# async_event_arbiter

**config.mk**
```make
export PLATFORM = sky130hd
export DESIGN_NAME = async_event_arbiter
export DESIGN_NICKNAME = d
export VERILOG_FILES = /design/src/rtl/async_evt_pkg.sv /design/src/rtl/event_sync.sv /design/src/rtl/async_event_arbiter.sv
export SDC_FILE = /design/constraint.sdc
export NUM_CORES = 1
export LEC_CHECK = 0
export ABC_AREA = 1
export ABC_CLOCK_PERIOD_IN_PS = 1630
export CAP_MARGIN = 0
export CORE_MARGIN = 2
export CORE_UTILIZATION = 30
export DETAILED_ROUTE_END_ITERATION = 7
export GPL_ROUTABILITY_DRIVEN = 0
export GPL_TIMING_DRIVEN = 0
export PLACE_DENSITY = 0.56
export SETUP_SLACK_MARGIN = 0.1
export SYNTH_ARGS = -nofsm -noshare
export SYNTH_HDL_FRONTEND = slang
export SYNTH_SLANG_ARGS = --single-unit
```
**constraint.sdc**
```tcl
create_clock -name clock -period 1.63 [get_ports clock]
set_input_delay 0.4075 -clock clock [delete_from_list [all_inputs] [get_ports clock]]
set_output_delay 0.4075 -clock clock [all_outputs]
set_load 0.1 [all_outputs]
```
**src/rtl/async_evt_pkg.sv**
```systemverilog
// Shared types and default sizing for the asynchronous event arbiter.
// The pending-counter feature is selected by ASYNC_EVT_PENDCNT_EN (see async_event_arbiter).
package async_evt_pkg;

  localparam int unsigned N_CH_DEFAULT  = 4;
  localparam int unsigned CNT_W_DEFAULT = 3;

  typedef enum logic {
    IDLE,
    OFFER
  } arb_state_e;

  // Channel index following 'cur', wrapping from n_ch-1 back to 0.
  function automatic int unsigned rr_wrap(input int unsigned cur, input int unsigned step,
                                          input int unsigned n_ch);
    int unsigned sum;
    sum = cur + step;
    if (sum >= n_ch) sum = sum - n_ch;
    return sum;
  endfunction

endpackage

```
**src/rtl/event_sync.sv**
```systemverilog
// Two-flop synchronizer plus edge-detect flop; emits a one-cycle pulse per rising edge.
// Events are suppressed until the pipeline holds post-reset samples only.
module event_sync (
  input  logic clock,
  input  logic reset,
  input  logic async_in,
  output logic pulse
);

  logic [2:0] sync_q;
  logic [2:0] arm_q;

  always_ff @(posedge clock or posedge reset) begin
    if (reset) begin
      sync_q <= '0;
      arm_q  <= '0;
    end else begin
      sync_q <= {sync_q[1:0], async_in};
      arm_q  <= {arm_q[1:0], 1'b1};
    end
  end

  // arm_q[2] rises once sync3 holds a real sample, so a line high at release is not an edge.
  assign pulse = sync_q[1] & ~sync_q[2] & arm_q[2];

endmodule

```
**src/rtl/async_event_arbiter.sv**
```systemverilog
// Round-robin arbiter for asynchronous event lines with per-channel pending state.
// Define ASYNC_EVT_PENDCNT_EN for CNT_W-bit pending counters; otherwise 1-bit pending flags.
module async_event_arbiter
  import async_evt_pkg::*;
#(
  parameter int unsigned N_CH  = N_CH_DEFAULT,
  parameter int unsigned CNT_W = CNT_W_DEFAULT
) (
  input  logic                    clock,
  input  logic                    reset,
  input  logic [N_CH-1:0]         async_in,
  output logic                    grant_valid,
  input  logic                    grant_ready,
  output logic [$clog2(N_CH)-1:0] grant_id,
  output logic [N_CH-1:0]         pend_mask,
  output logic [N_CH-1:0]         overflow,
  input  logic [N_CH-1:0]         ovf_clr
);

`ifdef ASYNC_EVT_PENDCNT_EN
  localparam int unsigned CW = CNT_W;
`else
  // CNT_W is kept in the interface so both builds share one parameter set.
  localparam int unsigned CW = (CNT_W > 0) ? 1 : 1;
`endif
  localparam int unsigned ID_W = $clog2(N_CH);
  localparam logic [CW-1:0] CNT_MAX = '1;

  logic [N_CH-1:0] evt;
  logic [N_CH-1:0] acc;
  logic [N_CH-1:0] drop;
  logic [N_CH-1:0] ovf_d;
  logic [CW-1:0]   cnt_q [N_CH];
  logic [CW-1:0]   cnt_d [N_CH];
  logic [ID_W-1:0] rr_ptr_q;
  logic [ID_W-1:0] win_id;
  arb_state_e      state_q;

  for (genvar g = 0; g < N_CH; g++) begin : g_sync
    event_sync u_sync (
      .clock    (clock),
      .reset    (reset),
      .async_in (async_in[g]),
      .pulse    (evt[g])
    );
  end

  // Pending counters: a coincident event and accept cancel out.
  always_comb begin
    cnt_d = cnt_q;
    drop  = '0;
    acc   = '0;
    for (int i = 0; i < N_CH; i++) begin
      acc[i] = grant_valid && grant_ready && (grant_id == ID_W'(i));
      if (evt[i] && !acc[i]) begin
        if (cnt_q[i] == CNT_MAX) drop[i] = 1'b1;
        else                     cnt_d[i] = cnt_q[i] + CW'(1);
      end else if (acc[i] && !evt[i]) begin
        cnt_d[i] = cnt_q[i] - CW'(1);
      end
    end
    // A fresh drop wins over a same-cycle clear.
    ovf_d = drop | (overflow & ~ovf_clr);
  end

  always_comb begin
    pend_mask = '0;
    for (int i = 0; i < N_CH; i++) begin
      pend_mask[i] = |cnt_q[i];
    end
  end

  always_ff @(posedge clock or posedge reset) begin
    if (reset) begin
      cnt_q    <= '{default: '0};
      overflow <= '0;
    end else begin
      cnt_q    <= cnt_d;
      overflow <= ovf_d;
    end
  end

  // Scan from farthest to nearest so the nearest pending channel after rr_ptr_q wins.
  always_comb begin
    logic [ID_W-1:0] idx;
    win_id = '0;
    idx    = '0;
    for (int unsigned k = N_CH; k >= 1; k--) begin
      idx = ID_W'(rr_wrap(32'(rr_ptr_q), k, N_CH));
      if (pend_mask[idx]) win_id = idx;
    end
  end

  always_ff @(posedge clock or posedge reset) begin
    if (reset) begin
      state_q     <= IDLE;
      grant_valid <= 1'b0;
      grant_id    <= '0;
      rr_ptr_q    <= ID_W'(N_CH - 1);
    end else begin
      case (state_q)
        IDLE: begin
          if (|pend_mask) begin
            state_q     <= OFFER;
            grant_valid <= 1'b1;
            grant_id    <= win_id;
          end
        end
        OFFER: begin
          if (grant_ready) begin
            state_q     <= IDLE;
            grant_valid <= 1'b0;
            rr_ptr_q    <= grant_id;
          end
        end
        default: begin
          state_q     <= IDLE;
          grant_valid <= 1'b0;
        end
      endcase
    end
  end

endmodule

```
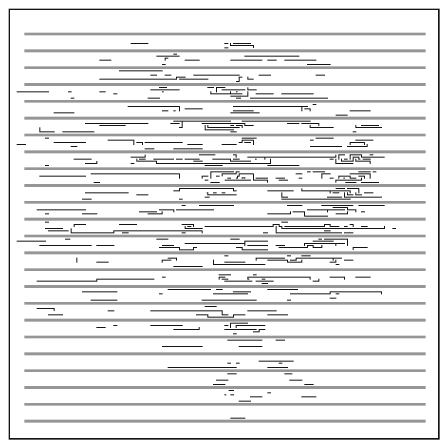
Fig. 1. Met1 routing (async_event_arbiter).
Supply wires on this layer in grey.
nets with wire on the layer	167
main direction	horizontal
global routing usage on met1: 0.129
total number of vias: 952
Routed WL: 2470 um

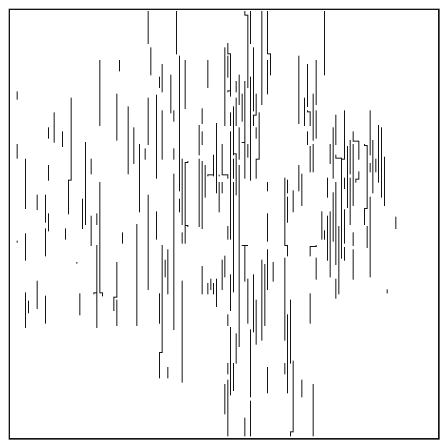
Fig. 2. Signal wires on met2 (async_event_arbiter).
longest straight run	29.2 um
nets with wire on the layer	153
wire length on this layer	1320 um
share of all routed wire	53%
met2 usage in global routing: 0.182

==> metrics.log <==
[flow] final metrics
[metrics] Top cell area share: 0.530
[metrics] worst hold path cell count: 0
[metrics] endpoint kind of the worst setup timing path: register
[metrics] GRT busiest layer: met2
[metrics] area post-placement: 0.00156 sq mm
[metrics] overall routing resource usage: 0.111
[metrics] std cell rows: 23
[metrics] Max Freq: 665 MHz
[metrics] via count of the first global-routing pass: 1015
[metrics] clock sinks: 29
[metrics] highest layer used for signal routing: met3
[metrics] RSZ-0062 raised after global routing: true
[metrics] critical path class: in -> reg
[metrics] Late-Pin Clk Latency: 0.27 ns
[metrics] clock tree from TritonCTS: built
[metrics] global route total overflow: 0
[metrics] Clk Tree Root Cell: sky130_fd_sc_hd__clkbuf_8
[metrics] top-level I/O count: 22
[metrics] kind of cell adding the most delay to the critical path: buffers and inverters
[metrics] per-instance average area after synthesis: 9.30 sq um
[metrics] mux share: 0
[metrics] total tool warning count: 28
[metrics] crit-path cells: clkdlybuf4s50_1, nand2_1, inv_2, nand3_1, ha_4, nor3_2, a21oi_1
[metrics] result of the run: completed
[metrics] fraction of synthesized cell area in xor and xnor cells: 0
[metrics] Max transition margin: 0.596
-- flip-flops by register name, summed over array words and instances, names as in the netlist --
register              count
g_sync.u_sync.sync_q     12
g_sync.u_sync.arm_q       3
rr_ptr_q                  2
state_q                   1
overflow                  4
grant_id                  2
pend_mask                 4
grant_valid               1
-- cell type report --
| class | count | share of cell area |
|---|---|---|
| clock buffer | 7 | 0.0569 |
| inverter | 17 | 0.0428 |
| multi-input combinational | 90 | 0.316 |
| clock inverter | 1 | 0.00295 |
| sequential | 29 | 0.436 |
| timing repair buffer | 21 | 0.0990 |
| buffer | 1 | 0.00886 |
| tap | 50 | 0.0369 |

# af_scheduler

Fig. 3: af_scheduler, met1 routing
Supply wires on this layer in grey.
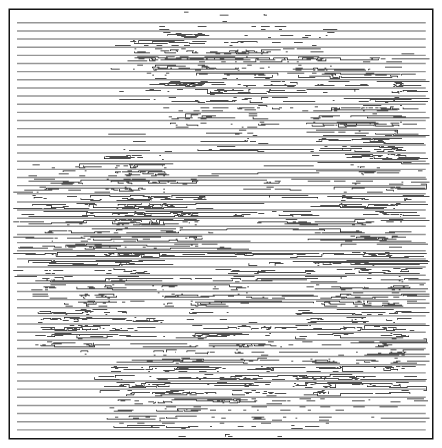
[config.mk]
export PLATFORM = sky130hd
export DESIGN_NAME = af_scheduler
export DESIGN_NICKNAME = d
export VERILOG_FILES = /design/src/rtl/af_scheduler.sv
export SDC_FILE = /design/constraint.sdc
export NUM_CORES = 1
export LEC_CHECK = 0
export ABC_AREA = 1
export ABC_CLOCK_PERIOD_IN_PS = 2400
export CAP_MARGIN = 20
export CELL_PAD_IN_SITES_DETAIL_PLACEMENT = 1
export CELL_PAD_IN_SITES_GLOBAL_PLACEMENT = 2
export CORE_AREA = 2 2 139 141
export CTS_CLUSTER_DIAMETER = 150
export DETAILED_ROUTE_END_ITERATION = 10
export DIE_AREA = 0 0 141 143
export GPL_TIMING_DRIVEN = 0
export PLACE_DENSITY = 0.82
export RECOVER_POWER = 50
export SETUP_SLACK_MARGIN = 0.15
export SLEW_MARGIN = 10
export SYNTH_ARGS = -nofsm -noshare
export SYNTH_HDL_FRONTEND = slang
export SYNTH_SLANG_ARGS = --single-unit
[constraint.sdc]
create_clock -name clk_i -period 2.4 [get_ports clk_i]
set_input_delay 0.36 -clock clk_i [delete_from_list [all_inputs] [get_ports clk_i]]
set_output_delay 0.36 -clock clk_i [all_outputs]
set_load 0.01 [all_outputs]
[src/rtl/af_scheduler.sv]
// rtl/af_scheduler.sv - round-robin burst scheduler feeding a shared activation-function cluster
//
// Purpose: NUM_REQ psum producers share one activation-function cluster.
// An IDLE/BURST state machine grants one requester at a time for BURST_LEN
// words. The granted word goes through a one-deep registered output stage.
// The scheduler also owns the cluster mode register, which can change only
// while the datapath is drained.
//
// Ports:
//   clk_i, rst_ni                - clock, asynchronous active-low reset
//   req_data_i                   - packed requester words, requester k at [k*DATA_BITWIDTH +: DATA_BITWIDTH]
//   req_enable_i / req_ready_o   - per-requester valid / ready
//   data_o / enable_o / ready_i  - registered output word, its valid, downstream ready
//   grant_o                      - current or last burst owner
//   busy_o                       - high while a burst is in progress
//   mode_cfg_i / mode_we_i       - mode write value / strobe
//   mode_ack_o                   - one-cycle pulse when a mode write is accepted
//   mode_o                       - mode to the cluster

module af_scheduler #(
    parameter int DATA_BITWIDTH = 40,
    parameter int MODES         = 2,
    parameter int NUM_REQ       = 4,
    parameter int BURST_LEN     = 4
) (
    input  logic                               clk_i,
    input  logic                               rst_ni,
    input  logic [NUM_REQ*DATA_BITWIDTH-1:0]   req_data_i,
    input  logic [NUM_REQ-1:0]                 req_enable_i,
    output logic [NUM_REQ-1:0]                 req_ready_o,
    output logic [DATA_BITWIDTH-1:0]           data_o,
    output logic                               enable_o,
    input  logic                               ready_i,
    output logic [$clog2(NUM_REQ)-1:0]         grant_o,
    output logic                               busy_o,
    input  logic [$clog2(MODES)-1:0]           mode_cfg_i,
    input  logic                               mode_we_i,
    output logic                               mode_ack_o,
    output logic [$clog2(MODES)-1:0]           mode_o
);

    localparam int GW = $clog2(NUM_REQ);
    localparam int MW = $clog2(MODES);

    typedef enum logic {
        IDLE  = 1'b0,
        BURST = 1'b1
    } state_t;

    state_t                   state_q, state_d;
    logic [GW-1:0]            grant_q, grant_d;
    logic [GW-1:0]            ptr_q, ptr_d;
    logic [7:0]               cnt_q, cnt_d;
    logic [DATA_BITWIDTH-1:0] data_q, data_d;
    logic                     en_q, en_d;
    logic [MW-1:0]            mode_q, mode_d;
    logic                     ack_q, ack_d;

    logic                     out_free;
    logic                     xfer;
    logic                     mode_ok;
    logic [GW:0]              pick;
    logic [DATA_BITWIDTH-1:0] sel_word;

    // Round-robin search starting at ptr and wrapping upward. The loop runs
    // from the farthest candidate to the nearest, so the nearest hit is the
    // last one written and wins. Result is {found, index}.
    function automatic logic [GW:0] rr_pick(input logic [NUM_REQ-1:0] en,
                                            input logic [GW-1:0]      ptr);
        logic [GW:0] pos;
        logic [GW:0] res;
        res = '0;
        for (int i = NUM_REQ - 1; i >= 0; i--) begin
            pos = {1'b0, ptr} + (GW+1)'(i);
            if (pos >= (GW+1)'(NUM_REQ)) begin
                pos = pos - (GW+1)'(NUM_REQ);
            end
            if (en[pos[GW-1:0]]) begin
                res = {1'b1, pos[GW-1:0]};
            end
        end
        return res;
    endfunction

    always_comb begin
        state_d  = state_q;
        grant_d  = grant_q;
        ptr_d    = ptr_q;
        cnt_d    = cnt_q;
        data_d   = data_q;
        en_d     = en_q;
        mode_d   = mode_q;
        ack_d    = 1'b0;
        sel_word = '0;

        for (int k = 0; k < NUM_REQ; k++) begin
            if (grant_q == GW'(k)) begin
                sel_word = req_data_i[k*DATA_BITWIDTH +: DATA_BITWIDTH];
            end
        end

        // The output stage can take a word if it is empty or is draining this cycle.
        out_free    = ~en_q | ready_i;
        req_ready_o = '0;
        if (state_q == BURST && out_free) begin
            req_ready_o[grant_q] = 1'b1;
        end
        xfer    = (state_q == BURST) & req_enable_i[grant_q] & out_free;
        mode_ok = (state_q == IDLE) & ~en_q & mode_we_i;
        pick    = rr_pick(req_enable_i, ptr_q);

        // A fill wins over a drain, so back-to-back words keep enable high.
        if (xfer) begin
            data_d = sel_word;
            en_d   = 1'b1;
        end else if (ready_i) begin
            en_d = 1'b0;
        end

        case (state_q)
            IDLE: begin
                // An accepted mode write takes this cycle instead of a grant.
                if (mode_ok) begin
                    mode_d = mode_cfg_i;
                    ack_d  = 1'b1;
                end else if (pick[GW]) begin
                    grant_d = pick[GW-1:0];
                    cnt_d   = '0;
                    state_d = BURST;
                end
            end
            BURST: begin
                if (xfer) begin
                    if (cnt_q == 8'(BURST_LEN - 1)) begin
                        state_d = IDLE;
                        cnt_d   = '0;
                        ptr_d   = (grant_q == GW'(NUM_REQ - 1)) ? '0 : grant_q + GW'(1);
                    end else begin
                        cnt_d = cnt_q + 8'd1;
                    end
                end
            end
            default: state_d = IDLE;
        endcase
    end

    always_ff @(posedge clk_i or negedge rst_ni) begin
        if (!rst_ni) begin
            state_q <= IDLE;
            grant_q <= '0;
            ptr_q   <= '0;
            cnt_q   <= '0;
            data_q  <= '0;
            en_q    <= 1'b0;
            mode_q  <= '0;
            ack_q   <= 1'b0;
        end else begin
            state_q <= state_d;
            grant_q <= grant_d;
            ptr_q   <= ptr_d;
            cnt_q   <= cnt_d;
            data_q  <= data_d;
            en_q    <= en_d;
            mode_q  <= mode_d;
            ack_q   <= ack_d;
        end
    end

    assign data_o     = data_q;
    assign enable_o   = en_q;
    assign grant_o    = grant_q;
    assign busy_o     = (state_q == BURST);
    assign mode_o     = mode_q;
    assign mode_ack_o = ack_q;

endmodule

==> metrics.log <==
[flow] final metrics
[metrics] result of the run: finished with violations
[metrics] violations in the final reports: max-capacitance violations, max-slew violations
[metrics] post-synthesis instance area: 0.00386 sq mm
[metrics] clock transition at the registers of the reported paths: 0.07 ns
[metrics] count of yosys warnings during synthesis: 0
[metrics] Pre-Place Util: 0.208
[metrics] highest-count cells in the layout ignoring fill and taps: sky130_fd_sc_hd__clkdlybuf4s50_1 (191), sky130_fd_sc_hd__nand2_1 (149), sky130_fd_sc_hd__a21oi_1 (102)
[metrics] Synth flops: 56
[metrics] number of antenna-violating nets in the routed design: 0
[metrics] net switching fraction of the power: 0.478
[metrics] Gate Count Post-Synth: 536
[metrics] most instantiated library cell after synthesis: sky130_fd_sc_hd__nand2_1
[metrics] top post-synthesis cells by count: sky130_fd_sc_hd__nand2_1 (148), sky130_fd_sc_hd__a21oi_1 (102), sky130_fd_sc_hd__dfrtp_1 (56), sky130_fd_sc_hd__nor2_1 (56), sky130_fd_sc_hd__o211ai_1 (42)
[metrics] Iter 0 DRT Violations: 110
[metrics] number of nets in the layout: 941
[metrics] total clock buffers created by CTS: 5
[metrics] first element of the critical path: grant_o[0]$_DFFE_PN0P_
[metrics] iteration tally of the first detailed-router pass: 4
[metrics] CTS HTree Levels: 2
[metrics] share of power burned in combinational logic: 0.689
[metrics] total tool warning count: 31
[metrics] post-synth tally of flip-flops with integrated enable: 0
[metrics] Via density: 4.60
[metrics] total of clock buffers placed in the layout: 6
[metrics] overall routing resource usage: 0.177
[metrics] per-instance average area after synthesis: 7.21 sq um
[metrics] Max Freq: 454 MHz
[metrics] cell taking the most area after synthesis: sky130_fd_sc_hd__dfrtp_1
[metrics] global placement routability congestion: 0.842
[metrics] leakage power total: 0.00280 uW
[metrics] setup bufs post-CTS: 4
[metrics] std cell rows: 50
[metrics] Crit Reg-Reg Startpoint: grant_o[0]$_DFFE_PN0P_
[metrics] combinational family with the most area after synthesis: simple AND/OR/NAND/NOR gates
[metrics] number of pins exceeding their max-slew limit in the final report: 57
[metrics] RSZ-0062 raised after global routing: true
[metrics] top-level I/O count: 219
[metrics] max-capacitance violation count: 1
[metrics] hold buffer count at CTS: 0
[metrics] post-synthesis sequential area ratio: 0.363
[metrics] post-layout util: 0.353
[metrics] die height: 143 um
[metrics] Critical Path End: req_ready_o[2]
[metrics] Max transition margin: -0.0136
[metrics] top cells by area, synth: sky130_fd_sc_hd__dfrtp_1 (36%), sky130_fd_sc_hd__nand2_1 (14%), sky130_fd_sc_hd__a21oi_1 (13%)
[metrics] Comb area: 0.00214 sq mm
[metrics] crit-path cells: buf_4, inv_1, ha_1, clkbuf_4, inv_2, clkbuf_8, nor2_2, clkbuf_2
[metrics] worst hold path cell count: 2
[metrics] Worst Max-Slew Pin Slew: 1.52 ns
[metrics] signal buffers share of area: 0.375
[metrics] critical path class: reg -> out
[metrics] clock tree from TritonCTS: built
[metrics] buffering stage count on the worst path with inverters included: 6
[metrics] Endpoint, Worst Hold: mode_o$_DFFE_PN0P_
[metrics] mux share: 0
[metrics] Late-Pin Clk Latency: 0.31 ns
## Picture notes: Fig. 3
main direction	horizontal
wire length on this layer	8160 um
share of all routed wire	45%
nets with wire on the layer	847
longest straight run	64.9 um
Routed WL: 17900 um
global routing usage on met1: 0.232
total number of vias: 4605

layer usage:
metal,up-vias,part of all wire,track usage
met5,-,0,0
met1,2189,0.45,0.232
met2,134,0.49,0.308
met4,0,0.015,0.0442
met3,17,0.043,0.0262
li1,2265,-,-
metrics by stage:
step	total power (uW)	cells	hold WS [ns]	instance area [sq um]
after floorplan	4950	536	0.0644	3860
after global placement	7070	988	0.469	6340
after detailed placement	7240	989	0.385	6360
after CTS	8170	1000	0.0447	6580
after global routing	8690	1001	0.517	6550
final	7930	1001	0.492	6550

# instr_fetch_unit

[src/rtl/instr_fetch_unit.sv]
// Instruction fetch stage: owns the PC, fetches over a req/ack handshake, holds the
// fetched instruction for the control unit and applies execute-stage redirects.
module instr_fetch_unit #(
  parameter logic [31:0] RESET_PC = 32'h0000_0000
) (
  input  logic        clk,
  input  logic        rst,
  output logic        imem_req,
  output logic [31:0] imem_addr,
  input  logic        imem_ack,
  input  logic [31:0] imem_rdata,
  input  logic        stall,
  input  logic        redirect_valid,
  input  logic [31:0] redirect_target,
  output logic [31:0] instr,
  output logic [31:0] instr_pc,
  output logic        instr_valid,
  output logic [6:0]  opcode,
  output logic        misaligned_fault
);

  localparam logic [31:0] NopInstr = 32'h0000_0013;

  typedef enum logic [2:0] {StIdle, StReq, StDrain, StHold, StFault} state_e;

  state_e      r_state,         w_state_next;
  logic [31:0] r_pc,            w_pc_next;
  logic [31:0] r_imem_addr,     w_imem_addr_next;
  logic [31:0] r_instr,         w_instr_next;
  logic [31:0] r_instr_pc,      w_instr_pc_next;
  logic        r_fault_pending, w_fault_pending_next;
  logic        w_tgt_misaligned;

  assign w_tgt_misaligned = |redirect_target[1:0];

  always_ff @(posedge clk or posedge rst) begin
    if (rst) begin
      r_state         <= StIdle;
      r_pc            <= RESET_PC;
      r_imem_addr     <= RESET_PC;
      r_instr         <= NopInstr;
      r_instr_pc      <= RESET_PC;
      r_fault_pending <= 1'b0;
    end else begin
      r_state         <= w_state_next;
      r_pc            <= w_pc_next;
      r_imem_addr     <= w_imem_addr_next;
      r_instr         <= w_instr_next;
      r_instr_pc      <= w_instr_pc_next;
      r_fault_pending <= w_fault_pending_next;
    end
  end

  always_comb begin
    w_state_next         = r_state;
    w_pc_next            = r_pc;
    w_imem_addr_next     = r_imem_addr;
    w_instr_next         = r_instr;
    w_instr_pc_next      = r_instr_pc;
    w_fault_pending_next = r_fault_pending;

    unique case (r_state)
      StIdle: begin
        w_state_next     = StReq;
        w_imem_addr_next = r_pc;
      end

      StReq: begin
        if (redirect_valid) begin
          // Data acked alongside a redirect is on the wrong path and is dropped.
          w_pc_next            = redirect_target;
          w_fault_pending_next = w_tgt_misaligned;
          if (imem_ack) begin
            if (w_tgt_misaligned) begin
              w_state_next = StFault;
            end else begin
              w_state_next     = StReq;
              w_imem_addr_next = redirect_target;
            end
          end else begin
            w_state_next = StDrain;
          end
        end else if (imem_ack) begin
          w_instr_next    = imem_rdata;
          w_instr_pc_next = r_imem_addr;
          w_pc_next       = r_imem_addr + 32'd4;
          w_state_next    = StHold;
        end
      end

      StDrain: begin
        if (redirect_valid) begin
          w_pc_next            = redirect_target;
          w_fault_pending_next = w_tgt_misaligned;
        end
        // The latest redirect seen, including one in the ack cycle, decides the outcome.
        if (imem_ack) begin
          if (w_fault_pending_next) begin
            w_state_next = StFault;
          end else begin
            w_state_next     = StReq;
            w_imem_addr_next = w_pc_next;
          end
        end
      end

      StHold: begin
        if (redirect_valid) begin
          if (w_tgt_misaligned) begin
            w_state_next = StFault;
          end else begin
            w_pc_next        = redirect_target;
            w_imem_addr_next = redirect_target;
            w_state_next     = StReq;
          end
        end else if (!stall) begin
          w_state_next     = StReq;
          w_imem_addr_next = r_pc;
        end
      end

      StFault: begin
        w_state_next = StFault;
      end

      default: begin
        w_state_next = StIdle;
      end
    endcase
  end

  assign imem_req         = (r_state == StReq) || (r_state == StDrain);
  assign imem_addr        = r_imem_addr;
  assign instr            = r_instr;
  assign instr_pc         = r_instr_pc;
  assign instr_valid      = (r_state == StHold);
  assign opcode           = r_instr[6:0];
  assign misaligned_fault = (r_state == StFault);

endmodule
[config.mk]
export PLATFORM = sky130hd
export DESIGN_NAME = instr_fetch_unit
export DESIGN_NICKNAME = d
export VERILOG_FILES = /design/src/rtl/instr_fetch_unit.sv
export SDC_FILE = /design/constraint.sdc
export NUM_CORES = 1
export LEC_CHECK = 0
export ABC_AREA = 1
export CORE_UTILIZATION = 56
export DETAILED_ROUTE_END_ITERATION = 8
export GPL_ROUTABILITY_DRIVEN = 0
export PLACE_DENSITY = 0.87
export REMOVE_ABC_BUFFERS = 1
export SYNTH_ARGS = -nofsm -noshare
export SYNTH_HDL_FRONTEND = slang
export SYNTH_SLANG_ARGS = --single-unit
export TNS_END_PERCENT = 30
[constraint.sdc]
create_clock -name clk -period 15.5 [get_ports clk]
set_clock_uncertainty 0.05 [all_clocks]
set_input_delay 4.65 -clock clk [delete_from_list [all_inputs] [get_ports clk]]
set_output_delay 4.65 -clock clk [all_outputs]
set_load 0.05 [all_outputs]
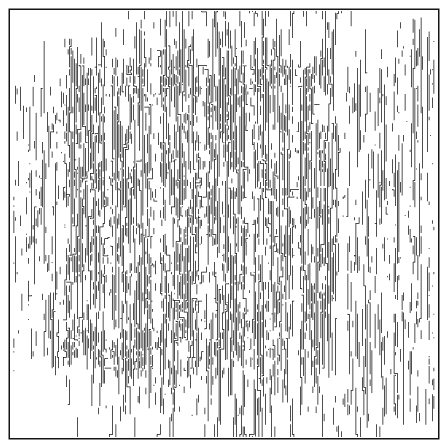
Fig. 4. Signal wires on met2 (instr_fetch_unit).
main direction	vertical
wire length on this layer	11400 um
share of all routed wire	47%
total number of vias: 8775
met2 usage in global routing: 0.530
Routed WL: 24500 um

==> metrics.log <==
[flow] final metrics
[metrics] result of the run: completed
[metrics] total power consumption of the routed design: 2690 uW
[metrics] via count of the first global-routing pass: 8026
[metrics] end of the worst register-to-register path: imem_addr[28]$_DFFE_PP0P_
[metrics] fraction of layout cells with a size suffix above 1: 0.0664
[metrics] std cell rows: 44
[metrics] clock sinks: 132
[metrics] depth of the worst register-to-register path: 10
[metrics] combinational share of cell area: 0.397
[metrics] count of inverters other than clock inverters in the layout: 122
[metrics] Pre-Place Util: 0.574
[metrics] sequential share of cell area: 0.312
[metrics] delay of the slowest cell on the worst path: 0.86 ns
[metrics] footprint of the flip-flops and latches: 0.00331 sq mm
[metrics] distinct cell type count after synthesis: 34
[metrics] power density over the cells: 254 mW/mm^2
[metrics] Buffers, non-clock: 182
[metrics] Top cell area share: 0.389
[metrics] top-level I/O count: 175
[metrics] number of antenna-violating nets in the routed design: 0
[metrics] slowest cell on the critical path: sky130_fd_sc_hd__clkdlybuf4s50_1
[metrics] overall chip area: 0.0153 sq mm
[metrics] global routing usage on met1: 0.431
[metrics] Synth Area in Simple Gates: 0.312
[metrics] critical path class: reg -> out
[metrics] placed cell count: 1492
[metrics] endpoint kind of the worst setup timing path: output pin
[metrics] Final Critical Period: 8.28 ns
[metrics] Late-Pin Clk Latency: 0.43 ns
[metrics] met3 layer usage reported by global route: 0.0751
[metrics] leakage power total: 0.00488 uW
[metrics] number of pins exceeding their max-slew limit in the final report: 0
[metrics] critical path startpoint category: register
[metrics] Iter 0 DRT Violations: 854
[metrics] worst hold path cell count: 2
[metrics] number of antenna violations at the first check in global routing: 0
[metrics] RSZ-0062 raised after global routing: false
[metrics] worst hold path class: reg -> reg
[metrics] iteration tally of the first detailed-router pass: 8
[metrics] top cells by area, synth: sky130_fd_sc_hd__dfrtp_1 (39%), sky130_fd_sc_hd__nand2_1 (17%), sky130_fd_sc_hd__nand3_1 (7.1%)
[metrics] clock tree from TritonCTS: built
[metrics] clock tree buffer depth: 2
[metrics] slack of the critical path: 7.22 ns
[metrics] number of buffers added on ports: 174
[metrics] crit path DRT: 10.80 ns
[metrics] hold buffer count at CTS: 0
[metrics] post-layout util: 0.732
[metrics] count of yosys warnings during synthesis: 0
[metrics] TAP cells: 184
[metrics] area of the synthesized netlist per yosys stat: 0.00831 sq mm
[metrics] post-detailed-route DRC marker count: 0
[metrics] mux share: 0.0475
[metrics] AO/OA Area Share: 0.141
[metrics] layout sequential cell count: 132
[metrics] ClkCell Share: 0.0556
[metrics] mi-comb count: 872
[metrics] Adder-Cell Fraction of Synth Area: 0.00151
[metrics] total clock buffers created by CTS: 17
[metrics] post-synth tally of flip-flops with integrated enable: 0
[metrics] highest-count cells in the layout ignoring fill and taps: sky130_fd_sc_hd__nand2_1 (382), sky130_fd_sc_hd__clkdlybuf4s50_1 (173), sky130_fd_sc_hd__dfrtp_1 (129)
[metrics] cell taking the most area after synthesis: sky130_fd_sc_hd__dfrtp_1
[metrics] Via density: 5.76
[metrics] Crit Reg-Reg Startpoint: r_state[2]$_DFFE_PP0P_
[metrics] per-instance average area after synthesis: 6.94 sq um
[metrics] global route total overflow: 0
[metrics] most instantiated library cell after synthesis: sky130_fd_sc_hd__nand2_1
[metrics] Routed met2 length: 11400 um
[metrics] Comb area: 0.00421 sq mm
[metrics] filler cell count in the final layout: 1134
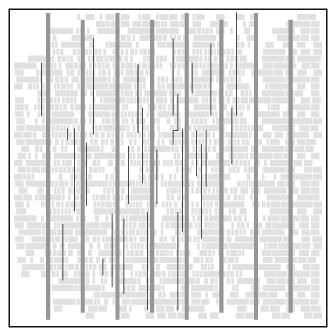
Fig. 5. Met4 routing (instr_fetch_unit).
Supply wires on this layer in grey. Cells faint in the background.
main direction	vertical
share of all routed wire	2.7%
wire length on this layer	649 um

[worst max-delay path: cells and delay by family (launching register included)]
family,cells,cell delay (ns)
buffers and inverters,3,1.38
DFF,1,0.38
and+or+nand+nor,2,1.37
[per-stage QoR]
step                area, sq um  hold slack [ns]
CTS                       10600            0.437
detailed placement        10000            0.422
floorplan                  7940            0.421
global placement          10000            0.415
finish                    10600            0.430
global route              10600            0.459
[where the power goes]
group / internal [uW] / switching, uW
clock network: 244 / 157
logic: 510 / 1090
registers: 523 / 164
total: 1280 / 1410

# hcsr04_meas_ctrl

Fig. 6: hcsr04_meas_ctrl, met1 routing
Supply wires on this layer in grey.
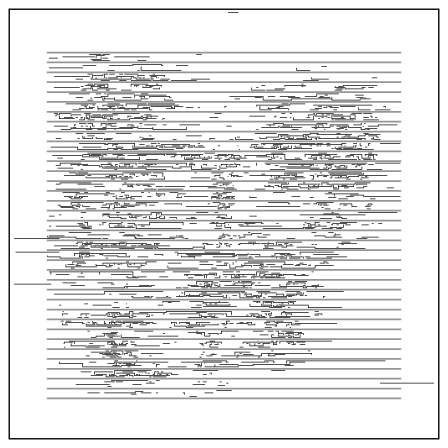
Fig. 7: hcsr04_meas_ctrl, signal wires on met2
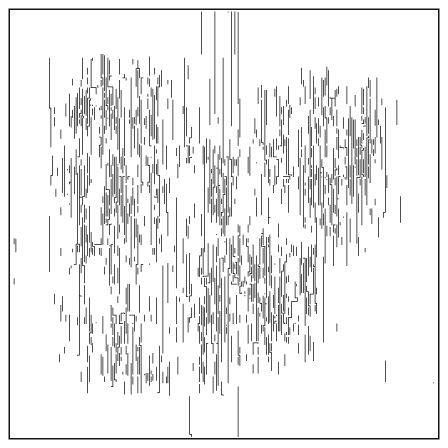
`src/rtl/hcsr04_defs.sv`:
```
// Shared definitions for the HC-SR04 measurement sequencer: FSM states and
// default 50 MHz timing constants.
package hcsr04_defs;

  typedef enum logic [2:0] {
    ST_IDLE,
    ST_TRIG,
    ST_WAIT_ECHO,
    ST_MEASURE,
    ST_HOLDOFF
  } state_t;

  localparam int unsigned DEF_TRIG_CYC   = 500;
  localparam int unsigned DEF_CM_CYC     = 2941;
  localparam int unsigned DEF_MAX_CM     = 400;
  localparam int unsigned DEF_WAIT_CYC   = 1_500_000;
  localparam int unsigned DEF_PERIOD_CYC = 3_000_000;
  localparam int unsigned DEF_DIST_LEN   = 9;

  // Bits needed for a counter running 0..n-1.
  function automatic int unsigned cnt_width(input int unsigned n);
    return (n > 1) ? $clog2(n) : 1;
  endfunction

endpackage

```
`src/rtl/hcsr04_echo_sync.sv`:
```
// Echo input synchronizer with registered rise/fall pulses.
// Define HCSR04_ECHO_FILTER_EN to add a 3-sample glitch filter (latency 5 instead of 3).
module hcsr04_echo_sync (
  input  logic CLK,
  input  logic RST_n,
  input  logic I_ECHO,
  output logic O_ECHO_S,
  output logic O_RISE,
  output logic O_FALL
);

  logic [1:0] sync_q;
  logic       echo_nxt;

  always_ff @(posedge CLK or negedge RST_n) begin
    if (!RST_n) sync_q <= '0;
    else        sync_q <= {sync_q[0], I_ECHO};
  end

`ifdef HCSR04_ECHO_FILTER_EN
  logic [1:0] hist_q;

  always_ff @(posedge CLK or negedge RST_n) begin
    if (!RST_n) hist_q <= '0;
    else        hist_q <= {hist_q[0], sync_q[1]};
  end

  // Follow the synchronized input only once three consecutive samples agree.
  always_comb begin
    echo_nxt = O_ECHO_S;
    if (sync_q[1] == hist_q[0] && hist_q[0] == hist_q[1])
      echo_nxt = sync_q[1];
  end
`else
  always_comb begin
    echo_nxt = sync_q[1];
  end
`endif

  // Edge pulses are registered alongside echo_s so both change on the same edge.
  always_ff @(posedge CLK or negedge RST_n) begin
    if (!RST_n) begin
      O_ECHO_S <= 1'b0;
      O_RISE   <= 1'b0;
      O_FALL   <= 1'b0;
    end else begin
      O_ECHO_S <= echo_nxt;
      O_RISE   <= echo_nxt & ~O_ECHO_S;
      O_FALL   <= ~echo_nxt & O_ECHO_S;
    end
  end

endmodule

```
`src/rtl/hcsr04_meas_ctrl.sv`:
```
// HC-SR04 measurement sequencer: trigger, echo timing in cm, timeouts, repetition
// hold-off and the free-running cm strobe. Echo filter selected by HCSR04_ECHO_FILTER_EN.
module hcsr04_meas_ctrl
  import hcsr04_defs::*;
#(
  parameter int unsigned TRIG_CYC   = DEF_TRIG_CYC,
  parameter int unsigned CM_CYC     = DEF_CM_CYC,
  parameter int unsigned MAX_CM     = DEF_MAX_CM,
  parameter int unsigned WAIT_CYC   = DEF_WAIT_CYC,
  parameter int unsigned PERIOD_CYC = DEF_PERIOD_CYC,
  parameter int unsigned DIST_LEN   = DEF_DIST_LEN
) (
  input  logic                CLK,
  input  logic                RST_n,
  input  logic                I_EN,
  input  logic                I_ECHO,
  output logic                O_TRIG,
  output logic                O_ST,
  output logic [DIST_LEN-1:0] O_DIST,
  output logic                O_DIST_VLD,
  output logic                O_TIMEOUT,
  output logic                O_BUSY
);

  localparam int unsigned PH_MAX = (WAIT_CYC > TRIG_CYC) ? WAIT_CYC : TRIG_CYC;
  localparam int unsigned PH_W   = cnt_width(PH_MAX);
  localparam int unsigned PRE_W  = cnt_width(CM_CYC);
  localparam int unsigned PER_W  = cnt_width(PERIOD_CYC);

  localparam logic [PH_W-1:0]     TRIG_LAST = PH_W'(TRIG_CYC - 1);
  localparam logic [PH_W-1:0]     WAIT_LAST = PH_W'(WAIT_CYC - 1);
  localparam logic [PRE_W-1:0]    CM_LAST   = PRE_W'(CM_CYC - 1);
  localparam logic [PER_W-1:0]    PER_LAST  = PER_W'(PERIOD_CYC - 1);
  localparam logic [DIST_LEN-1:0] DIST_MAX  = DIST_LEN'(MAX_CM);

  state_t              state, state_n;
  logic [PH_W-1:0]     ph_cnt;
  logic [PRE_W-1:0]    pre_cnt;
  logic [PRE_W-1:0]    st_cnt;
  logic [PER_W-1:0]    per_cnt;
  logic [DIST_LEN-1:0] dist_cnt;
  logic                echo_s, echo_rise, echo_fall;
  logic                ph_clr, per_clr, meas_clr, pub, pub_to, cm_wrap;

  hcsr04_echo_sync u_echo_sync (
    .CLK      (CLK),
    .RST_n    (RST_n),
    .I_ECHO   (I_ECHO),
    .O_ECHO_S (echo_s),
    .O_RISE   (echo_rise),
    .O_FALL   (echo_fall)
  );

  always_ff @(posedge CLK or negedge RST_n) begin
    if (!RST_n) state <= ST_IDLE;
    else        state <= state_n;
  end

  always_comb begin
    state_n  = state;
    ph_clr   = 1'b0;
    per_clr  = 1'b0;
    meas_clr = 1'b0;
    pub      = 1'b0;
    pub_to   = 1'b0;
    cm_wrap  = (pre_cnt == CM_LAST);
    case (state)
      ST_IDLE: begin
        if (I_EN) begin
          state_n = ST_TRIG;
          per_clr = 1'b1;
          ph_clr  = 1'b1;
        end
      end
      ST_TRIG: begin
        if (ph_cnt == TRIG_LAST) begin
          state_n = ST_WAIT_ECHO;
          ph_clr  = 1'b1;
        end
      end
      ST_WAIT_ECHO: begin
        if (echo_rise) begin
          state_n  = ST_MEASURE;
          meas_clr = 1'b1;
        end else if (ph_cnt == WAIT_LAST) begin
          state_n = ST_HOLDOFF;
          pub     = 1'b1;
          pub_to  = 1'b1;
        end
      end
      ST_MEASURE: begin
        // Fall has priority: a fall on the overflow cycle publishes MAX_CM.
        if (echo_fall) begin
          state_n = ST_HOLDOFF;
          pub     = 1'b1;
        end else if (cm_wrap && dist_cnt == DIST_MAX) begin
          state_n = ST_HOLDOFF;
          pub     = 1'b1;
          pub_to  = 1'b1;
        end
      end
      ST_HOLDOFF: begin
        if (per_cnt == PER_LAST && !echo_s) begin
          if (I_EN) begin
            state_n = ST_TRIG;
            per_clr = 1'b1;
            ph_clr  = 1'b1;
          end else begin
            state_n = ST_IDLE;
          end
        end
      end
      default: state_n = ST_IDLE;
    endcase
  end

  always_ff @(posedge CLK or negedge RST_n) begin
    if (!RST_n)                                         ph_cnt <= '0;
    else if (ph_clr)                                    ph_cnt <= '0;
    else if (state == ST_TRIG || state == ST_WAIT_ECHO) ph_cnt <= ph_cnt + 1'b1;
  end

  always_ff @(posedge CLK or negedge RST_n) begin
    if (!RST_n)                  per_cnt <= '0;
    else if (per_clr)            per_cnt <= '0;
    else if (per_cnt != PER_LAST) per_cnt <= per_cnt + 1'b1;
  end

  always_ff @(posedge CLK or negedge RST_n) begin
    if (!RST_n) begin
      pre_cnt  <= '0;
      dist_cnt <= '0;
    end else if (meas_clr) begin
      pre_cnt  <= '0;
      dist_cnt <= '0;
    end else if (state == ST_MEASURE) begin
      if (cm_wrap) begin
        pre_cnt <= '0;
        if (dist_cnt != DIST_MAX) dist_cnt <= dist_cnt + 1'b1;
      end else begin
        pre_cnt <= pre_cnt + 1'b1;
      end
    end
  end

  always_ff @(posedge CLK or negedge RST_n) begin
    if (!RST_n) begin
      O_DIST     <= '0;
      O_DIST_VLD <= 1'b0;
      O_TIMEOUT  <= 1'b0;
    end else begin
      O_DIST_VLD <= pub;
      O_TIMEOUT  <= pub_to;
      if (pub) O_DIST <= pub_to ? '0 : dist_cnt;
    end
  end

  always_ff @(posedge CLK or negedge RST_n) begin
    if (!RST_n) begin
      st_cnt <= '0;
      O_ST   <= 1'b0;
    end else if (st_cnt == CM_LAST) begin
      st_cnt <= '0;
      O_ST   <= 1'b1;
    end else begin
      st_cnt <= st_cnt + 1'b1;
      O_ST   <= 1'b0;
    end
  end

  always_comb begin
    O_TRIG = (state == ST_TRIG);
    O_BUSY = (state == ST_TRIG) || (state == ST_WAIT_ECHO) || (state == ST_MEASURE);
  end

endmodule

```
`config.mk`:
```
export PLATFORM = sky130hd
export DESIGN_NAME = hcsr04_meas_ctrl
export DESIGN_NICKNAME = d
export VERILOG_FILES = /design/src/rtl/hcsr04_defs.sv /design/src/rtl/hcsr04_echo_sync.sv /design/src/rtl/hcsr04_meas_ctrl.sv
export SDC_FILE = /design/constraint.sdc
export NUM_CORES = 1
export LEC_CHECK = 0
export ABC_AREA = 1
export CAP_MARGIN = 10
export CORE_MARGIN = 10
export CORE_UTILIZATION = 55
export DETAILED_ROUTE_END_ITERATION = 16
export PLACE_DENSITY = 0.8
export SYNTH_ARGS = -nofsm -noshare
export SYNTH_HDL_FRONTEND = slang
export SYNTH_HIERARCHICAL = 1
export SYNTH_SLANG_ARGS = --single-unit
```
`constraint.sdc`:
```
create_clock -name CLK -period 5.15 [get_ports CLK]
set_input_delay 1.545 -clock CLK [delete_from_list [all_inputs] [get_ports CLK]]
set_output_delay 1.545 -clock CLK [all_outputs]
set_load 0.05 [all_outputs]
```
==> metrics.log <==
[flow] final metrics
[metrics] filler cell count in the final layout: 811
[metrics] power density over the cells: 319 mW/mm^2
[metrics] number of nets at floorplan: 678
[metrics] crit-path cells: inv_1, nand3_1, inv_1, clkdlybuf4s50_1
[metrics] result of the run: completed
[metrics] wire length of the first global-routing pass: 18000 um
[metrics] hold buffer count at CTS: 0
[metrics] number of antenna-violating nets in the routed design: 0
[metrics] Clk Tree Root Cell: sky130_fd_sc_hd__clkbuf_8
[metrics] critical path startpoint category: register
[metrics] crit path DRT: 3.61 ns
[metrics] chip width: 118 um
[metrics] total clock buffers created by CTS: 9
[metrics] cell type taking the most area: combinational gates
[metrics] highest layer used for signal routing: met4
[metrics] area of the synthesized netlist per yosys stat: 0.00526 sq mm
[metrics] clock network power consumption: 473 uW
[metrics] slack of the critical path: 1.62 ns
[metrics] worst hold path cell count: 0
[metrics] clock sinks: 96
[metrics] global route total overflow: 0
[metrics] highest-count cells in the layout ignoring fill and taps: sky130_fd_sc_hd__nand2_1 (131), sky130_fd_sc_hd__nor2_1 (112), sky130_fd_sc_hd__dfrtp_1 (96)
[metrics] clock tree from TritonCTS: built
[metrics] per-instance average area after synthesis: 7.90 sq um
[metrics] portion of total power attributed to the clock network: 0.260
## Picture notes: Fig. 6
wire length on this layer	4720 um
share of all routed wire	46%
longest straight run	28.1 um
nets with wire on the layer	651
total number of vias: 4297
global routing usage on met1: 0.184
Routed WL: 10200 um

## Picture notes: Fig. 7
longest straight run	31.4 um
share of all routed wire	48%
met2 usage in global routing: 0.252

state kept, by name (all words and copies together), names as in the netlist, 2 cells and up:
register	cells
pre_cnt	12
per_cnt	22
st_cnt	12
state	3
O_DIST	9
dist_cnt	9
u_echo_sync/sync_q	2
ph_cnt	21
cell families (layout without fill, tap and decap cells):
kind of cell / count (synthesis) / in the layout / share of synthesized area
xor gates and xnor gates: 41 / 41 / 0.0683
AOI/OAI and AO/OA: 53 / 53 / 0.0571
buffers and inverters: 101 / 126 / 0.0807
DFF: 96 / 96 / 0.457
adders and majority gates: 8 / 8 / 0.0190
and+or+nand+nor: 367 / 367 / 0.318

# noc_edge_injector

Fig. 8: noc_edge_injector, met4 routing
Supply wires on this layer in grey. Cells faint in the background.
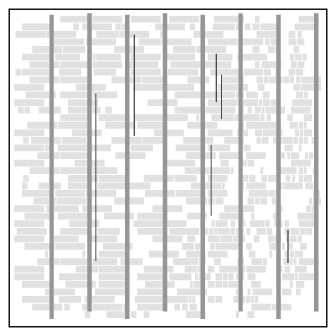
Fig. 9: noc_edge_injector, met1 routing
Supply wires on this layer in grey.
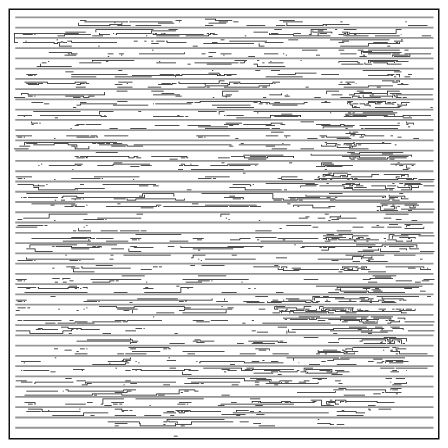
Fig. 10: noc_edge_injector, signal wires on met2
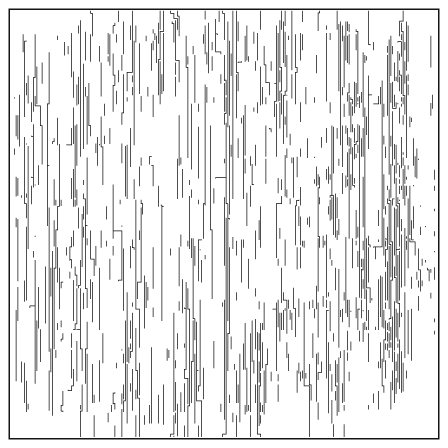
`config.mk`:
```
export PLATFORM = sky130hd
export DESIGN_NAME = noc_edge_injector
export DESIGN_NICKNAME = d
export VERILOG_FILES = /design/src/rtl/noc_edge_injector.sv
export SDC_FILE = /design/constraint.sdc
export NUM_CORES = 1
export LEC_CHECK = 0
export CAP_MARGIN = 10
export CORE_MARGIN = 1
export CORE_UTILIZATION = 55
export CTS_CLUSTER_SIZE = 12
export DETAILED_ROUTE_END_ITERATION = 10
export DONT_BUFFER_PORTS = 1
export GPL_ROUTABILITY_DRIVEN = 0
export PLACE_DENSITY_LB_ADDON = 0.05
export SYNTH_ARGS = -nofsm -noshare
export SYNTH_HDL_FRONTEND = slang
export SYNTH_SLANG_ARGS = --single-unit
```
`constraint.sdc`:
```
create_clock -name clk -period 3.8 [get_ports clk]
set_clock_uncertainty 0.15 [all_clocks]
set_input_delay 0.76 -clock clk [delete_from_list [all_inputs] [get_ports clk]]
set_output_delay 0.76 -clock clk [all_outputs]
set_load 0.05 [all_outputs]
```
`src/rtl/noc_edge_injector.sv`:
```
// Mesh edge packet transmitter. It pairs a descriptor with words from a payload FIFO and
// sends them as head/body/tail flits on the up port, using a valid/ready handshake.
module noc_edge_injector #(
  parameter int DATA_WIDTH  = 32,
  parameter int COORD_WIDTH = 2,
  parameter int LEN_WIDTH   = 3,
  parameter int FIFO_DEPTH  = 4,
  parameter int SRC_X       = 0,
  parameter int SRC_Y       = 0
) (
  input  logic                   clk,
  input  logic                   rst,
  input  logic                   desc_valid,
  output logic                   desc_ready,
  input  logic [COORD_WIDTH-1:0] desc_dst_x,
  input  logic [COORD_WIDTH-1:0] desc_dst_y,
  input  logic [LEN_WIDTH-1:0]   desc_len,
  input  logic                   wr_valid,
  output logic                   wr_ready,
  input  logic [DATA_WIDTH-1:0]  wr_data,
  output logic                   up_valid,
  input  logic                   up_ready,
  output logic [1:0]             up_type,
  output logic [DATA_WIDTH-1:0]  up_data,
  output logic                   busy,
  output logic [15:0]            pkt_count
);

  // Handshake: a transfer happens on a rising edge where valid && ready are both high.
  // Once the sender raises valid, it holds valid and the payload stable until ready is seen.

  localparam int PTR_W   = $clog2(FIFO_DEPTH);
  localparam int HDR_PAD = DATA_WIDTH - 4*COORD_WIDTH - LEN_WIDTH;

  typedef enum logic [1:0] {IDLE, HEAD, BODY} state_t;

  state_t                 state;
  logic [COORD_WIDTH-1:0] dst_x_q, dst_y_q;
  logic [LEN_WIDTH-1:0]   len_q, remaining;
  logic [DATA_WIDTH-1:0]  mem [FIFO_DEPTH];
  logic [PTR_W-1:0]       wr_ptr, rd_ptr;
  logic [PTR_W:0]         count;
  logic                   full, empty, push, pop, desc_take;
  logic [DATA_WIDTH-1:0]  header;

  assign full  = (count == (PTR_W+1)'(FIFO_DEPTH));
  assign empty = (count == '0);

  // wr_ready looks only at the current occupancy, so a pop in the same cycle does not let a push in.
  assign wr_ready   = rst && !full;
  assign desc_ready = rst && (state == IDLE);
  assign busy       = (state != IDLE);

  assign push      = wr_valid && wr_ready;
  assign pop       = (state == BODY) && !empty && up_ready;
  assign desc_take = desc_valid && desc_ready;

  assign header = {dst_x_q, dst_y_q, COORD_WIDTH'(SRC_X), COORD_WIDTH'(SRC_Y),
                   len_q, {HDR_PAD{1'b0}}};

  always_comb begin
    up_valid = 1'b0;
    up_type  = 2'b00;
    up_data  = '0;
    case (state)
      HEAD: begin
        up_valid = 1'b1;
        up_type  = (len_q == '0) ? 2'b11 : 2'b01;
        up_data  = header;
      end
      BODY: begin
        up_valid = !empty;
        up_type  = (remaining == LEN_WIDTH'(1)) ? 2'b10 : 2'b00;
        up_data  = mem[rd_ptr];
      end
      default: ;
    endcase
  end

  always_ff @(posedge clk) begin
    if (push) mem[wr_ptr] <= wr_data;
  end

  always_ff @(posedge clk) begin
    if (!rst) begin
      state     <= IDLE;
      dst_x_q   <= '0;
      dst_y_q   <= '0;
      len_q     <= '0;
      remaining <= '0;
      wr_ptr    <= '0;
      rd_ptr    <= '0;
      count     <= '0;
      pkt_count <= '0;
    end else begin
      if (push) wr_ptr <= wr_ptr + PTR_W'(1);
      if (pop)  rd_ptr <= rd_ptr + PTR_W'(1);
      if (push && !pop)      count <= count + (PTR_W+1)'(1);
      else if (pop && !push) count <= count - (PTR_W+1)'(1);

      case (state)
        IDLE: begin
          if (desc_take) begin
            dst_x_q <= desc_dst_x;
            dst_y_q <= desc_dst_y;
            len_q   <= desc_len;
            state   <= HEAD;
          end
        end
        HEAD: begin
          if (up_ready) begin
            if (len_q == '0) begin
              pkt_count <= pkt_count + 16'd1;
              state     <= IDLE;
            end else begin
              remaining <= len_q;
              state     <= BODY;
            end
          end
        end
        BODY: begin
          if (pop) begin
            remaining <= remaining - LEN_WIDTH'(1);
            if (remaining == LEN_WIDTH'(1)) begin
              pkt_count <= pkt_count + 16'd1;
              state     <= IDLE;
            end
          end
        end
        default: state <= IDLE;
      endcase
    end
  end

endmodule

```
==> metrics.log <==
[flow] final metrics
[metrics] result of the run: completed
[metrics] number of pins exceeding their max-slew limit in the final report: 0
[metrics] overall chip area: 0.0129 sq mm
[metrics] Setup TNS: 0 ns
[metrics] delay of the slowest cell on the worst path: 0.52 ns
[metrics] hold slack: 0.290 ns
[metrics] chip width: 113 um
[metrics] mi-comb count: 238
[metrics] final non-filler cell total: 627
[metrics] Pre-Place Util: 0.566
[metrics] area of the synthesized netlist per yosys stat: 0.00683 sq mm
[metrics] share of power burned in combinational logic: 0.076
[metrics] fraction of synthesized cell area in xor and xnor cells: 0.00641
[metrics] number of setup violations in the final report: 0
[metrics] net switching fraction of the power: 0.213
[metrics] clock network power consumption: 1860 uW
[metrics] iteration tally of the first detailed-router pass: 6
[metrics] met3 layer usage reported by global route: 0.0622
[metrics] register-to-register setup slack: 1.11 ns
[metrics] worst hold path cell count: 0
[metrics] top post-synthesis cells by count: sky130_fd_sc_hd__edfxtp_1 (128), sky130_fd_sc_hd__dfxtp_1 (37), sky130_fd_sc_hd__and2_1 (33), sky130_fd_sc_hd__mux4_2 (32), sky130_fd_sc_hd__a21oi_1 (30)
[metrics] number of nets in the layout: 505
[metrics] count of inverters other than clock inverters in the layout: 13
[metrics] TAP cells: 168
[metrics] Comb area: 0.00209 sq mm
[metrics] RSZ-0062 raised after global routing: false
[metrics] clock sinks: 165
[metrics] Yosys Instances: 439
[metrics] Endpoint, Worst Hold: mem[0][30]$_DFFE_PP_
[metrics] Synth Area in Simple Gates: 0.0903
[metrics] wire length the detailed router placed on met1: 5300 um
[metrics] crit-path cells: inv_1, ha_1, and2_1, buf_4, a22o_1
[metrics] Fin. Hold Viols: 0
[metrics] half-perimeter wire length of the detailed placement result: 7600 um
[metrics] Iter 0 DRT Violations: 302
[metrics] most instantiated library cell after synthesis: sky130_fd_sc_hd__edfxtp_1
[metrics] clock tree buffer depth: 2
[metrics] slack of the critical path: 0.561 ns
[metrics] detail-routed net length per standard cell: 19.7 um
[metrics] Buffers, non-clock: 12
[metrics] Synth flops: 165
[metrics] Top FF cell, synth: sky130_fd_sc_hd__edfxtp_1
[metrics] post-synthesis sequential area ratio: 0.671
[metrics] Late-Pin Clk Latency: 0.41 ns
[metrics] end of the worst register-to-register path: pkt_count[4]$_SDFFE_PN0P_
[metrics] Final Critical Period: 3.24 ns
[metrics] depth of the worst register-to-register path: 7
[metrics] Via density: 5.88
[metrics] Max Freq: 309 MHz
[metrics] post-layout period usage of the worst path: 0.852
[metrics] placed cell count: 595
[metrics] layout sequential cell count: 165
[metrics] post-synthesis instance area: 0.00683 sq mm
[metrics] cell taking the most area after synthesis: sky130_fd_sc_hd__edfxtp_1
[metrics] sequential share of cell area: 0.597
## Picture notes: Fig. 8
longest straight run	59.8 um
wire length on this layer	165 um
main direction	vertical
share of all routed wire	1.3%
Routed WL: 12300 um
total number of vias: 3686

## Picture notes: Fig. 9
longest straight run	36.8 um
nets with wire on the layer	471

## Picture notes: Fig. 10
nets with wire on the layer	433
main direction	vertical
longest straight run	57.3 um
share of all routed wire	50%
wire length on this layer	6130 um
met2 usage in global routing: 0.330

[sequential cells by signal, indices dropped and copies added, names as in the netlist, named ones only]
register,cells
rd_ptr,2
remaining,3
wr_ptr,2
dst_x_q,2
mem,128
count,3
dst_y_q,2
state,2
len_q,3
pkt_count,16
[worst max-delay path, delay by kind of cell (launching register included)]
family / cells / cell delay [ns]
AOI/OAI and AO/OA: 1 / 0.52
adders and majority gates: 1 / 0.44
buffers and inverters: 2 / 0.42
DFF: 1 / 0.34
and+or+nand+nor: 1 / 0.19

# cmp_rr_arbiter

--- src/rtl/cmp_pkg.sv ---
// Shared defaults, result flag indices and the result-slot state type
// for the round-robin comparator arbiter.
package cmp_pkg;

  localparam int N_REQ_DEF = 4;
  localparam int WIDTH_DEF = 4;

  // Bit positions of the comparator flags when packed into a 3-bit vector.
  localparam int RES_GT = 2;
  localparam int RES_EQ = 1;
  localparam int RES_LT = 0;

  typedef enum logic {
    SLOT_EMPTY = 1'b0,
    SLOT_FULL  = 1'b1
  } slot_state_e;

endpackage

--- src/rtl/cmp_rr_arbiter_cmp.sv ---
// Shared unsigned magnitude comparator; purely combinational.
module cmp_rr_arbiter_cmp #(
  parameter int WIDTH = 4
) (
  input  logic [WIDTH-1:0] a,
  input  logic [WIDTH-1:0] b,
  output logic             a_gt_b,
  output logic             a_eq_b,
  output logic             a_ls_b
);

  assign a_gt_b = (a > b);
  assign a_eq_b = (a == b);
  assign a_ls_b = (a < b);

endmodule

--- src/rtl/cmp_rr_arbiter.sv ---
// Round-robin arbiter in front of one shared comparator; the granted operand
// pair is registered and its result is presented one cycle later.
module cmp_rr_arbiter
  import cmp_pkg::*;
#(
  parameter int N_REQ = N_REQ_DEF,
  parameter int WIDTH = WIDTH_DEF,
  parameter int IDW   = $clog2(N_REQ)
) (
  input  logic                   clk,
  input  logic                   rst,
  input  logic [N_REQ-1:0]       req_valid,
  input  logic [N_REQ*WIDTH-1:0] req_a,
  input  logic [N_REQ*WIDTH-1:0] req_b,
  output logic [N_REQ-1:0]       req_ready,
  output logic                   rsp_valid,
  input  logic                   rsp_ready,
  output logic [IDW-1:0]         rsp_id,
  output logic                   rsp_gt,
  output logic                   rsp_eq,
  output logic                   rsp_lt
);

  // Handshake: a transfer happens on any edge where valid and ready are both
  // high; ready never waits on valid being low, and a stalled slot drops all
  // ready bits until the consumer takes the held result.

  slot_state_e      slot_q, slot_d;
  logic [IDW-1:0]   ptr_q, ptr_d;
  logic [IDW-1:0]   rsp_id_q, rsp_id_d;
  logic [WIDTH-1:0] a_q, a_d;
  logic [WIDTH-1:0] b_q, b_d;

  logic [WIDTH-1:0] op_a [N_REQ];
  logic [WIDTH-1:0] op_b [N_REQ];
  logic [IDW-1:0]   gnt_id;
  logic [IDW-1:0]   cand_id;
  logic             gnt_found;
  logic             can_accept;
  logic             accept;
  logic [2:0]       flags;

  for (genvar i = 0; i < N_REQ; i++) begin : g_unpack
    assign op_a[i] = req_a[i*WIDTH +: WIDTH];
    assign op_b[i] = req_b[i*WIDTH +: WIDTH];
  end

  // Search begins at the pointer and wraps; first valid requester wins.
  always_comb begin
    gnt_found = 1'b0;
    gnt_id    = '0;
    cand_id   = '0;
    for (int k = 0; k < N_REQ; k++) begin
      cand_id = IDW'((32'(ptr_q) + 32'(k)) % 32'(N_REQ));
      if (!gnt_found && req_valid[cand_id]) begin
        gnt_found = 1'b1;
        gnt_id    = cand_id;
      end
    end
  end

  // A full slot can be refilled in the same cycle it drains.
  assign can_accept = !rst && ((slot_q == SLOT_EMPTY) || rsp_ready);
  assign accept     = can_accept && gnt_found;

  always_comb begin
    req_ready = '0;
    if (accept) begin
      req_ready[gnt_id] = 1'b1;
    end
  end

  always_comb begin
    slot_d   = slot_q;
    ptr_d    = ptr_q;
    rsp_id_d = rsp_id_q;
    a_d      = a_q;
    b_d      = b_q;
    if (accept) begin
      slot_d   = SLOT_FULL;
      ptr_d    = (gnt_id == IDW'(N_REQ - 1)) ? '0 : gnt_id + 1'b1;
      rsp_id_d = gnt_id;
      a_d      = op_a[gnt_id];
      b_d      = op_b[gnt_id];
    end else if ((slot_q == SLOT_FULL) && rsp_ready) begin
      slot_d = SLOT_EMPTY;
    end
  end

  always_ff @(posedge clk or posedge rst) begin
    if (rst) begin
      slot_q   <= SLOT_EMPTY;
      ptr_q    <= '0;
      rsp_id_q <= '0;
      a_q      <= '0;
      b_q      <= '0;
    end else begin
      slot_q   <= slot_d;
      ptr_q    <= ptr_d;
      rsp_id_q <= rsp_id_d;
      a_q      <= a_d;
      b_q      <= b_d;
    end
  end

  cmp_rr_arbiter_cmp #(
    .WIDTH (WIDTH)
  ) u_cmp (
    .a      (a_q),
    .b      (b_q),
    .a_gt_b (flags[RES_GT]),
    .a_eq_b (flags[RES_EQ]),
    .a_ls_b (flags[RES_LT])
  );

  assign rsp_valid = (slot_q == SLOT_FULL);
  assign rsp_id    = rsp_id_q;
  assign rsp_gt    = flags[RES_GT];
  assign rsp_eq    = flags[RES_EQ];
  assign rsp_lt    = flags[RES_LT];

endmodule
--- config.mk ---
export PLATFORM = sky130hd
export DESIGN_NAME = cmp_rr_arbiter
export DESIGN_NICKNAME = d
export VERILOG_FILES = /design/src/rtl/cmp_pkg.sv /design/src/rtl/cmp_rr_arbiter_cmp.sv /design/src/rtl/cmp_rr_arbiter.sv
export SDC_FILE = /design/constraint.sdc
export NUM_CORES = 1
export LEC_CHECK = 0
export CORE_UTILIZATION = 33
export DETAILED_ROUTE_END_ITERATION = 6
export HOLD_SLACK_MARGIN = 0.1
export PLACE_DENSITY = 0.68
export SLEW_MARGIN = 20
export SYNTH_ARGS = -nofsm -noshare
export SYNTH_HDL_FRONTEND = slang
export SYNTH_HIERARCHICAL = 1
export SYNTH_SLANG_ARGS = --single-unit
--- constraint.sdc ---
create_clock -name clk -period 2.1 [get_ports clk]
set_input_delay 0.42 -clock clk [delete_from_list [all_inputs] [get_ports clk]]
set_output_delay 0.42 -clock clk [all_outputs]
set_load 0.005 [all_outputs]
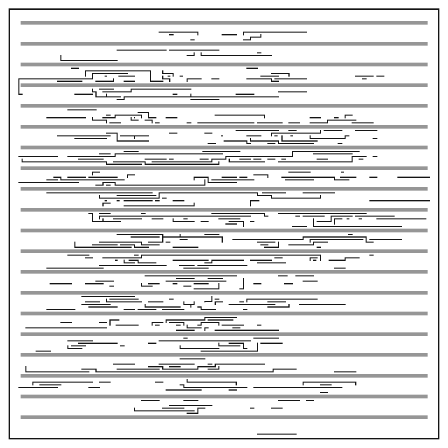
Fig. 11. Met1 routing (cmp_rr_arbiter).
Supply wires on this layer in grey.
share of all routed wire	42%
main direction	horizontal

==> metrics.log <==
[flow] final metrics
[metrics] result of the run: completed
[metrics] Via density: 5.26
[metrics] global placement routability congestion: 0.839
[metrics] number of setup violations in the final report: 0
[metrics] iteration tally of the first detailed-router pass: 4
[metrics] critical path class: in -> out
[metrics] most instantiated logic cell after routing: sky130_fd_sc_hd__clkdlybuf4s50_1
[metrics] diodes inserted: 0
[metrics] distinct cell type count after synthesis: 33
[metrics] AO/OA Area Share: 0.240
[metrics] chip width: 56.1 um
[metrics] Routed met2 length: 1540 um
[metrics] number of pins exceeding their max-slew limit in the final report: 0
[metrics] pre-CTS WS: -0.596 ns
[metrics] post-synth tally of flip-flops with integrated enable: 0
[metrics] wire length of the first global-routing pass: 4810 um
[metrics] overall routing resource usage: 0.198
[metrics] final non-filler cell total: 200
[metrics] via count of the first global-routing pass: 1064
[metrics] wire length the detailed router placed on met1: 1290 um
[metrics] Max rail drop VDD: 0.852 mV
[metrics] Top cell area share: 0.337
[metrics] Critical Path End: req_ready[0]
[metrics] clock tree from TritonCTS: built
[metrics] max-capacitance violation count: 0
[metrics] global routing usage on met1: 0.238
[metrics] clock sinks: 13
[metrics] hold buffer count at CTS: 0
[metrics] worst hold path class: in -> async
[metrics] half-perimeter wire length of the detailed placement result: 2260 um
[metrics] global route total overflow: 0
[metrics] die height: 56.1 um
[metrics] Setup TNS: 0 ns
[metrics] leakage power total: 0.000847 uW
[metrics] power density over the cells: 1030 mW/mm^2
[metrics] Adder-Cell Fraction of Synth Area: 0.0648
[metrics] fraction of synthesis flops using an asynchronous set or reset pin: 1.00
[metrics] number of nets at floorplan: 131
[metrics] largest net degree at the start of global routing: 15
[metrics] Max transition margin: 0.799
[metrics] number of buffers added on ports: 48
[metrics] area post-placement: 0.00163 sq mm
[metrics] Synth Area in Simple Gates: 0.158
[metrics] top cells by area, synth: sky130_fd_sc_hd__dfrtp_1 (34%), sky130_fd_sc_hd__a221o_1 (8.3%), sky130_fd_sc_hd__a22o_1 (7.3%)
[metrics] Synth flops: 13
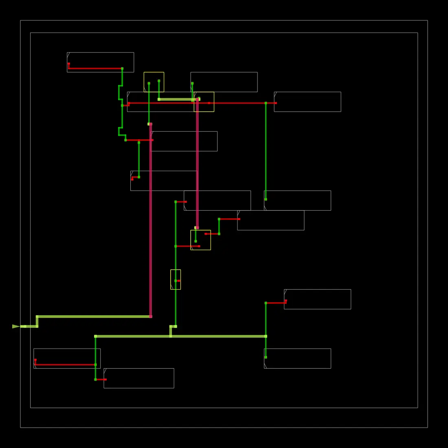
Fig. 12. Clock wiring as the flow saved it (cmp_rr_arbiter).
total clock buffers created by CTS: 3
layout sequential cell count: 13
Post-Route Skew: 0.00813 ns

==> power breakdown <==
part           total (uW)  switching [uW]  leakage [uW]  internal (uW)
Combinational        1250             483      0.000675            763
Sequential            434            74.0      0.000156            360
Clock                 164            90.6     0.0000150           73.7
==> area by class of cell <==
type | count | area, sq um
Tap cell | 31 | 38.8
Clock buffer | 4 | 26.3
Multi-Input combinational cell | 64 | 653
Fill cell | 222 | 966
Inverter | 7 | 26.3
Timing Repair Buffer | 81 | 721
Sequential cell | 13 | 327
==> flip-flops by register name, indices dropped and copies added (netlist names) <==
signal,flops
rsp_id,2
a_q,4
ptr_q,2
rsp_valid,1
b_q,4

# demux_custom_reg

<file path="config.mk">
export PLATFORM = sky130hd
export DESIGN_NAME = demux_custom_reg
export DESIGN_NICKNAME = d
export VERILOG_FILES = /design/src/rtl/demux_custom_reg_pkg.sv /design/src/rtl/demux_custom_reg_reg8_en.sv /design/src/rtl/demux_custom_reg.sv
export SDC_FILE = /design/constraint.sdc
export NUM_CORES = 1
export LEC_CHECK = 0
export ABC_AREA = 0
export CAP_MARGIN = 10
export CORE_MARGIN = 5
export CORE_UTILIZATION = 40
export DETAILED_ROUTE_END_ITERATION = 10
export PLACE_DENSITY = 0.71
export REMOVE_ABC_BUFFERS = 1
export SYNTH_ARGS = -nofsm -noshare
export SYNTH_HDL_FRONTEND = slang
export SYNTH_SLANG_ARGS = --single-unit
</file>
<file path="constraint.sdc">
create_clock -name clk -period 2 [get_ports clk]
set_clock_uncertainty 0.15 [all_clocks]
set_input_delay 0.4 -clock clk [delete_from_list [all_inputs] [get_ports clk]]
set_output_delay 0.4 -clock clk [all_outputs]
set_load 0.01 [all_outputs]
</file>
<file path="src/rtl/demux_custom_reg_pkg.sv">
// Shared constants for the 3-bank write demux: select codes, bank indices and FSM states.
// The select codes match the read-side selector so a word written with sel=s reads back with s.
package demux_custom_reg_pkg;

    localparam int unsigned WORD_W    = 8;
    localparam int unsigned NUM_BANKS = 3;

    localparam logic [1:0] SEL_A     = 2'b01;
    localparam logic [1:0] SEL_B     = 2'b10;
    localparam logic [1:0] SEL_C     = 2'b11;
    localparam logic [1:0] SEL_C_ALT = 2'b00;

    localparam int unsigned BANK_A = 0;
    localparam int unsigned BANK_B = 1;
    localparam int unsigned BANK_C = 2;

    typedef enum logic {
        StIdle = 1'b0,
        StDone = 1'b1
    } state_e;

    // One-hot bank mask for a select code; 00 and 11 both address C.
    function automatic logic [NUM_BANKS-1:0] sel_to_mask(input logic [1:0] s);
        logic [NUM_BANKS-1:0] m;
        m = '0;
        case (s)
            SEL_A:   m[BANK_A] = 1'b1;
            SEL_B:   m[BANK_B] = 1'b1;
            default: m[BANK_C] = 1'b1;
        endcase
        return m;
    endfunction

    function automatic logic [1:0] ptr_advance(input logic [1:0] p);
        logic [1:0] n;
        case (p)
            SEL_A:   n = SEL_B;
            SEL_B:   n = SEL_C;
            default: n = SEL_A;
        endcase
        return n;
    endfunction

endpackage

</file>
<file path="src/rtl/demux_custom_reg_reg8_en.sv">
// 8-bit storage register with synchronous reset, synchronous clear and load enable.
// Reset and clear both win over load.
module reg8_en
    import demux_custom_reg_pkg::*;
(
    input  logic              clk_i,
    input  logic              reset_i,
    input  logic              clear_i,
    input  logic              load_i,
    input  logic [WORD_W-1:0] d_i,
    output logic [WORD_W-1:0] q_o
);

    logic [WORD_W-1:0] q_d, q_q;

    always_comb begin
        q_d = q_q;
        if (clear_i) begin
            q_d = '0;
        end else if (load_i) begin
            q_d = d_i;
        end
    end

    always_ff @(posedge clk_i) begin
        if (reset_i) begin
            q_q <= '0;
        end else begin
            q_q <= q_d;
        end
    end

    assign q_o = q_q;

endmodule

</file>
<file path="src/rtl/demux_custom_reg.sv">
// Write-side demux: stores an input word into bank A, B or C (manual sel or round-robin pointer)
// and exposes the banks as the 24 interleaved lanes the selector reads.
module demux_custom_reg
    import demux_custom_reg_pkg::*;
#(
    parameter int unsigned WIDTH = 8
) (
    input  logic             clk,
    input  logic             reset,
    input  logic [WIDTH-1:0] data_in,
    input  logic [1:0]       sel,
    input  logic             auto,
    input  logic             wr_valid,
    output logic             wr_ready,
    input  logic             clear,
    output logic [1:0]       ptr,
    output logic [2:0]       word_valid,
    output logic             frame_done,
    output logic data_out_1,  output logic data_out_2,  output logic data_out_3,
    output logic data_out_4,  output logic data_out_5,  output logic data_out_6,
    output logic data_out_7,  output logic data_out_8,  output logic data_out_9,
    output logic data_out_10, output logic data_out_11, output logic data_out_12,
    output logic data_out_13, output logic data_out_14, output logic data_out_15,
    output logic data_out_16, output logic data_out_17, output logic data_out_18,
    output logic data_out_19, output logic data_out_20, output logic data_out_21,
    output logic data_out_22, output logic data_out_23, output logic data_out_24
);

    state_e               state_d, state_q;
    logic [1:0]           ptr_d, ptr_q;
    logic [2:0]           valid_d, valid_q;
    logic [NUM_BANKS-1:0] load;
    logic [NUM_BANKS-1:0] tgt_mask;
    logic                 wr_fire;
    logic [WIDTH-1:0]     bank_a, bank_b, bank_c;

    assign wr_ready   = (state_q == StIdle);
    assign frame_done = (state_q == StDone);
    assign wr_fire    = wr_valid & wr_ready;
    assign tgt_mask   = sel_to_mask(auto ? ptr_q : sel);

    always_comb begin
        state_d = state_q;
        ptr_d   = ptr_q;
        valid_d = valid_q;
        load    = '0;
        unique case (state_q)
            StIdle: begin
                if (wr_fire) begin
                    load    = tgt_mask;
                    valid_d = valid_q | tgt_mask;
                    if (auto) begin
                        ptr_d = ptr_advance(ptr_q);
                    end
                    if (valid_d == 3'b111) begin
                        state_d = StDone;
                    end
                end
            end
            StDone: begin
                valid_d = '0;
                ptr_d   = SEL_A;
                state_d = StIdle;
            end
            default: state_d = StIdle;
        endcase
        // Clear discards any write this cycle; DONE still reports its pulse.
        if (clear) begin
            valid_d = '0;
            ptr_d   = SEL_A;
            load    = '0;
            state_d = StIdle;
        end
    end

    always_ff @(posedge clk) begin
        if (reset) begin
            state_q <= StIdle;
            ptr_q   <= SEL_A;
            valid_q <= '0;
        end else begin
            state_q <= state_d;
            ptr_q   <= ptr_d;
            valid_q <= valid_d;
        end
    end

    assign ptr        = ptr_q;
    assign word_valid = valid_q;

    reg8_en u_bank_a (
        .clk_i   (clk),
        .reset_i (reset),
        .clear_i (clear),
        .load_i  (load[BANK_A]),
        .d_i     (data_in),
        .q_o     (bank_a)
    );

    reg8_en u_bank_b (
        .clk_i   (clk),
        .reset_i (reset),
        .clear_i (clear),
        .load_i  (load[BANK_B]),
        .d_i     (data_in),
        .q_o     (bank_b)
    );

    reg8_en u_bank_c (
        .clk_i   (clk),
        .reset_i (reset),
        .clear_i (clear),
        .load_i  (load[BANK_C]),
        .d_i     (data_in),
        .q_o     (bank_c)
    );

    assign data_out_1  = bank_a[0];
    assign data_out_2  = bank_b[0];
    assign data_out_3  = bank_c[0];
    assign data_out_4  = bank_a[1];
    assign data_out_5  = bank_b[1];
    assign data_out_6  = bank_c[1];
    assign data_out_7  = bank_a[2];
    assign data_out_8  = bank_b[2];
    assign data_out_9  = bank_c[2];
    assign data_out_10 = bank_a[3];
    assign data_out_11 = bank_b[3];
    assign data_out_12 = bank_c[3];
    assign data_out_13 = bank_a[4];
    assign data_out_14 = bank_b[4];
    assign data_out_15 = bank_c[4];
    assign data_out_16 = bank_a[5];
    assign data_out_17 = bank_b[5];
    assign data_out_18 = bank_c[5];
    assign data_out_19 = bank_a[6];
    assign data_out_20 = bank_b[6];
    assign data_out_21 = bank_c[6];
    assign data_out_22 = bank_a[7];
    assign data_out_23 = bank_b[7];
    assign data_out_24 = bank_c[7];

endmodule

</file>
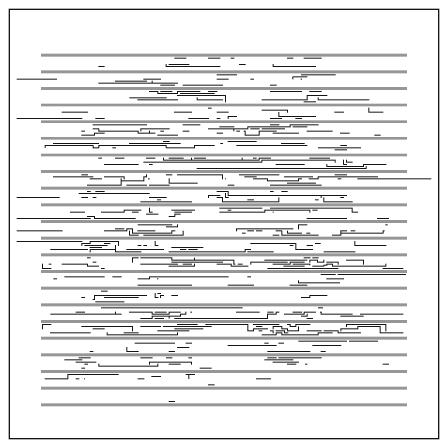
Fig. 13. Met1 routing (demux_custom_reg).
Supply wires on this layer in grey.
main direction	horizontal
share of all routed wire	46%
wire length on this layer	1490 um
nets with wire on the layer	177
Routed WL: 3260 um
global routing usage on met1: 0.175
total number of vias: 1145

==> metrics.log <==
[flow] final metrics
[metrics] arrival time at the worst endpoint: 1.96 ns
[metrics] pre-CTS WS: -0.395 ns
[metrics] area post-placement: 0.00198 sq mm
[metrics] post-synthesis instance area: 0.00144 sq mm
[metrics] Iter 0 DRT Violations: 57
[metrics] Synth flops: 30
[metrics] Crit Reg-Reg Startpoint: ptr[1]$_SDFFE_PP0P_
[metrics] distinct cell type count after synthesis: 25
[metrics] number of pins exceeding their max-slew limit in the final report: 0
[metrics] Adder-Cell Fraction of Synth Area: 0.0261
[metrics] kind of cell adding the most delay to the critical path: buffers and inverters
[metrics] diodes inserted: 0
[metrics] first element of the critical path: sel[1]
[metrics] result of the run: completed
[metrics] clock sinks: 30
[metrics] mux share: 0.181
[metrics] post-synthesis sequential area ratio: 0.418
==> layout make-up <==
cell class                 count  area [sq um]  share of cell area
inverter                       5          18.8             0.00907
clock buffer                   5          37.5              0.0181
multi-input combinational     88           756               0.365
clock inverter                 3          40.0              0.0194
sequential                    30           602               0.291
timing repair buffer          56           557               0.269
tap                           46          57.6              0.0278
==> worst min-delay path, cell delays in order (launching register included) <==
cell                       delay [ns]
sky130_fd_sc_hd__dfxtp_1         0.33
sky130_fd_sc_hd__nand2b_1        0.07
sky130_fd_sc_hd__a21oi_1         0.06

# hsv_frame_ctrl

Fig. 14: hsv_frame_ctrl, met1 routing
Supply wires on this layer in grey.
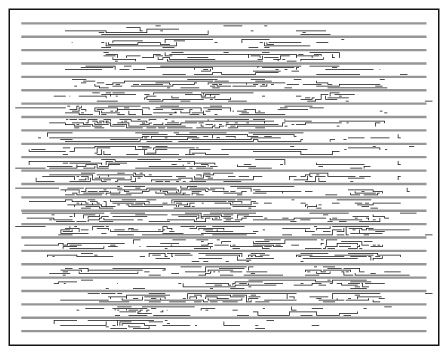
Fig. 15: hsv_frame_ctrl, signal wires on met2
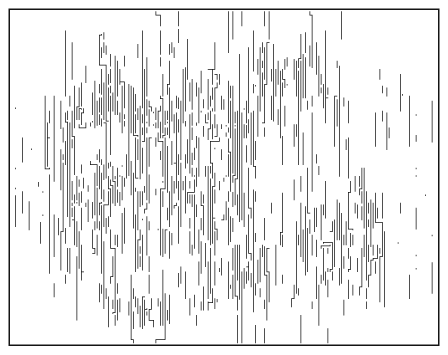
Fig. 16: hsv_frame_ctrl, the metal 3 layer
The bar under the picture is 20 um long. Cells faint in the background.
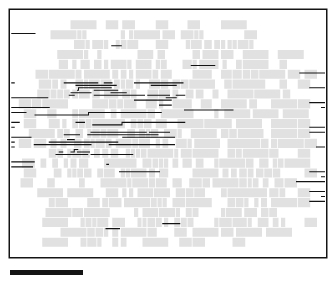
$ cat src/rtl/hsv_pkg.sv
// Shared types for the HSV frame sequencer: controller states, coordinate width
// and the sideband bundle that travels alongside the converter pipeline.
package hsv_pkg;

   localparam int unsigned CoordW = 10;

   typedef enum logic [1:0] {
      StIdle,
      StWaitSof,
      StActive,
      StDrain
   } state_e;

   typedef struct packed {
      logic fv;
      logic dv;
      logic sof;
      logic eol;
      logic eof;
   } sideband_t;

endpackage

$ cat src/rtl/hsv_sideband_delay.sv
// Fixed-depth shift register for sideband markers, used to line them up with
// a pipelined datapath. clr_i wipes every stage in one cycle.
module hsv_sideband_delay
   import hsv_pkg::*;
#(
   parameter int unsigned Depth = 3
) (
   input  logic      clk_i,
   input  logic      clr_i,
   input  sideband_t d_i,
   output sideband_t q_o
);

   sideband_t pipe_q [Depth];

   always_ff @(posedge clk_i) begin
      if (clr_i) begin
         for (int i = 0; i < Depth; i++) begin
            pipe_q[i] <= '0;
         end
      end else begin
         pipe_q[0] <= d_i;
         for (int i = 1; i < Depth; i++) begin
            pipe_q[i] <= pipe_q[i-1];
         end
      end
   end

   assign q_o = pipe_q[Depth-1];

endmodule

$ cat src/rtl/hsv_frame_ctrl.sv
// Frame sequencer for the RGB565-to-HSV converter: tracks frame position, gates the
// converter, emits latency-matched markers and checks each frame's geometry.
module hsv_frame_ctrl
   import hsv_pkg::*;
#(
   parameter int unsigned H_ACTIVE = 640,
   parameter int unsigned V_ACTIVE = 480,
   parameter int unsigned PIPE_LAT = 3
) (
   input  logic              cmos_pclk,
   input  logic              rst,
   input  logic              enable,
   input  logic              rgb_fram_valid,
   input  logic              rgb_data_valid,
   output logic              conv_en,
   output logic [CoordW-1:0] pix_x,
   output logic [CoordW-1:0] pix_y,
   output logic              hsv_fram_valid,
   output logic              hsv_data_valid,
   output logic              hsv_sof,
   output logic              hsv_eol,
   output logic              hsv_eof,
   output logic              frame_done,
   output logic              frame_err,
   output logic [7:0]        err_cnt,
   output logic              busy
);

   localparam logic [CoordW-1:0] HMax   = CoordW'(H_ACTIVE);
   localparam logic [CoordW-1:0] VMax   = CoordW'(V_ACTIVE);
   localparam logic [CoordW-1:0] HLast  = CoordW'(H_ACTIVE - 1);
   localparam logic [CoordW-1:0] VLast  = CoordW'(V_ACTIVE - 1);
   localparam logic [CoordW:0]   VLines = (CoordW + 1)'(V_ACTIVE);
   localparam logic [3:0]        DrainLast = 4'(PIPE_LAT - 1);

   state_e            state_q, state_d;
   logic              fv_prev_q, dv_prev_q;
   logic [CoordW-1:0] x_q, x_d, y_q, y_d;
   logic              bad_q, bad_d;
   logic [3:0]        drain_q, drain_d;
   logic              done_q, done_d;
   logic              err_q, err_d;
   logic [7:0]        err_cnt_q, err_cnt_d;

   logic              fv_rise, dv_fall;
   logic              act, in_geo, in_pix, frame_bad;
   logic [CoordW-1:0] cur_x, cur_y;
   logic              cur_bad;
   logic [CoordW:0]   lines;
   sideband_t         sb_in, sb_out;

   assign fv_rise = rgb_fram_valid & ~fv_prev_q;
   assign dv_fall = dv_prev_q & ~rgb_data_valid;

   always_comb begin
      state_d   = state_q;
      x_d       = x_q;
      y_d       = y_q;
      bad_d     = bad_q;
      drain_d   = drain_q;
      done_d    = 1'b0;
      err_d     = 1'b0;
      err_cnt_d = err_cnt_q;
      act       = 1'b0;
      cur_x     = x_q;
      cur_y     = y_q;
      cur_bad   = bad_q;
      in_geo    = 1'b0;
      in_pix    = 1'b0;
      lines     = '0;
      frame_bad = 1'b0;
      sb_in     = '0;

      unique case (state_q)
         StIdle: begin
            if (enable) state_d = StWaitSof;
         end
         StWaitSof: begin
            if (!enable) begin
               state_d = StIdle;
            end else if (fv_rise) begin
               // The SOF edge cycle is already an active cycle, seen with cleared counters.
               act     = 1'b1;
               cur_x   = '0;
               cur_y   = '0;
               cur_bad = 1'b0;
               state_d = StActive;
            end
         end
         StActive: begin
            act = 1'b1;
         end
         StDrain: begin
            if (drain_q == DrainLast) begin
               done_d  = 1'b1;
               drain_d = '0;
               state_d = enable ? StWaitSof : StIdle;
            end else begin
               drain_d = drain_q + 4'd1;
            end
         end
         default: state_d = StIdle;
      endcase

      if (act) begin
         in_geo    = (cur_x < HMax) && (cur_y < VMax);
         in_pix    = rgb_fram_valid & rgb_data_valid & in_geo;
         sb_in.fv  = rgb_fram_valid;
         sb_in.dv  = in_pix;
         sb_in.sof = in_pix & (cur_x == '0) & (cur_y == '0);
         sb_in.eol = in_pix & (cur_x == HLast);
         sb_in.eof = sb_in.eol & (cur_y == VLast);

         x_d   = cur_x;
         y_d   = cur_y;
         bad_d = cur_bad;
         if (rgb_fram_valid & rgb_data_valid & ~in_geo) bad_d = 1'b1;
         if (in_pix) x_d = cur_x + CoordW'(1);
         if (rgb_fram_valid & dv_fall) begin
            x_d = '0;
            y_d = (cur_y == '1) ? cur_y : cur_y + CoordW'(1);
            if (cur_x != HMax) bad_d = 1'b1;
         end

         if (!rgb_fram_valid) begin
            // A trailing partial line still counts toward the line total.
            lines     = {1'b0, cur_y} + {{CoordW{1'b0}}, (cur_x != '0)};
            frame_bad = cur_bad | (lines != VLines) | ((cur_x != '0) & (cur_x != HMax));
            if (frame_bad) begin
               err_d = 1'b1;
               if (err_cnt_q != 8'hFF) err_cnt_d = err_cnt_q + 8'd1;
            end
            state_d = StDrain;
            drain_d = '0;
         end
      end
   end

   always_ff @(posedge cmos_pclk) begin
      if (rst) begin
         state_q   <= StIdle;
         fv_prev_q <= 1'b0;
         dv_prev_q <= 1'b0;
         x_q       <= '0;
         y_q       <= '0;
         bad_q     <= 1'b0;
         drain_q   <= '0;
         done_q    <= 1'b0;
         err_q     <= 1'b0;
         err_cnt_q <= '0;
      end else begin
         state_q   <= state_d;
         fv_prev_q <= rgb_fram_valid;
         dv_prev_q <= rgb_data_valid;
         x_q       <= x_d;
         y_q       <= y_d;
         bad_q     <= bad_d;
         drain_q   <= drain_d;
         done_q    <= done_d;
         err_q     <= err_d;
         err_cnt_q <= err_cnt_d;
      end
   end

   hsv_sideband_delay #(
      .Depth (PIPE_LAT)
   ) u_delay (
      .clk_i (cmos_pclk),
      .clr_i (rst),
      .d_i   (sb_in),
      .q_o   (sb_out)
   );

   assign conv_en        = in_pix;
   assign pix_x          = x_q;
   assign pix_y          = y_q;
   assign hsv_fram_valid = sb_out.fv;
   assign hsv_data_valid = sb_out.dv;
   assign hsv_sof        = sb_out.sof;
   assign hsv_eol        = sb_out.eol;
   assign hsv_eof        = sb_out.eof;
   assign frame_done     = done_q;
   assign frame_err      = err_q;
   assign err_cnt        = err_cnt_q;
   assign busy           = (state_q != StIdle);

endmodule

$ cat config.mk
export PLATFORM = sky130hd
export DESIGN_NAME = hsv_frame_ctrl
export DESIGN_NICKNAME = d
export VERILOG_FILES = /design/src/rtl/hsv_pkg.sv /design/src/rtl/hsv_sideband_delay.sv /design/src/rtl/hsv_frame_ctrl.sv
export SDC_FILE = /design/constraint.sdc
export NUM_CORES = 1
export LEC_CHECK = 0
export CAP_MARGIN = 40
export CORE_AREA = 2 2 85 66
export CTS_BUF_LIST = sky130_fd_sc_hd__clkbuf_16
export DETAILED_ROUTE_END_ITERATION = 8
export DIE_AREA = 0 0 87 68
export HOLD_SLACK_MARGIN = 0.05
export PLACE_DENSITY = 0.83
export SETUP_SLACK_MARGIN = 0.3
export SLEW_MARGIN = 10
export SYNTH_ARGS = -nofsm -noshare
export SYNTH_HDL_FRONTEND = slang
export SYNTH_SLANG_ARGS = --single-unit
$ cat constraint.sdc
create_clock -name cmos_pclk -period 8.6 [get_ports cmos_pclk]
set_clock_uncertainty 0.1 [all_clocks]
set_input_delay 1.72 -clock cmos_pclk [delete_from_list [all_inputs] [get_ports cmos_pclk]]
set_output_delay 1.72 -clock cmos_pclk [all_outputs]
set_load 0.05 [all_outputs]
==> metrics.log <==
[flow] final metrics
[metrics] result of the run: completed
[metrics] number of gates resized after cts: 0
[metrics] combinational share of cell area: 0.476
[metrics] iteration tally of the first detailed-router pass: 5
[metrics] first element of the critical path: rgb_fram_valid
[metrics] largest net degree at the start of global routing: 48
[metrics] filler cell count in the final layout: 416
[metrics] portion of total power attributed to the clock network: 0.442
[metrics] worst hold path class: reg -> reg
[metrics] placed cell count: 429
[metrics] diodes inserted: 0
[metrics] startpoint of the lowest-slack hold path: u_delay.pipe_q[0][2]$_SDFF_PP0_
[metrics] per-instance average area after synthesis: 8.25 sq um
[metrics] area post-placement: 0.00326 sq mm
[metrics] number of nets at floorplan: 363
[metrics] pre-CTS WS: 2.04 ns
[metrics] Iter 0 DRT Violations: 205
[metrics] slack of the critical path: 2.22 ns
[metrics] Buffers, non-clock: 43
[metrics] area of the synthesized netlist per yosys stat: 0.00286 sq mm
[metrics] crit-path cells: clkdlybuf4s50_1, and4b_1, a21oi_1, nor3_1, clkdlybuf4s50_1
[metrics] clock transition at the registers of the reported paths: 0.07 ns
[metrics] Routed WL: 6720 um
[metrics] clock tree from TritonCTS: built
[metrics] post-synth tally of flip-flops with integrated enable: 0
[metrics] Gate Count Post-Synth: 347
[metrics] number of buffers added on ports: 41
[metrics] clock sinks: 54
Notes on Fig. 14 above:
nets with wire on the layer	344
main direction	horizontal
share of all routed wire	48%
longest straight run	28.5 um

Notes on Fig. 15 above:
longest straight run	34.0 um
main direction	vertical
share of all routed wire	45%
nets with wire on the layer	314

Notes on Fig. 16 above:
share of all routed wire	6.7%
nets with wire on the layer	52
wire length on this layer	453 um
main direction	horizontal
longest straight run	20.0 um

cells by family after synthesis:
| group | synth area share |
|---|---|
| AND/OR/NAND/NOR | 0.311 |
| AND-OR/OR-AND | 0.173 |
| adder cells (fa/ha/maj) | 0.0481 |
| buffers and inverters | 0.0520 |
| flip-flops | 0.377 |
| multiplexers | 0.00743 |
| XOR/XNOR | 0.0306 |
layer usage:
layer	up-vias	GRT usage
met3	6	0.0519
met4	0	0.0664
li1	1315	-
met2	110	0.354
met5	-	0
met1	1264	0.324

# fib_index_flat

Fig. 17: fib_index_flat, the metal 3 layer
The bar under the picture is 50 um long. Cells faint in the background.
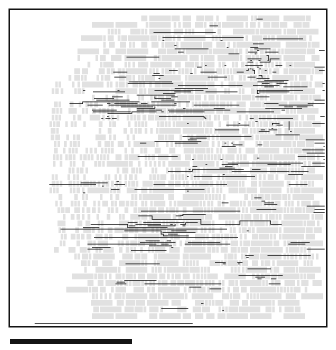
Fig. 18: fib_index_flat, clock wiring as the flow saved it
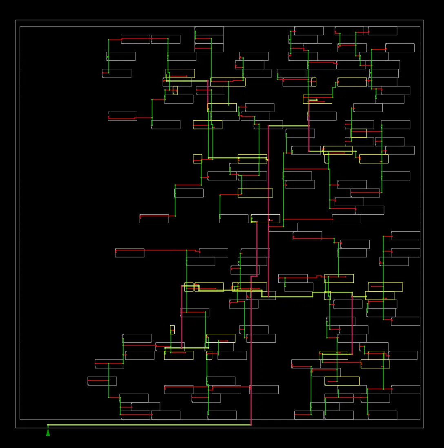
### src/rtl/fib_pkg.sv
// Shared definitions for the Fibonacci generator / index decoder pair.
// Holds the FSM state type, the seed constants and an index-width helper.
package fib_pkg;

    typedef enum logic [1:0] {
        StIDLE,
        StCALC,
        StDONE
    } state_t;

    localparam int unsigned F0 = 0;
    localparam int unsigned F1 = 1;

    // Smallest index width w with 2^w > 1.45*bits + 2 (scaled by 100 to stay integer).
    function automatic int unsigned min_idx_w(input int unsigned bits);
        for (int unsigned w = 1; w < 31; w++) begin
            if ((longint'(100) << w) > longint'(145 * bits + 200)) begin
                return w;
            end
        end
        return 31;
    endfunction

endpackage

### src/rtl/fib_index_if.sv
// Request/result bundle of the Fibonacci index decoder: A/IEA in, N/EXACT/OE out.
interface fib_index_if #(
    parameter int BITS = 32,
    parameter int IDX  = 8
);
    logic [BITS-1:0] A;
    logic            IEA;
    logic [IDX-1:0]  N;
    logic            EXACT;
    logic            OE;

    modport master (output A, output IEA, input N, input EXACT, input OE);
    modport slave  (input A, input IEA, output N, output EXACT, output OE);
endinterface

### src/rtl/fib_step.sv
// One Fibonacci search step: advance (cur, nxt) while nxt still fits under target.
module fib_step
    import fib_pkg::*;
#(
    parameter int BITS = 32
) (
    input  logic [BITS-1:0] cur,
    input  logic [BITS:0]   nxt,
    input  logic [BITS-1:0] target,
    output logic [BITS-1:0] next_cur,
    output logic [BITS:0]   next_nxt,
    output logic            advance
);

    // The top bit of nxt marks a sum beyond BITS; it always compares greater than target.
    assign advance  = !nxt[BITS] && (nxt[BITS-1:0] <= target);
    assign next_cur = nxt[BITS-1:0];
    assign next_nxt = {1'b0, cur} + nxt;

endmodule

### src/rtl/fib_index.sv
// Fibonacci index decoder: returns the largest N with F(N) <= A plus an exact-match flag,
// searching one Fibonacci step per clock behind an IEA/OE level handshake.
module fib_index
    import fib_pkg::*;
#(
    parameter int BITS = 32,
    parameter int IDX  = 8
) (
    input  logic       CLK,
    input  logic       RST,
    fib_index_if.slave bus
);

    state_t          state, state_next;
    logic [BITS-1:0] target, target_next;
    logic [BITS-1:0] cur, cur_next;
    logic [BITS:0]   nxt, nxt_next;
    logic [IDX-1:0]  k, k_next;
    logic [IDX-1:0]  n, n_next;
    logic            exact, exact_next;
    logic            oe, oe_next;

    logic [BITS-1:0] step_cur;
    logic [BITS:0]   step_nxt;
    logic            advance;

    fib_step #(
        .BITS(BITS)
    ) u_step (
        .cur     (cur),
        .nxt     (nxt),
        .target  (target),
        .next_cur(step_cur),
        .next_nxt(step_nxt),
        .advance (advance)
    );

    always_ff @(posedge CLK or posedge RST) begin
        if (RST) begin
            state <= StIDLE;
        end else begin
            state <= state_next;
        end
    end

    always_ff @(posedge CLK or posedge RST) begin
        if (RST) begin
            target <= '0;
            cur    <= '0;
            nxt    <= '0;
            k      <= '0;
            n      <= '0;
            exact  <= 1'b0;
            oe     <= 1'b0;
        end else begin
            target <= target_next;
            cur    <= cur_next;
            nxt    <= nxt_next;
            k      <= k_next;
            n      <= n_next;
            exact  <= exact_next;
            oe     <= oe_next;
        end
    end

    always_comb begin
        state_next  = state;
        target_next = target;
        cur_next    = cur;
        nxt_next    = nxt;
        k_next      = k;
        n_next      = n;
        exact_next  = exact;
        oe_next     = oe;

        unique case (state)
            StIDLE: begin
                if (bus.IEA) begin
                    target_next = bus.A;
                    if (bus.A == BITS'(F0)) begin
                        n_next     = '0;
                        exact_next = 1'b1;
                        oe_next    = 1'b1;
                        state_next = StDONE;
                    end else begin
                        // Seed with F(1)=1 in cur and F(2)=1 in nxt so A=1 resolves to N=2.
                        cur_next   = BITS'(F1);
                        nxt_next   = (BITS + 1)'(F1);
                        k_next     = IDX'(1);
                        state_next = StCALC;
                    end
                end
            end

            StCALC: begin
                if (advance) begin
                    cur_next = step_cur;
                    nxt_next = step_nxt;
                    k_next   = k + IDX'(1);
                end else begin
                    n_next     = k;
                    exact_next = (cur == target);
                    oe_next    = 1'b1;
                    state_next = StDONE;
                end
            end

            StDONE: begin
                if (oe && !bus.IEA) begin
                    oe_next    = 1'b0;
                    state_next = StIDLE;
                end
            end

            default: begin
                state_next = StIDLE;
            end
        endcase
    end

    assign bus.N     = n;
    assign bus.EXACT = exact;
    assign bus.OE    = oe;

endmodule

### src/flat_wrapper.sv
// flat-port wrapper written by rule: the top's interface ports become plain ports
module fib_index_flat import fib_pkg::*;
#(
    parameter int BITS = 32,
    parameter int IDX  = 8
)
  (CLK, RST, bus_A, bus_IEA, bus_N, bus_EXACT, bus_OE);
  fib_index_if #(.BITS(BITS), .IDX(IDX)) bus_i ();
  input  logic CLK;
  input  logic RST;
  input wire logic [$bits(bus_i.A)-1:0] bus_A;
  input wire logic [$bits(bus_i.IEA)-1:0] bus_IEA;
  output wire logic [$bits(bus_i.N)-1:0] bus_N;
  output wire logic [$bits(bus_i.EXACT)-1:0] bus_EXACT;
  output wire logic [$bits(bus_i.OE)-1:0] bus_OE;
  assign bus_i.A = bus_A;
  assign bus_i.IEA = bus_IEA;
  assign bus_N = bus_i.N;
  assign bus_EXACT = bus_i.EXACT;
  assign bus_OE = bus_i.OE;
  fib_index #(.BITS(BITS), .IDX(IDX)) u_core (.CLK(CLK), .RST(RST), .bus(bus_i));
endmodule
### config.mk
export PLATFORM = sky130hd
export DESIGN_NAME = fib_index_flat
export DESIGN_NICKNAME = d
export VERILOG_FILES = /design/src/rtl/fib_pkg.sv /design/src/rtl/fib_index_if.sv /design/src/rtl/fib_step.sv /design/src/rtl/fib_index.sv /design/src/flat_wrapper.sv
export SDC_FILE = /design/constraint.sdc
export NUM_CORES = 1
export LEC_CHECK = 0
export ABC_AREA = 1
export CAP_MARGIN = 0
export CORE_UTILIZATION = 56
export DETAILED_ROUTE_END_ITERATION = 16
export GPL_TIMING_DRIVEN = 0
export HOLD_SLACK_MARGIN = 0.1
export PLACE_DENSITY = 0.88
export SYNTH_ARGS = -nofsm -noshare
export SYNTH_HDL_FRONTEND = slang
export SYNTH_HIERARCHICAL = 1
export SYNTH_SLANG_ARGS = --single-unit
export TNS_END_PERCENT = 30
### constraint.sdc
create_clock -name CLK -period 4.01 [get_ports CLK]
set_clock_uncertainty 0.15 [all_clocks]
set_input_delay 0.6015 -clock CLK [delete_from_list [all_inputs] [get_ports CLK]]
set_output_delay 0.6015 -clock CLK [all_outputs]
set_load 0.05 [all_outputs]
==> metrics.log <==
[flow] final metrics
[metrics] number of buffers added on ports: 44
[metrics] result of the run: completed
[metrics] arrival time at the worst endpoint: 3.09 ns
[metrics] Final Critical Period: 2.89 ns
[metrics] share of power burned in combinational logic: 0.026
[metrics] final non-filler cell total: 1573
[metrics] max-capacitance violation count: 0
[metrics] ClkCell Share: 0.0587
[metrics] area post-placement: 0.00990 sq mm
[metrics] power density over the cells: 272 mW/mm^2
[metrics] post-layout period usage of the worst path: 0.721
[metrics] register with the most flip-flops: u_core/nxt
[metrics] Max transition margin: 0.582
[metrics] Max rail drop VDD: 0.304 mV
[metrics] Psw: 576 uW
[metrics] RSZ-0062 raised after global routing: false
[metrics] number of gates resized after cts: 0
[metrics] hold buffer count at CTS: 0
[metrics] number of antenna violations at the first check in global routing: 0
[metrics] portion of total power attributed to the clock network: 0.561
[metrics] count of yosys warnings during synthesis: 6
[metrics] iteration tally of the first detailed-router pass: 6
[metrics] fraction of layout cells with a size suffix above 1: 0.111
[metrics] critical path startpoint category: register
[metrics] overall routing resource usage: 0.321
[metrics] Gate Count Post-Synth: 1280
[metrics] first element of the critical path: u_core/target[27]$_DFFE_PP0P_
[metrics] leakage power total: 0.00566 uW
[metrics] Comb area: 0.00519 sq mm
[metrics] combinational share of cell area: 0.493
[metrics] fraction of synthesis flops using an asynchronous set or reset pin: 1.00
[metrics] clock tree from TritonCTS: built
Notes on Fig. 17 above:
main direction	horizontal
nets with wire on the layer	176
share of all routed wire	8.1%
wire length on this layer	2100 um
Routed WL: 25900 um
total number of vias: 8865
met3 layer usage reported by global route: 0.0631

Notes on Fig. 18 above:
total of clock buffers placed in the layout: 23
clock network power consumption: 1610 uW
Late-Pin Clk Latency: 0.42 ns

[per-layer routing]
layer / vias to the layer above / wire length, um / global-route usage
met5: - / 0 / 0
met4: 0 / 1240 / 0.185
met3: 103 / 2100 / 0.0631
met2: 424 / 12100 / 0.529
met1: 4191 / 10400 / 0.392
li1: 4147 / - / -
[placed cells by master (no fill, tap or decap), drive strengths merged, types with 36 or more instances in the layout]
master,count
ha,68
dfrtp,117
nand2,484
nand3,44
clkbuf,36
a21oi,67
nor2,100
clkdlybuf4s50,44
buf,57
inv,136
nand3b,64

# accel_mem_arbiter

Fig. 19: accel_mem_arbiter, the metal 3 layer
The bar under the picture is 200 um long. Cells faint in the background.
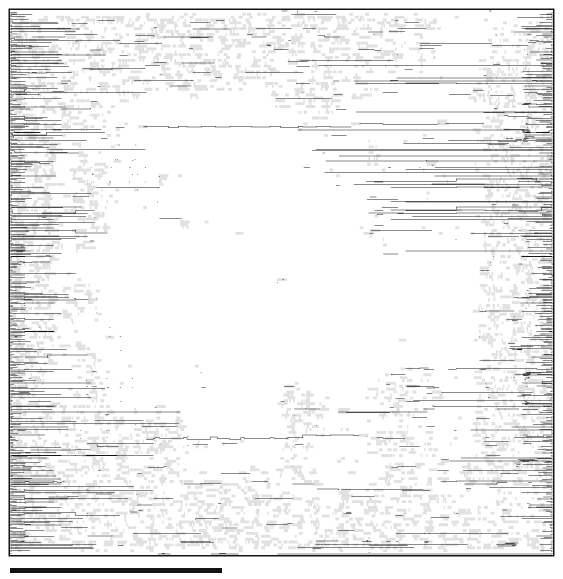
Fig. 20: accel_mem_arbiter, clock wiring as the flow saved it
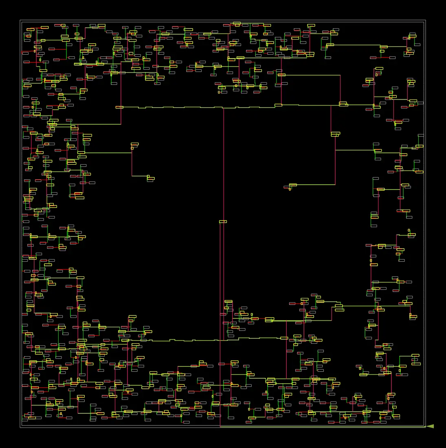
--- src/rtl/accel_mem_arbiter.sv ---
// accel_mem_arbiter: round-robin N-channel arbiter onto one memory port; define ARB_TIMEOUT_EN for the response watchdog
module accel_mem_arbiter #(
  parameter int NUM_CH      = 4,
  parameter int ADDR_W      = 16,
  parameter int WDATA_W     = 32,
  parameter int RDATA_W     = 512,
  parameter int TIMEOUT_CYC = 1024
) (
  input  logic                        clk,
  input  logic                        rst,
  input  logic [NUM_CH-1:0]           ch_rd_en,
  input  logic [NUM_CH-1:0]           ch_wr_en,
  input  logic [NUM_CH*ADDR_W-1:0]    ch_addr,
  input  logic [NUM_CH*WDATA_W-1:0]   ch_wr_data,
  output logic [RDATA_W-1:0]          ch_rd_data,
  output logic [NUM_CH-1:0]           ch_rd_valid,
  output logic [NUM_CH-1:0]           ch_wr_done,
  output logic [NUM_CH-1:0]           ch_err,
  output logic [$clog2(NUM_CH)-1:0]   grant_id,
  output logic                        busy,
  output logic                        mem_rd_en,
  output logic                        mem_wr_en,
  output logic [ADDR_W-1:0]           mem_addr,
  output logic [WDATA_W-1:0]          mem_wr_data,
  input  logic [RDATA_W-1:0]          mem_rd_data,
  input  logic                        mem_rd_valid,
  input  logic                        mem_wr_done
);
  localparam int GW = $clog2(NUM_CH);
  typedef enum logic [1:0] {IDLE, ISSUE, WAIT, RESP} state_t;
  state_t              r_state;
  logic [GW-1:0]       r_gid, w_gnt, w_idx;
  logic [NUM_CH-1:0]   w_req, w_oh, r_rd_valid, r_wr_done;
  logic                r_wr_op, r_mem_rd_en, r_mem_wr_en, w_hit;
  logic [ADDR_W-1:0]   r_mem_addr;
  logic [WDATA_W-1:0]  r_mem_wdata;
  logic [RDATA_W-1:0]  r_rd_data;
  if (NUM_CH < 2 || NUM_CH > 16 || TIMEOUT_CYC < 1) begin : g_bad_params
    $error("accel_mem_arbiter: parameter out of range");
  end
  // round-robin pick: scanning from farthest to nearest leaves the nearest requester after the last grant
  always_comb begin
    w_req = ch_rd_en | ch_wr_en;
    w_gnt = r_gid;
    w_idx = '0;
    for (int k = NUM_CH; k >= 1; k--) begin
      w_idx = GW'((int'(r_gid) + k) % NUM_CH);
      if (w_req[w_idx]) w_gnt = w_idx;
    end
  end
  assign w_oh  = NUM_CH'(1) << r_gid;
  assign w_hit = r_wr_op ? mem_wr_done : mem_rd_valid;
`ifdef ARB_TIMEOUT_EN
  localparam int TW = $clog2(TIMEOUT_CYC + 1);
  logic [TW-1:0]     r_wdog;
  logic [NUM_CH-1:0] r_err;
  logic              w_tout;
  assign w_tout = (r_wdog == TW'(TIMEOUT_CYC - 1));
  assign ch_err = r_err;
`else
  assign ch_err = '0;
`endif
  // transaction FSM; command and response pulses are registered on the transition that enters their state
  always_ff @(posedge clk) begin
    if (rst) begin
      r_state     <= IDLE;
      r_gid       <= GW'(NUM_CH - 1);
      r_wr_op     <= 1'b0;
      r_mem_rd_en <= 1'b0;
      r_mem_wr_en <= 1'b0;
      r_mem_addr  <= '0;
      r_mem_wdata <= '0;
      r_rd_data   <= '0;
      r_rd_valid  <= '0;
      r_wr_done   <= '0;
`ifdef ARB_TIMEOUT_EN
      r_wdog      <= '0;
      r_err       <= '0;
`endif
    end else begin
      r_mem_rd_en <= 1'b0;
      r_mem_wr_en <= 1'b0;
      r_rd_valid  <= '0;
      r_wr_done   <= '0;
`ifdef ARB_TIMEOUT_EN
      r_err       <= '0;
`endif
      case (r_state)
        IDLE: if (|w_req) begin
          r_gid       <= w_gnt;
          r_wr_op     <= ch_wr_en[w_gnt];
          r_mem_wr_en <= ch_wr_en[w_gnt];
          r_mem_rd_en <= !ch_wr_en[w_gnt];
          r_mem_addr  <= ch_addr[int'(w_gnt)*ADDR_W +: ADDR_W];
          r_mem_wdata <= ch_wr_data[int'(w_gnt)*WDATA_W +: WDATA_W];
          r_state     <= ISSUE;
        end
        ISSUE: begin
`ifdef ARB_TIMEOUT_EN
          r_wdog  <= '0;
`endif
          r_state <= WAIT;
        end
        WAIT: begin
`ifdef ARB_TIMEOUT_EN
          r_wdog <= r_wdog + 1'b1;
`endif
          if (w_hit) begin
            if (!r_wr_op) r_rd_data <= mem_rd_data;
            r_rd_valid <= r_wr_op ? '0 : w_oh;
            r_wr_done  <= r_wr_op ? w_oh : '0;
            r_state    <= RESP;
          end
`ifdef ARB_TIMEOUT_EN
          else if (w_tout) begin
            r_err   <= w_oh;
            r_state <= IDLE;
          end
`endif
        end
        RESP: r_state <= IDLE;
        default: r_state <= IDLE;
      endcase
    end
  end
  assign ch_rd_data  = r_rd_data;
  assign ch_rd_valid = r_rd_valid;
  assign ch_wr_done  = r_wr_done;
  assign grant_id    = r_gid;
  assign busy        = (r_state != IDLE);
  assign mem_rd_en   = r_mem_rd_en;
  assign mem_wr_en   = r_mem_wr_en;
  assign mem_addr    = r_mem_addr;
  assign mem_wr_data = r_mem_wdata;
endmodule

--- config.mk ---
export PLATFORM = sky130hd
export DESIGN_NAME = accel_mem_arbiter
export DESIGN_NICKNAME = d
export VERILOG_FILES = /design/src/rtl/accel_mem_arbiter.sv
export SDC_FILE = /design/constraint.sdc
export NUM_CORES = 1
export LEC_CHECK = 0
export ABC_AREA = 1
export CAP_MARGIN = 20
export CORE_AREA = 2 2 510 512
export CTS_CLUSTER_DIAMETER = 30
export DETAILED_ROUTE_END_ITERATION = 7
export DIE_AREA = 0 0 512 514
export PLACE_DENSITY = 0.3
export SETUP_SLACK_MARGIN = 0.3
export SLEW_MARGIN = 20
export SYNTH_ARGS = -nofsm -noshare
export SYNTH_HDL_FRONTEND = slang
export SYNTH_SLANG_ARGS = --single-unit
--- constraint.sdc ---
create_clock -name clk -period 3.7 [get_ports clk]
set_input_delay 1.11 -clock clk [delete_from_list [all_inputs] [get_ports clk]]
set_output_delay 1.11 -clock clk [all_outputs]
set_load 0.005 [all_outputs]
==> metrics.log <==
[flow] final metrics
[metrics] Pre-Place Util: 0.0872
[metrics] Critical Path End: ch_rd_data[227]
[metrics] overall routing resource usage: 0.136
[metrics] Endpoint, Worst Hold: ch_rd_data[206]$_SDFFE_PP0P_
[metrics] wire length of the first global-routing pass: 250000 um
[metrics] number of antenna-violating nets in the routed design: 0
[metrics] total length of routed met3 wires: 23800 um
[metrics] Synth flops: 575
[metrics] cell type taking the most area: buffers
[metrics] slowest cell on the critical path: sky130_fd_sc_hd__clkdlybuf4s50_1
[metrics] most instantiated logic cell after routing: sky130_fd_sc_hd__clkdlybuf4s50_1
[metrics] number of gates resized after cts: 4
[metrics] Worst Max-Slew Pin Slew: 0.857 ns
[metrics] total clock buffers created by CTS: 230
[metrics] combinational share of cell area: 0.189
[metrics] post-layout util: 0.185
[metrics] Crit. path cell count: 1
[metrics] count of inverters other than clock inverters in the layout: 262
[metrics] critical path class: reg -> out
[metrics] Pwr top: the clock network
[metrics] result of the run: completed
## Picture notes: Fig. 19
wire length on this layer	23.8 mm
nets with wire on the layer	890
total number of vias: 27300
Routed WL: 187000 um
met3 layer usage reported by global route: 0.0776

## Picture notes: Fig. 20
total of clock buffers placed in the layout: 364
Post-Route Skew: 0.0861 ns

[tightest hold or removal path, delay by kind of cell, from the launching register on]
family,cells,cell delay [ns]
compound gates,1,0.09
flops,1,0.31
simple gates,1,0.08
[state kept, by name, summed over array words and instances, names as in the netlist]
name and cells:
r_wr_op 1, mem_rd_en 1, mem_wr_data 32, ch_wr_done 4, ch_rd_data 512, ch_rd_valid 4, mem_wr_en 1, mem_addr 16
grant_id 2, r_state 2

# axi_read_arbiter_flat

Fig. 21: axi_read_arbiter_flat, met1 routing
Supply wires on this layer in grey.
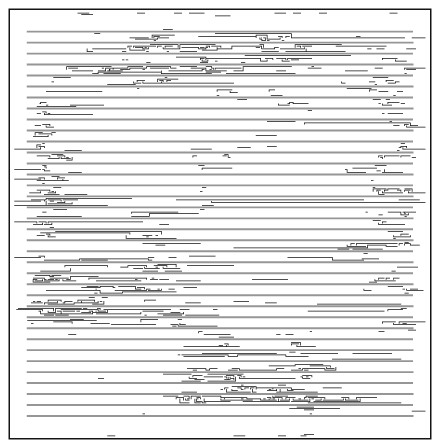
Fig. 22: axi_read_arbiter_flat, met4 routing
Supply wires on this layer in grey. Cells faint in the background.
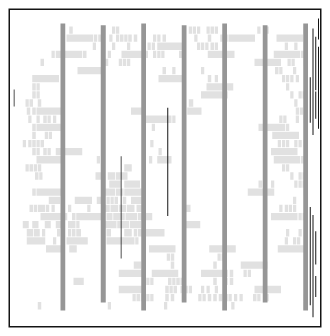
Fig. 23: axi_read_arbiter_flat, signal wires on met2
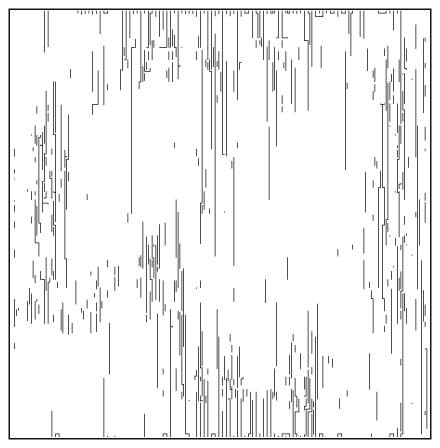
`config.mk`:
```
export PLATFORM = sky130hd
export DESIGN_NAME = axi_read_arbiter_flat
export DESIGN_NICKNAME = d
export VERILOG_FILES = /design/src/rtl/axi_read_arbiter_if.sv /design/src/rtl/axi_read_arbiter.sv /design/src/flat_wrapper.sv
export SDC_FILE = /design/constraint.sdc
export NUM_CORES = 1
export LEC_CHECK = 0
export ABC_AREA = 1
export CAP_MARGIN = 10
export CORE_AREA = 4 4 100 102
export CTS_CLUSTER_SIZE = 8
export DETAILED_ROUTE_END_ITERATION = 8
export DIE_AREA = 0 0 104 106
export DONT_BUFFER_PORTS = 1
export GPL_ROUTABILITY_DRIVEN = 0
export PLACE_DENSITY_LB_ADDON = 0.25
export SKIP_LAST_GASP = 1
export SLEW_MARGIN = 5
export SYNTH_ARGS = -nofsm -noshare
export SYNTH_HDL_FRONTEND = slang
export SYNTH_SLANG_ARGS = --single-unit
```
`constraint.sdc`:
```
create_clock -name aclk -period 1.4 [get_ports aclk]
set_input_delay 0.28 -clock aclk [delete_from_list [all_inputs] [get_ports aclk]]
set_output_delay 0.28 -clock aclk [all_outputs]
set_load 0.005 [all_outputs]
```
`src/rtl/axi_read_arbiter_if.sv`:
```
// Bundle of the requester-side and memory-side AXI4 read channels of axi_read_arbiter.
// master: the arbiter's view (it masters the memory port); slave: the surrounding logic.
interface axi_read_arbiter_if #(
  parameter int unsigned NUM_PORTS  = 2,
  parameter int unsigned ID_WIDTH   = 8,
  parameter int unsigned ADDR_WIDTH = 25,
  parameter int unsigned DATA_WIDTH = 64
);
  logic [NUM_PORTS*ADDR_WIDTH-1:0] s_axi_araddr;
  logic [NUM_PORTS*8-1:0]          s_axi_arlen;
  logic [NUM_PORTS-1:0]            s_axi_arvalid;
  logic [NUM_PORTS-1:0]            s_axi_arready;
  logic [DATA_WIDTH-1:0]           s_axi_rdata;
  logic [1:0]                      s_axi_rresp;
  logic                            s_axi_rlast;
  logic [NUM_PORTS-1:0]            s_axi_rvalid;
  logic [NUM_PORTS-1:0]            s_axi_rready;

  logic [ID_WIDTH-1:0]             m_axi_arid;
  logic [ADDR_WIDTH-1:0]           m_axi_araddr;
  logic [7:0]                      m_axi_arlen;
  logic [2:0]                      m_axi_arsize;
  logic [1:0]                      m_axi_arburst;
  logic                            m_axi_arvalid;
  logic                            m_axi_arready;
  logic [DATA_WIDTH-1:0]           m_axi_rdata;
  logic [1:0]                      m_axi_rresp;
  logic                            m_axi_rlast;
  logic                            m_axi_rvalid;
  logic                            m_axi_rready;

  modport master (
    input  s_axi_araddr, s_axi_arlen, s_axi_arvalid, s_axi_rready,
    input  m_axi_arready, m_axi_rdata, m_axi_rresp, m_axi_rlast, m_axi_rvalid,
    output s_axi_arready, s_axi_rdata, s_axi_rresp, s_axi_rlast, s_axi_rvalid,
    output m_axi_arid, m_axi_araddr, m_axi_arlen, m_axi_arsize, m_axi_arburst,
    output m_axi_arvalid, m_axi_rready
  );

  modport slave (
    output s_axi_araddr, s_axi_arlen, s_axi_arvalid, s_axi_rready,
    output m_axi_arready, m_axi_rdata, m_axi_rresp, m_axi_rlast, m_axi_rvalid,
    input  s_axi_arready, s_axi_rdata, s_axi_rresp, s_axi_rlast, s_axi_rvalid,
    input  m_axi_arid, m_axi_araddr, m_axi_arlen, m_axi_arsize, m_axi_arburst,
    input  m_axi_arvalid, m_axi_rready
  );
endinterface

```
`src/rtl/axi_read_arbiter.sv`:
```
// Shares one AXI4 read port among NUM_PORTS requesters, one burst at a time, round-robin.
// Define RD_ARB_FIXED_PRIORITY_EN for strict lowest-index-wins priority instead.
module axi_read_arbiter #(
  parameter int unsigned NUM_PORTS  = 2,
  parameter int unsigned ID_WIDTH   = 8,
  parameter int unsigned ADDR_WIDTH = 25,
  parameter int unsigned DATA_WIDTH = 64
) (
  input logic                aclk,
  input logic                resetn,
  axi_read_arbiter_if.master bus
);
  localparam int unsigned IDX_W = (NUM_PORTS > 1) ? $clog2(NUM_PORTS) : 1;

  localparam logic [1:0] StIdle = 2'd0;
  localparam logic [1:0] StAddr = 2'd1;
  localparam logic [1:0] StData = 2'd2;

  logic [1:0]            state_q, state_d;
  logic [IDX_W-1:0]      grant_q;
  logic [IDX_W-1:0]      winner;
  logic [ADDR_WIDTH-1:0] araddr_q;
  logic [7:0]            arlen_q;
  logic [ID_WIDTH-1:0]   arid_q;
  logic                  req_any;
  logic                  accept;
  logic                  last_beat;

  assign req_any   = |bus.s_axi_arvalid;
  assign accept    = (state_q == StIdle) && req_any;
  assign last_beat = (state_q == StData) && bus.m_axi_rvalid && bus.m_axi_rready &&
                     bus.m_axi_rlast;

`ifdef RD_ARB_FIXED_PRIORITY_EN
  always_comb begin
    winner = '0;
    for (int i = int'(NUM_PORTS) - 1; i >= 0; i--) begin
      if (bus.s_axi_arvalid[i]) winner = IDX_W'(i);
    end
  end
`else
  logic [IDX_W-1:0] last_grant_q;

  // Scan starts just past the previous grant so every requester gets a turn.
  always_comb begin
    int unsigned cand;
    logic        found;
    cand   = 0;
    found  = 1'b0;
    winner = '0;
    for (int unsigned k = 1; k <= NUM_PORTS; k++) begin
      cand = (int'(last_grant_q) + k) % NUM_PORTS;
      if (!found && bus.s_axi_arvalid[cand]) begin
        winner = IDX_W'(cand);
        found  = 1'b1;
      end
    end
  end

  always_ff @(posedge aclk or negedge resetn) begin
    if (!resetn) begin
      last_grant_q <= IDX_W'(NUM_PORTS - 1);
    end else if (last_beat) begin
      last_grant_q <= grant_q;
    end
  end
`endif

  always_comb begin
    state_d = state_q;
    case (state_q)
      StIdle:  if (req_any) state_d = StAddr;
      StAddr:  if (bus.m_axi_arready) state_d = StData;
      StData:  if (last_beat) state_d = StIdle;
      default: state_d = StIdle;
    endcase
  end

  always_ff @(posedge aclk or negedge resetn) begin
    if (!resetn) begin
      state_q  <= StIdle;
      grant_q  <= '0;
      araddr_q <= '0;
      arlen_q  <= '0;
      arid_q   <= '0;
    end else begin
      state_q <= state_d;
      if (accept) begin
        grant_q  <= winner;
        araddr_q <= bus.s_axi_araddr[int'(winner)*ADDR_WIDTH +: ADDR_WIDTH];
        arlen_q  <= bus.s_axi_arlen[int'(winner)*8 +: 8];
        arid_q   <= ID_WIDTH'(winner);
      end
    end
  end

  // Memory beats are only accepted while a burst is routed; elsewhere they back-pressure.
  always_comb begin
    bus.s_axi_arready = '0;
    bus.s_axi_rvalid  = '0;
    bus.m_axi_rready  = 1'b0;
    if (accept) bus.s_axi_arready[winner] = 1'b1;
    if (state_q == StData) begin
      bus.m_axi_rready          = bus.s_axi_rready[grant_q];
      bus.s_axi_rvalid[grant_q] = bus.m_axi_rvalid;
    end
  end

  assign bus.m_axi_arvalid = (state_q == StAddr);
  assign bus.m_axi_araddr  = araddr_q;
  assign bus.m_axi_arlen   = arlen_q;
  assign bus.m_axi_arid    = arid_q;
  assign bus.m_axi_arsize  = 3'($clog2(DATA_WIDTH / 8));
  assign bus.m_axi_arburst = 2'b01;

  assign bus.s_axi_rdata = bus.m_axi_rdata;
  assign bus.s_axi_rresp = bus.m_axi_rresp;
  assign bus.s_axi_rlast = bus.m_axi_rlast;
endmodule

```
`src/flat_wrapper.sv`:
```
// flat-port wrapper written by rule: the top's interface ports become plain ports
module axi_read_arbiter_flat 
#(
  parameter int unsigned NUM_PORTS  = 2,
  parameter int unsigned ID_WIDTH   = 8,
  parameter int unsigned ADDR_WIDTH = 25,
  parameter int unsigned DATA_WIDTH = 64
)
  (aclk, resetn, bus_s_axi_araddr, bus_s_axi_arlen, bus_s_axi_arvalid, bus_s_axi_rready, bus_m_axi_arready, bus_m_axi_rdata, bus_m_axi_rresp, bus_m_axi_rlast, bus_m_axi_rvalid, bus_s_axi_arready, bus_s_axi_rdata, bus_s_axi_rresp, bus_s_axi_rlast, bus_s_axi_rvalid, bus_m_axi_arid, bus_m_axi_araddr, bus_m_axi_arlen, bus_m_axi_arsize, bus_m_axi_arburst, bus_m_axi_arvalid, bus_m_axi_rready);
  axi_read_arbiter_if #(.NUM_PORTS(NUM_PORTS), .ID_WIDTH(ID_WIDTH), .ADDR_WIDTH(ADDR_WIDTH), .DATA_WIDTH(DATA_WIDTH)) bus_i ();
  input logic aclk;
  input logic resetn;
  input wire logic [$bits(bus_i.s_axi_araddr)-1:0] bus_s_axi_araddr;
  input wire logic [$bits(bus_i.s_axi_arlen)-1:0] bus_s_axi_arlen;
  input wire logic [$bits(bus_i.s_axi_arvalid)-1:0] bus_s_axi_arvalid;
  input wire logic [$bits(bus_i.s_axi_rready)-1:0] bus_s_axi_rready;
  input wire logic [$bits(bus_i.m_axi_arready)-1:0] bus_m_axi_arready;
  input wire logic [$bits(bus_i.m_axi_rdata)-1:0] bus_m_axi_rdata;
  input wire logic [$bits(bus_i.m_axi_rresp)-1:0] bus_m_axi_rresp;
  input wire logic [$bits(bus_i.m_axi_rlast)-1:0] bus_m_axi_rlast;
  input wire logic [$bits(bus_i.m_axi_rvalid)-1:0] bus_m_axi_rvalid;
  output wire logic [$bits(bus_i.s_axi_arready)-1:0] bus_s_axi_arready;
  output wire logic [$bits(bus_i.s_axi_rdata)-1:0] bus_s_axi_rdata;
  output wire logic [$bits(bus_i.s_axi_rresp)-1:0] bus_s_axi_rresp;
  output wire logic [$bits(bus_i.s_axi_rlast)-1:0] bus_s_axi_rlast;
  output wire logic [$bits(bus_i.s_axi_rvalid)-1:0] bus_s_axi_rvalid;
  output wire logic [$bits(bus_i.m_axi_arid)-1:0] bus_m_axi_arid;
  output wire logic [$bits(bus_i.m_axi_araddr)-1:0] bus_m_axi_araddr;
  output wire logic [$bits(bus_i.m_axi_arlen)-1:0] bus_m_axi_arlen;
  output wire logic [$bits(bus_i.m_axi_arsize)-1:0] bus_m_axi_arsize;
  output wire logic [$bits(bus_i.m_axi_arburst)-1:0] bus_m_axi_arburst;
  output wire logic [$bits(bus_i.m_axi_arvalid)-1:0] bus_m_axi_arvalid;
  output wire logic [$bits(bus_i.m_axi_rready)-1:0] bus_m_axi_rready;
  assign bus_i.s_axi_araddr = bus_s_axi_araddr;
  assign bus_i.s_axi_arlen = bus_s_axi_arlen;
  assign bus_i.s_axi_arvalid = bus_s_axi_arvalid;
  assign bus_i.s_axi_rready = bus_s_axi_rready;
  assign bus_i.m_axi_arready = bus_m_axi_arready;
  assign bus_i.m_axi_rdata = bus_m_axi_rdata;
  assign bus_i.m_axi_rresp = bus_m_axi_rresp;
  assign bus_i.m_axi_rlast = bus_m_axi_rlast;
  assign bus_i.m_axi_rvalid = bus_m_axi_rvalid;
  assign bus_s_axi_arready = bus_i.s_axi_arready;
  assign bus_s_axi_rdata = bus_i.s_axi_rdata;
  assign bus_s_axi_rresp = bus_i.s_axi_rresp;
  assign bus_s_axi_rlast = bus_i.s_axi_rlast;
  assign bus_s_axi_rvalid = bus_i.s_axi_rvalid;
  assign bus_m_axi_arid = bus_i.m_axi_arid;
  assign bus_m_axi_araddr = bus_i.m_axi_araddr;
  assign bus_m_axi_arlen = bus_i.m_axi_arlen;
  assign bus_m_axi_arsize = bus_i.m_axi_arsize;
  assign bus_m_axi_arburst = bus_i.m_axi_arburst;
  assign bus_m_axi_arvalid = bus_i.m_axi_arvalid;
  assign bus_m_axi_rready = bus_i.m_axi_rready;
  axi_read_arbiter #(.NUM_PORTS(NUM_PORTS), .ID_WIDTH(ID_WIDTH), .ADDR_WIDTH(ADDR_WIDTH), .DATA_WIDTH(DATA_WIDTH)) u_core (.aclk(aclk), .resetn(resetn), .bus(bus_i));
endmodule
```
==> metrics.log <==
[flow] final metrics
[metrics] result of the run: finished with violations
[metrics] violations in the final reports: negative setup slack
[metrics] Final Critical Period: 1.47 ns
[metrics] mux share: 0
[metrics] end of the worst register-to-register path: u_core.bus.m_axi_araddr[1]$_DFFE_PN0N_
[metrics] number of antenna violations at the first check in global routing: 0
[metrics] wire length of the first global-routing pass: 9770 um
[metrics] detail-routed net length per standard cell: 15.8 um
[metrics] filler cell count in the final layout: 1022
[metrics] slowest cell on the critical path: sky130_fd_sc_hd__dfrtp_1
[metrics] footprint of the flip-flops and latches: 928 sq um
[metrics] TAP cells: 111
[metrics] internal power consumption: 2680 uW
[metrics] Top FF cell, synth: sky130_fd_sc_hd__dfrtp_1
[metrics] iteration tally of the first detailed-router pass: 4
[metrics] hold buffer count at CTS: 2
[metrics] worst hold path class: in -> reg
[metrics] total power consumption of the routed design: 4610 uW
[metrics] max-capacitance violation count: 0
[metrics] register-to-register setup slack: 0.08 ns
[metrics] wire length the detailed router placed on met1: 2580 um
[metrics] total sequential power: 2030 uW
[metrics] top post-synthesis cells by count: sky130_fd_sc_hd__nand2_1 (208), sky130_fd_sc_hd__buf_4 (80), sky130_fd_sc_hd__dfrtp_1 (36), sky130_fd_sc_hd__buf_2 (9), sky130_fd_sc_hd__inv_1 (6)
[metrics] highest net fanout along the worst path: 3
[metrics] top cells by area, synth: sky130_fd_sc_hd__dfrtp_1 (36%), sky130_fd_sc_hd__nand2_1 (31%), sky130_fd_sc_hd__buf_4 (24%)
[metrics] startpoint of the lowest-slack hold path: bus_m_axi_arready
[metrics] total tool warning count: 28
[metrics] RSZ-0062 raised after global routing: true
[metrics] std cell rows: 35
[metrics] met3 layer usage reported by global route: 0.0595
[metrics] fraction of synthesis flops using an asynchronous set or reset pin: 1.00
[metrics] half-perimeter wire length of the detailed placement result: 4830 um
[metrics] area of the synthesized netlist per yosys stat: 0.00249 sq mm
[metrics] total length of routed met3 wires: 802 um
[metrics] top-level I/O count: 260
[metrics] count of yosys warnings during synthesis: 0
[metrics] Post-Route Skew: 0.00949 ns
[metrics] slack of the critical path: -0.0663 ns
[metrics] number of setup violations in the final report: 2
[metrics] Pre-Place Util: 0.274
## Picture notes: Fig. 21
main direction	horizontal
nets with wire on the layer	331
longest straight run	52.9 um
Routed WL: 6690 um
global routing usage on met1: 0.123
total number of vias: 1860

## Picture notes: Fig. 22
share of all routed wire	4.0%
main direction	vertical
nets with wire on the layer	13

## Picture notes: Fig. 23
share of all routed wire	45%
nets with wire on the layer	330
met2 usage in global routing: 0.175

metrics by stage:
stage / setup slack (ns) / TNS, ns / hold WS, ns / instance area [sq um] / util
detailed placement: 0.110 / 0 / -0.0135 / 2100 / 0.231
finish: -0.0663 / -0.0985 / 0.0691 / 2440 / 0.267
floorplan: 0.0150 / 0 / -0.0156 / 2530 / -
global placement: 0.125 / 0 / -0.0135 / 2100 / 0.231
CTS: -0.0808 / -0.142 / 0.0580 / 2290 / 0.252
global route: -0.140 / -0.290 / 0.0539 / 2440 / 0.267


## Gallery

Clock wiring as the flow saved it.
(a)
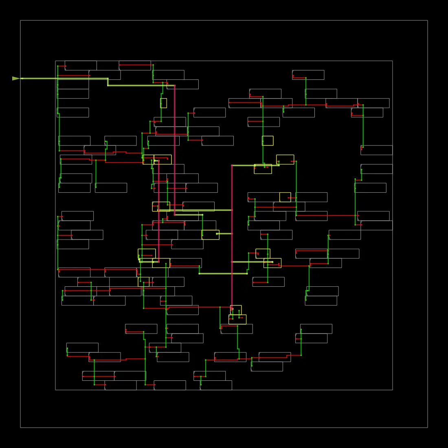
(b)
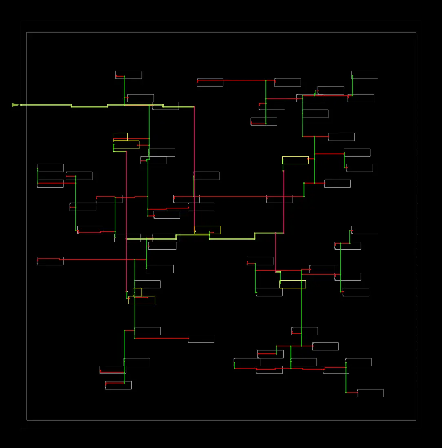
(c)
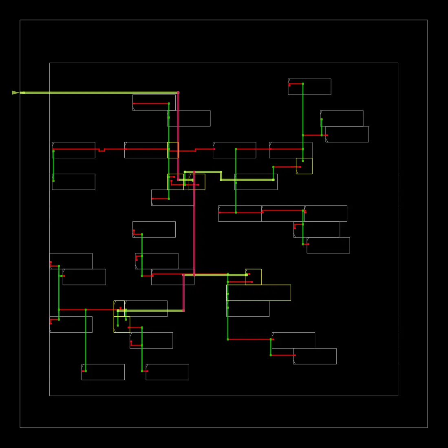
(d)
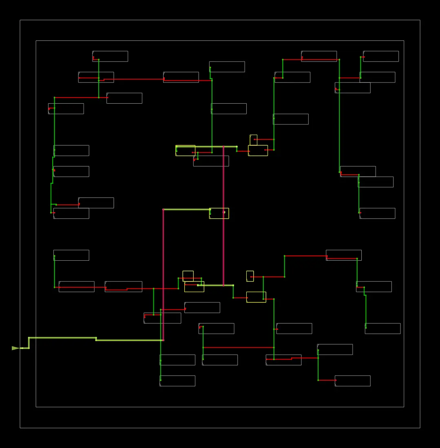
(e)
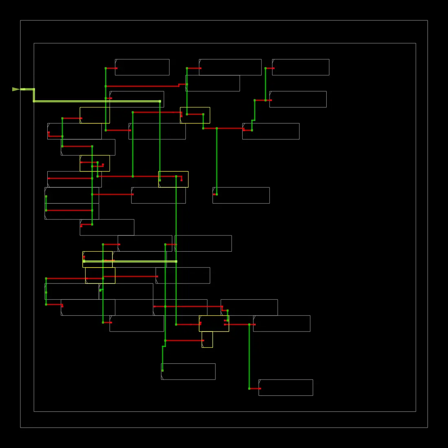
(f)
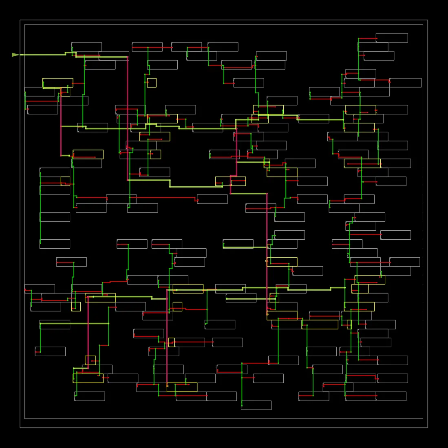
- most sequential cells: (f)
(e): async_event_arbiter
(d): axi_read_arbiter_flat
(f): instr_fetch_unit
(a): hcsr04_meas_ctrl
(b): af_scheduler
(c): demux_custom_reg


==> notes/layouts.md <==
Pictures saved along the way, in no particular order.

Met4 routing.
Supply wires on this layer in grey. Cells faint in the background.
image #1
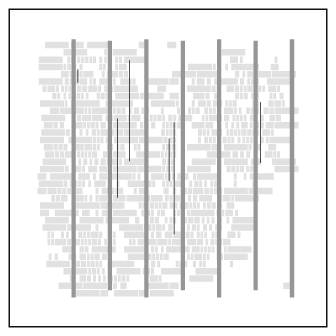
image #2
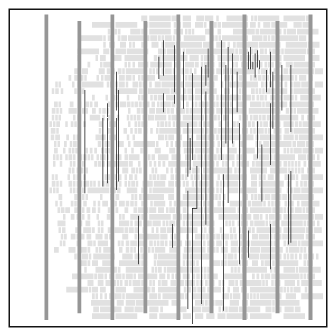
image #3
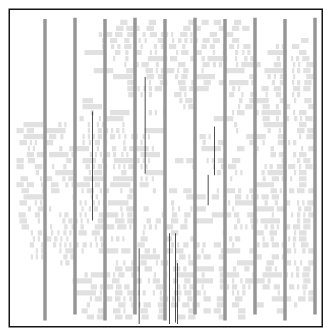
image #4
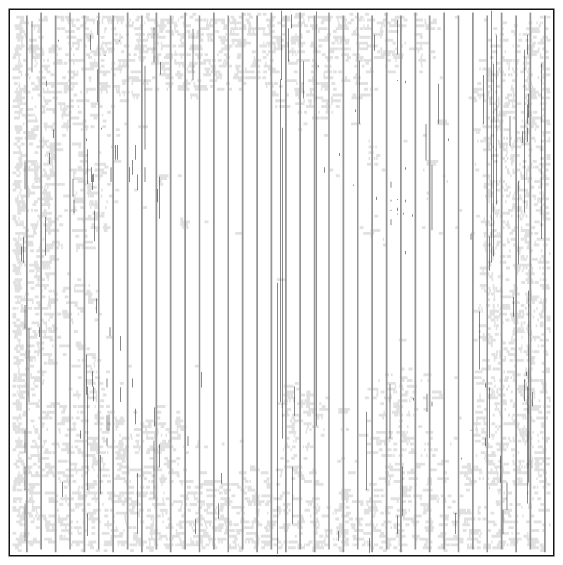
af_scheduler is image #3.
accel_mem_arbiter is image #4.
fib_index_flat is image #2.
hcsr04_meas_ctrl is image #1.

Power and IR drop assume default switching activity.
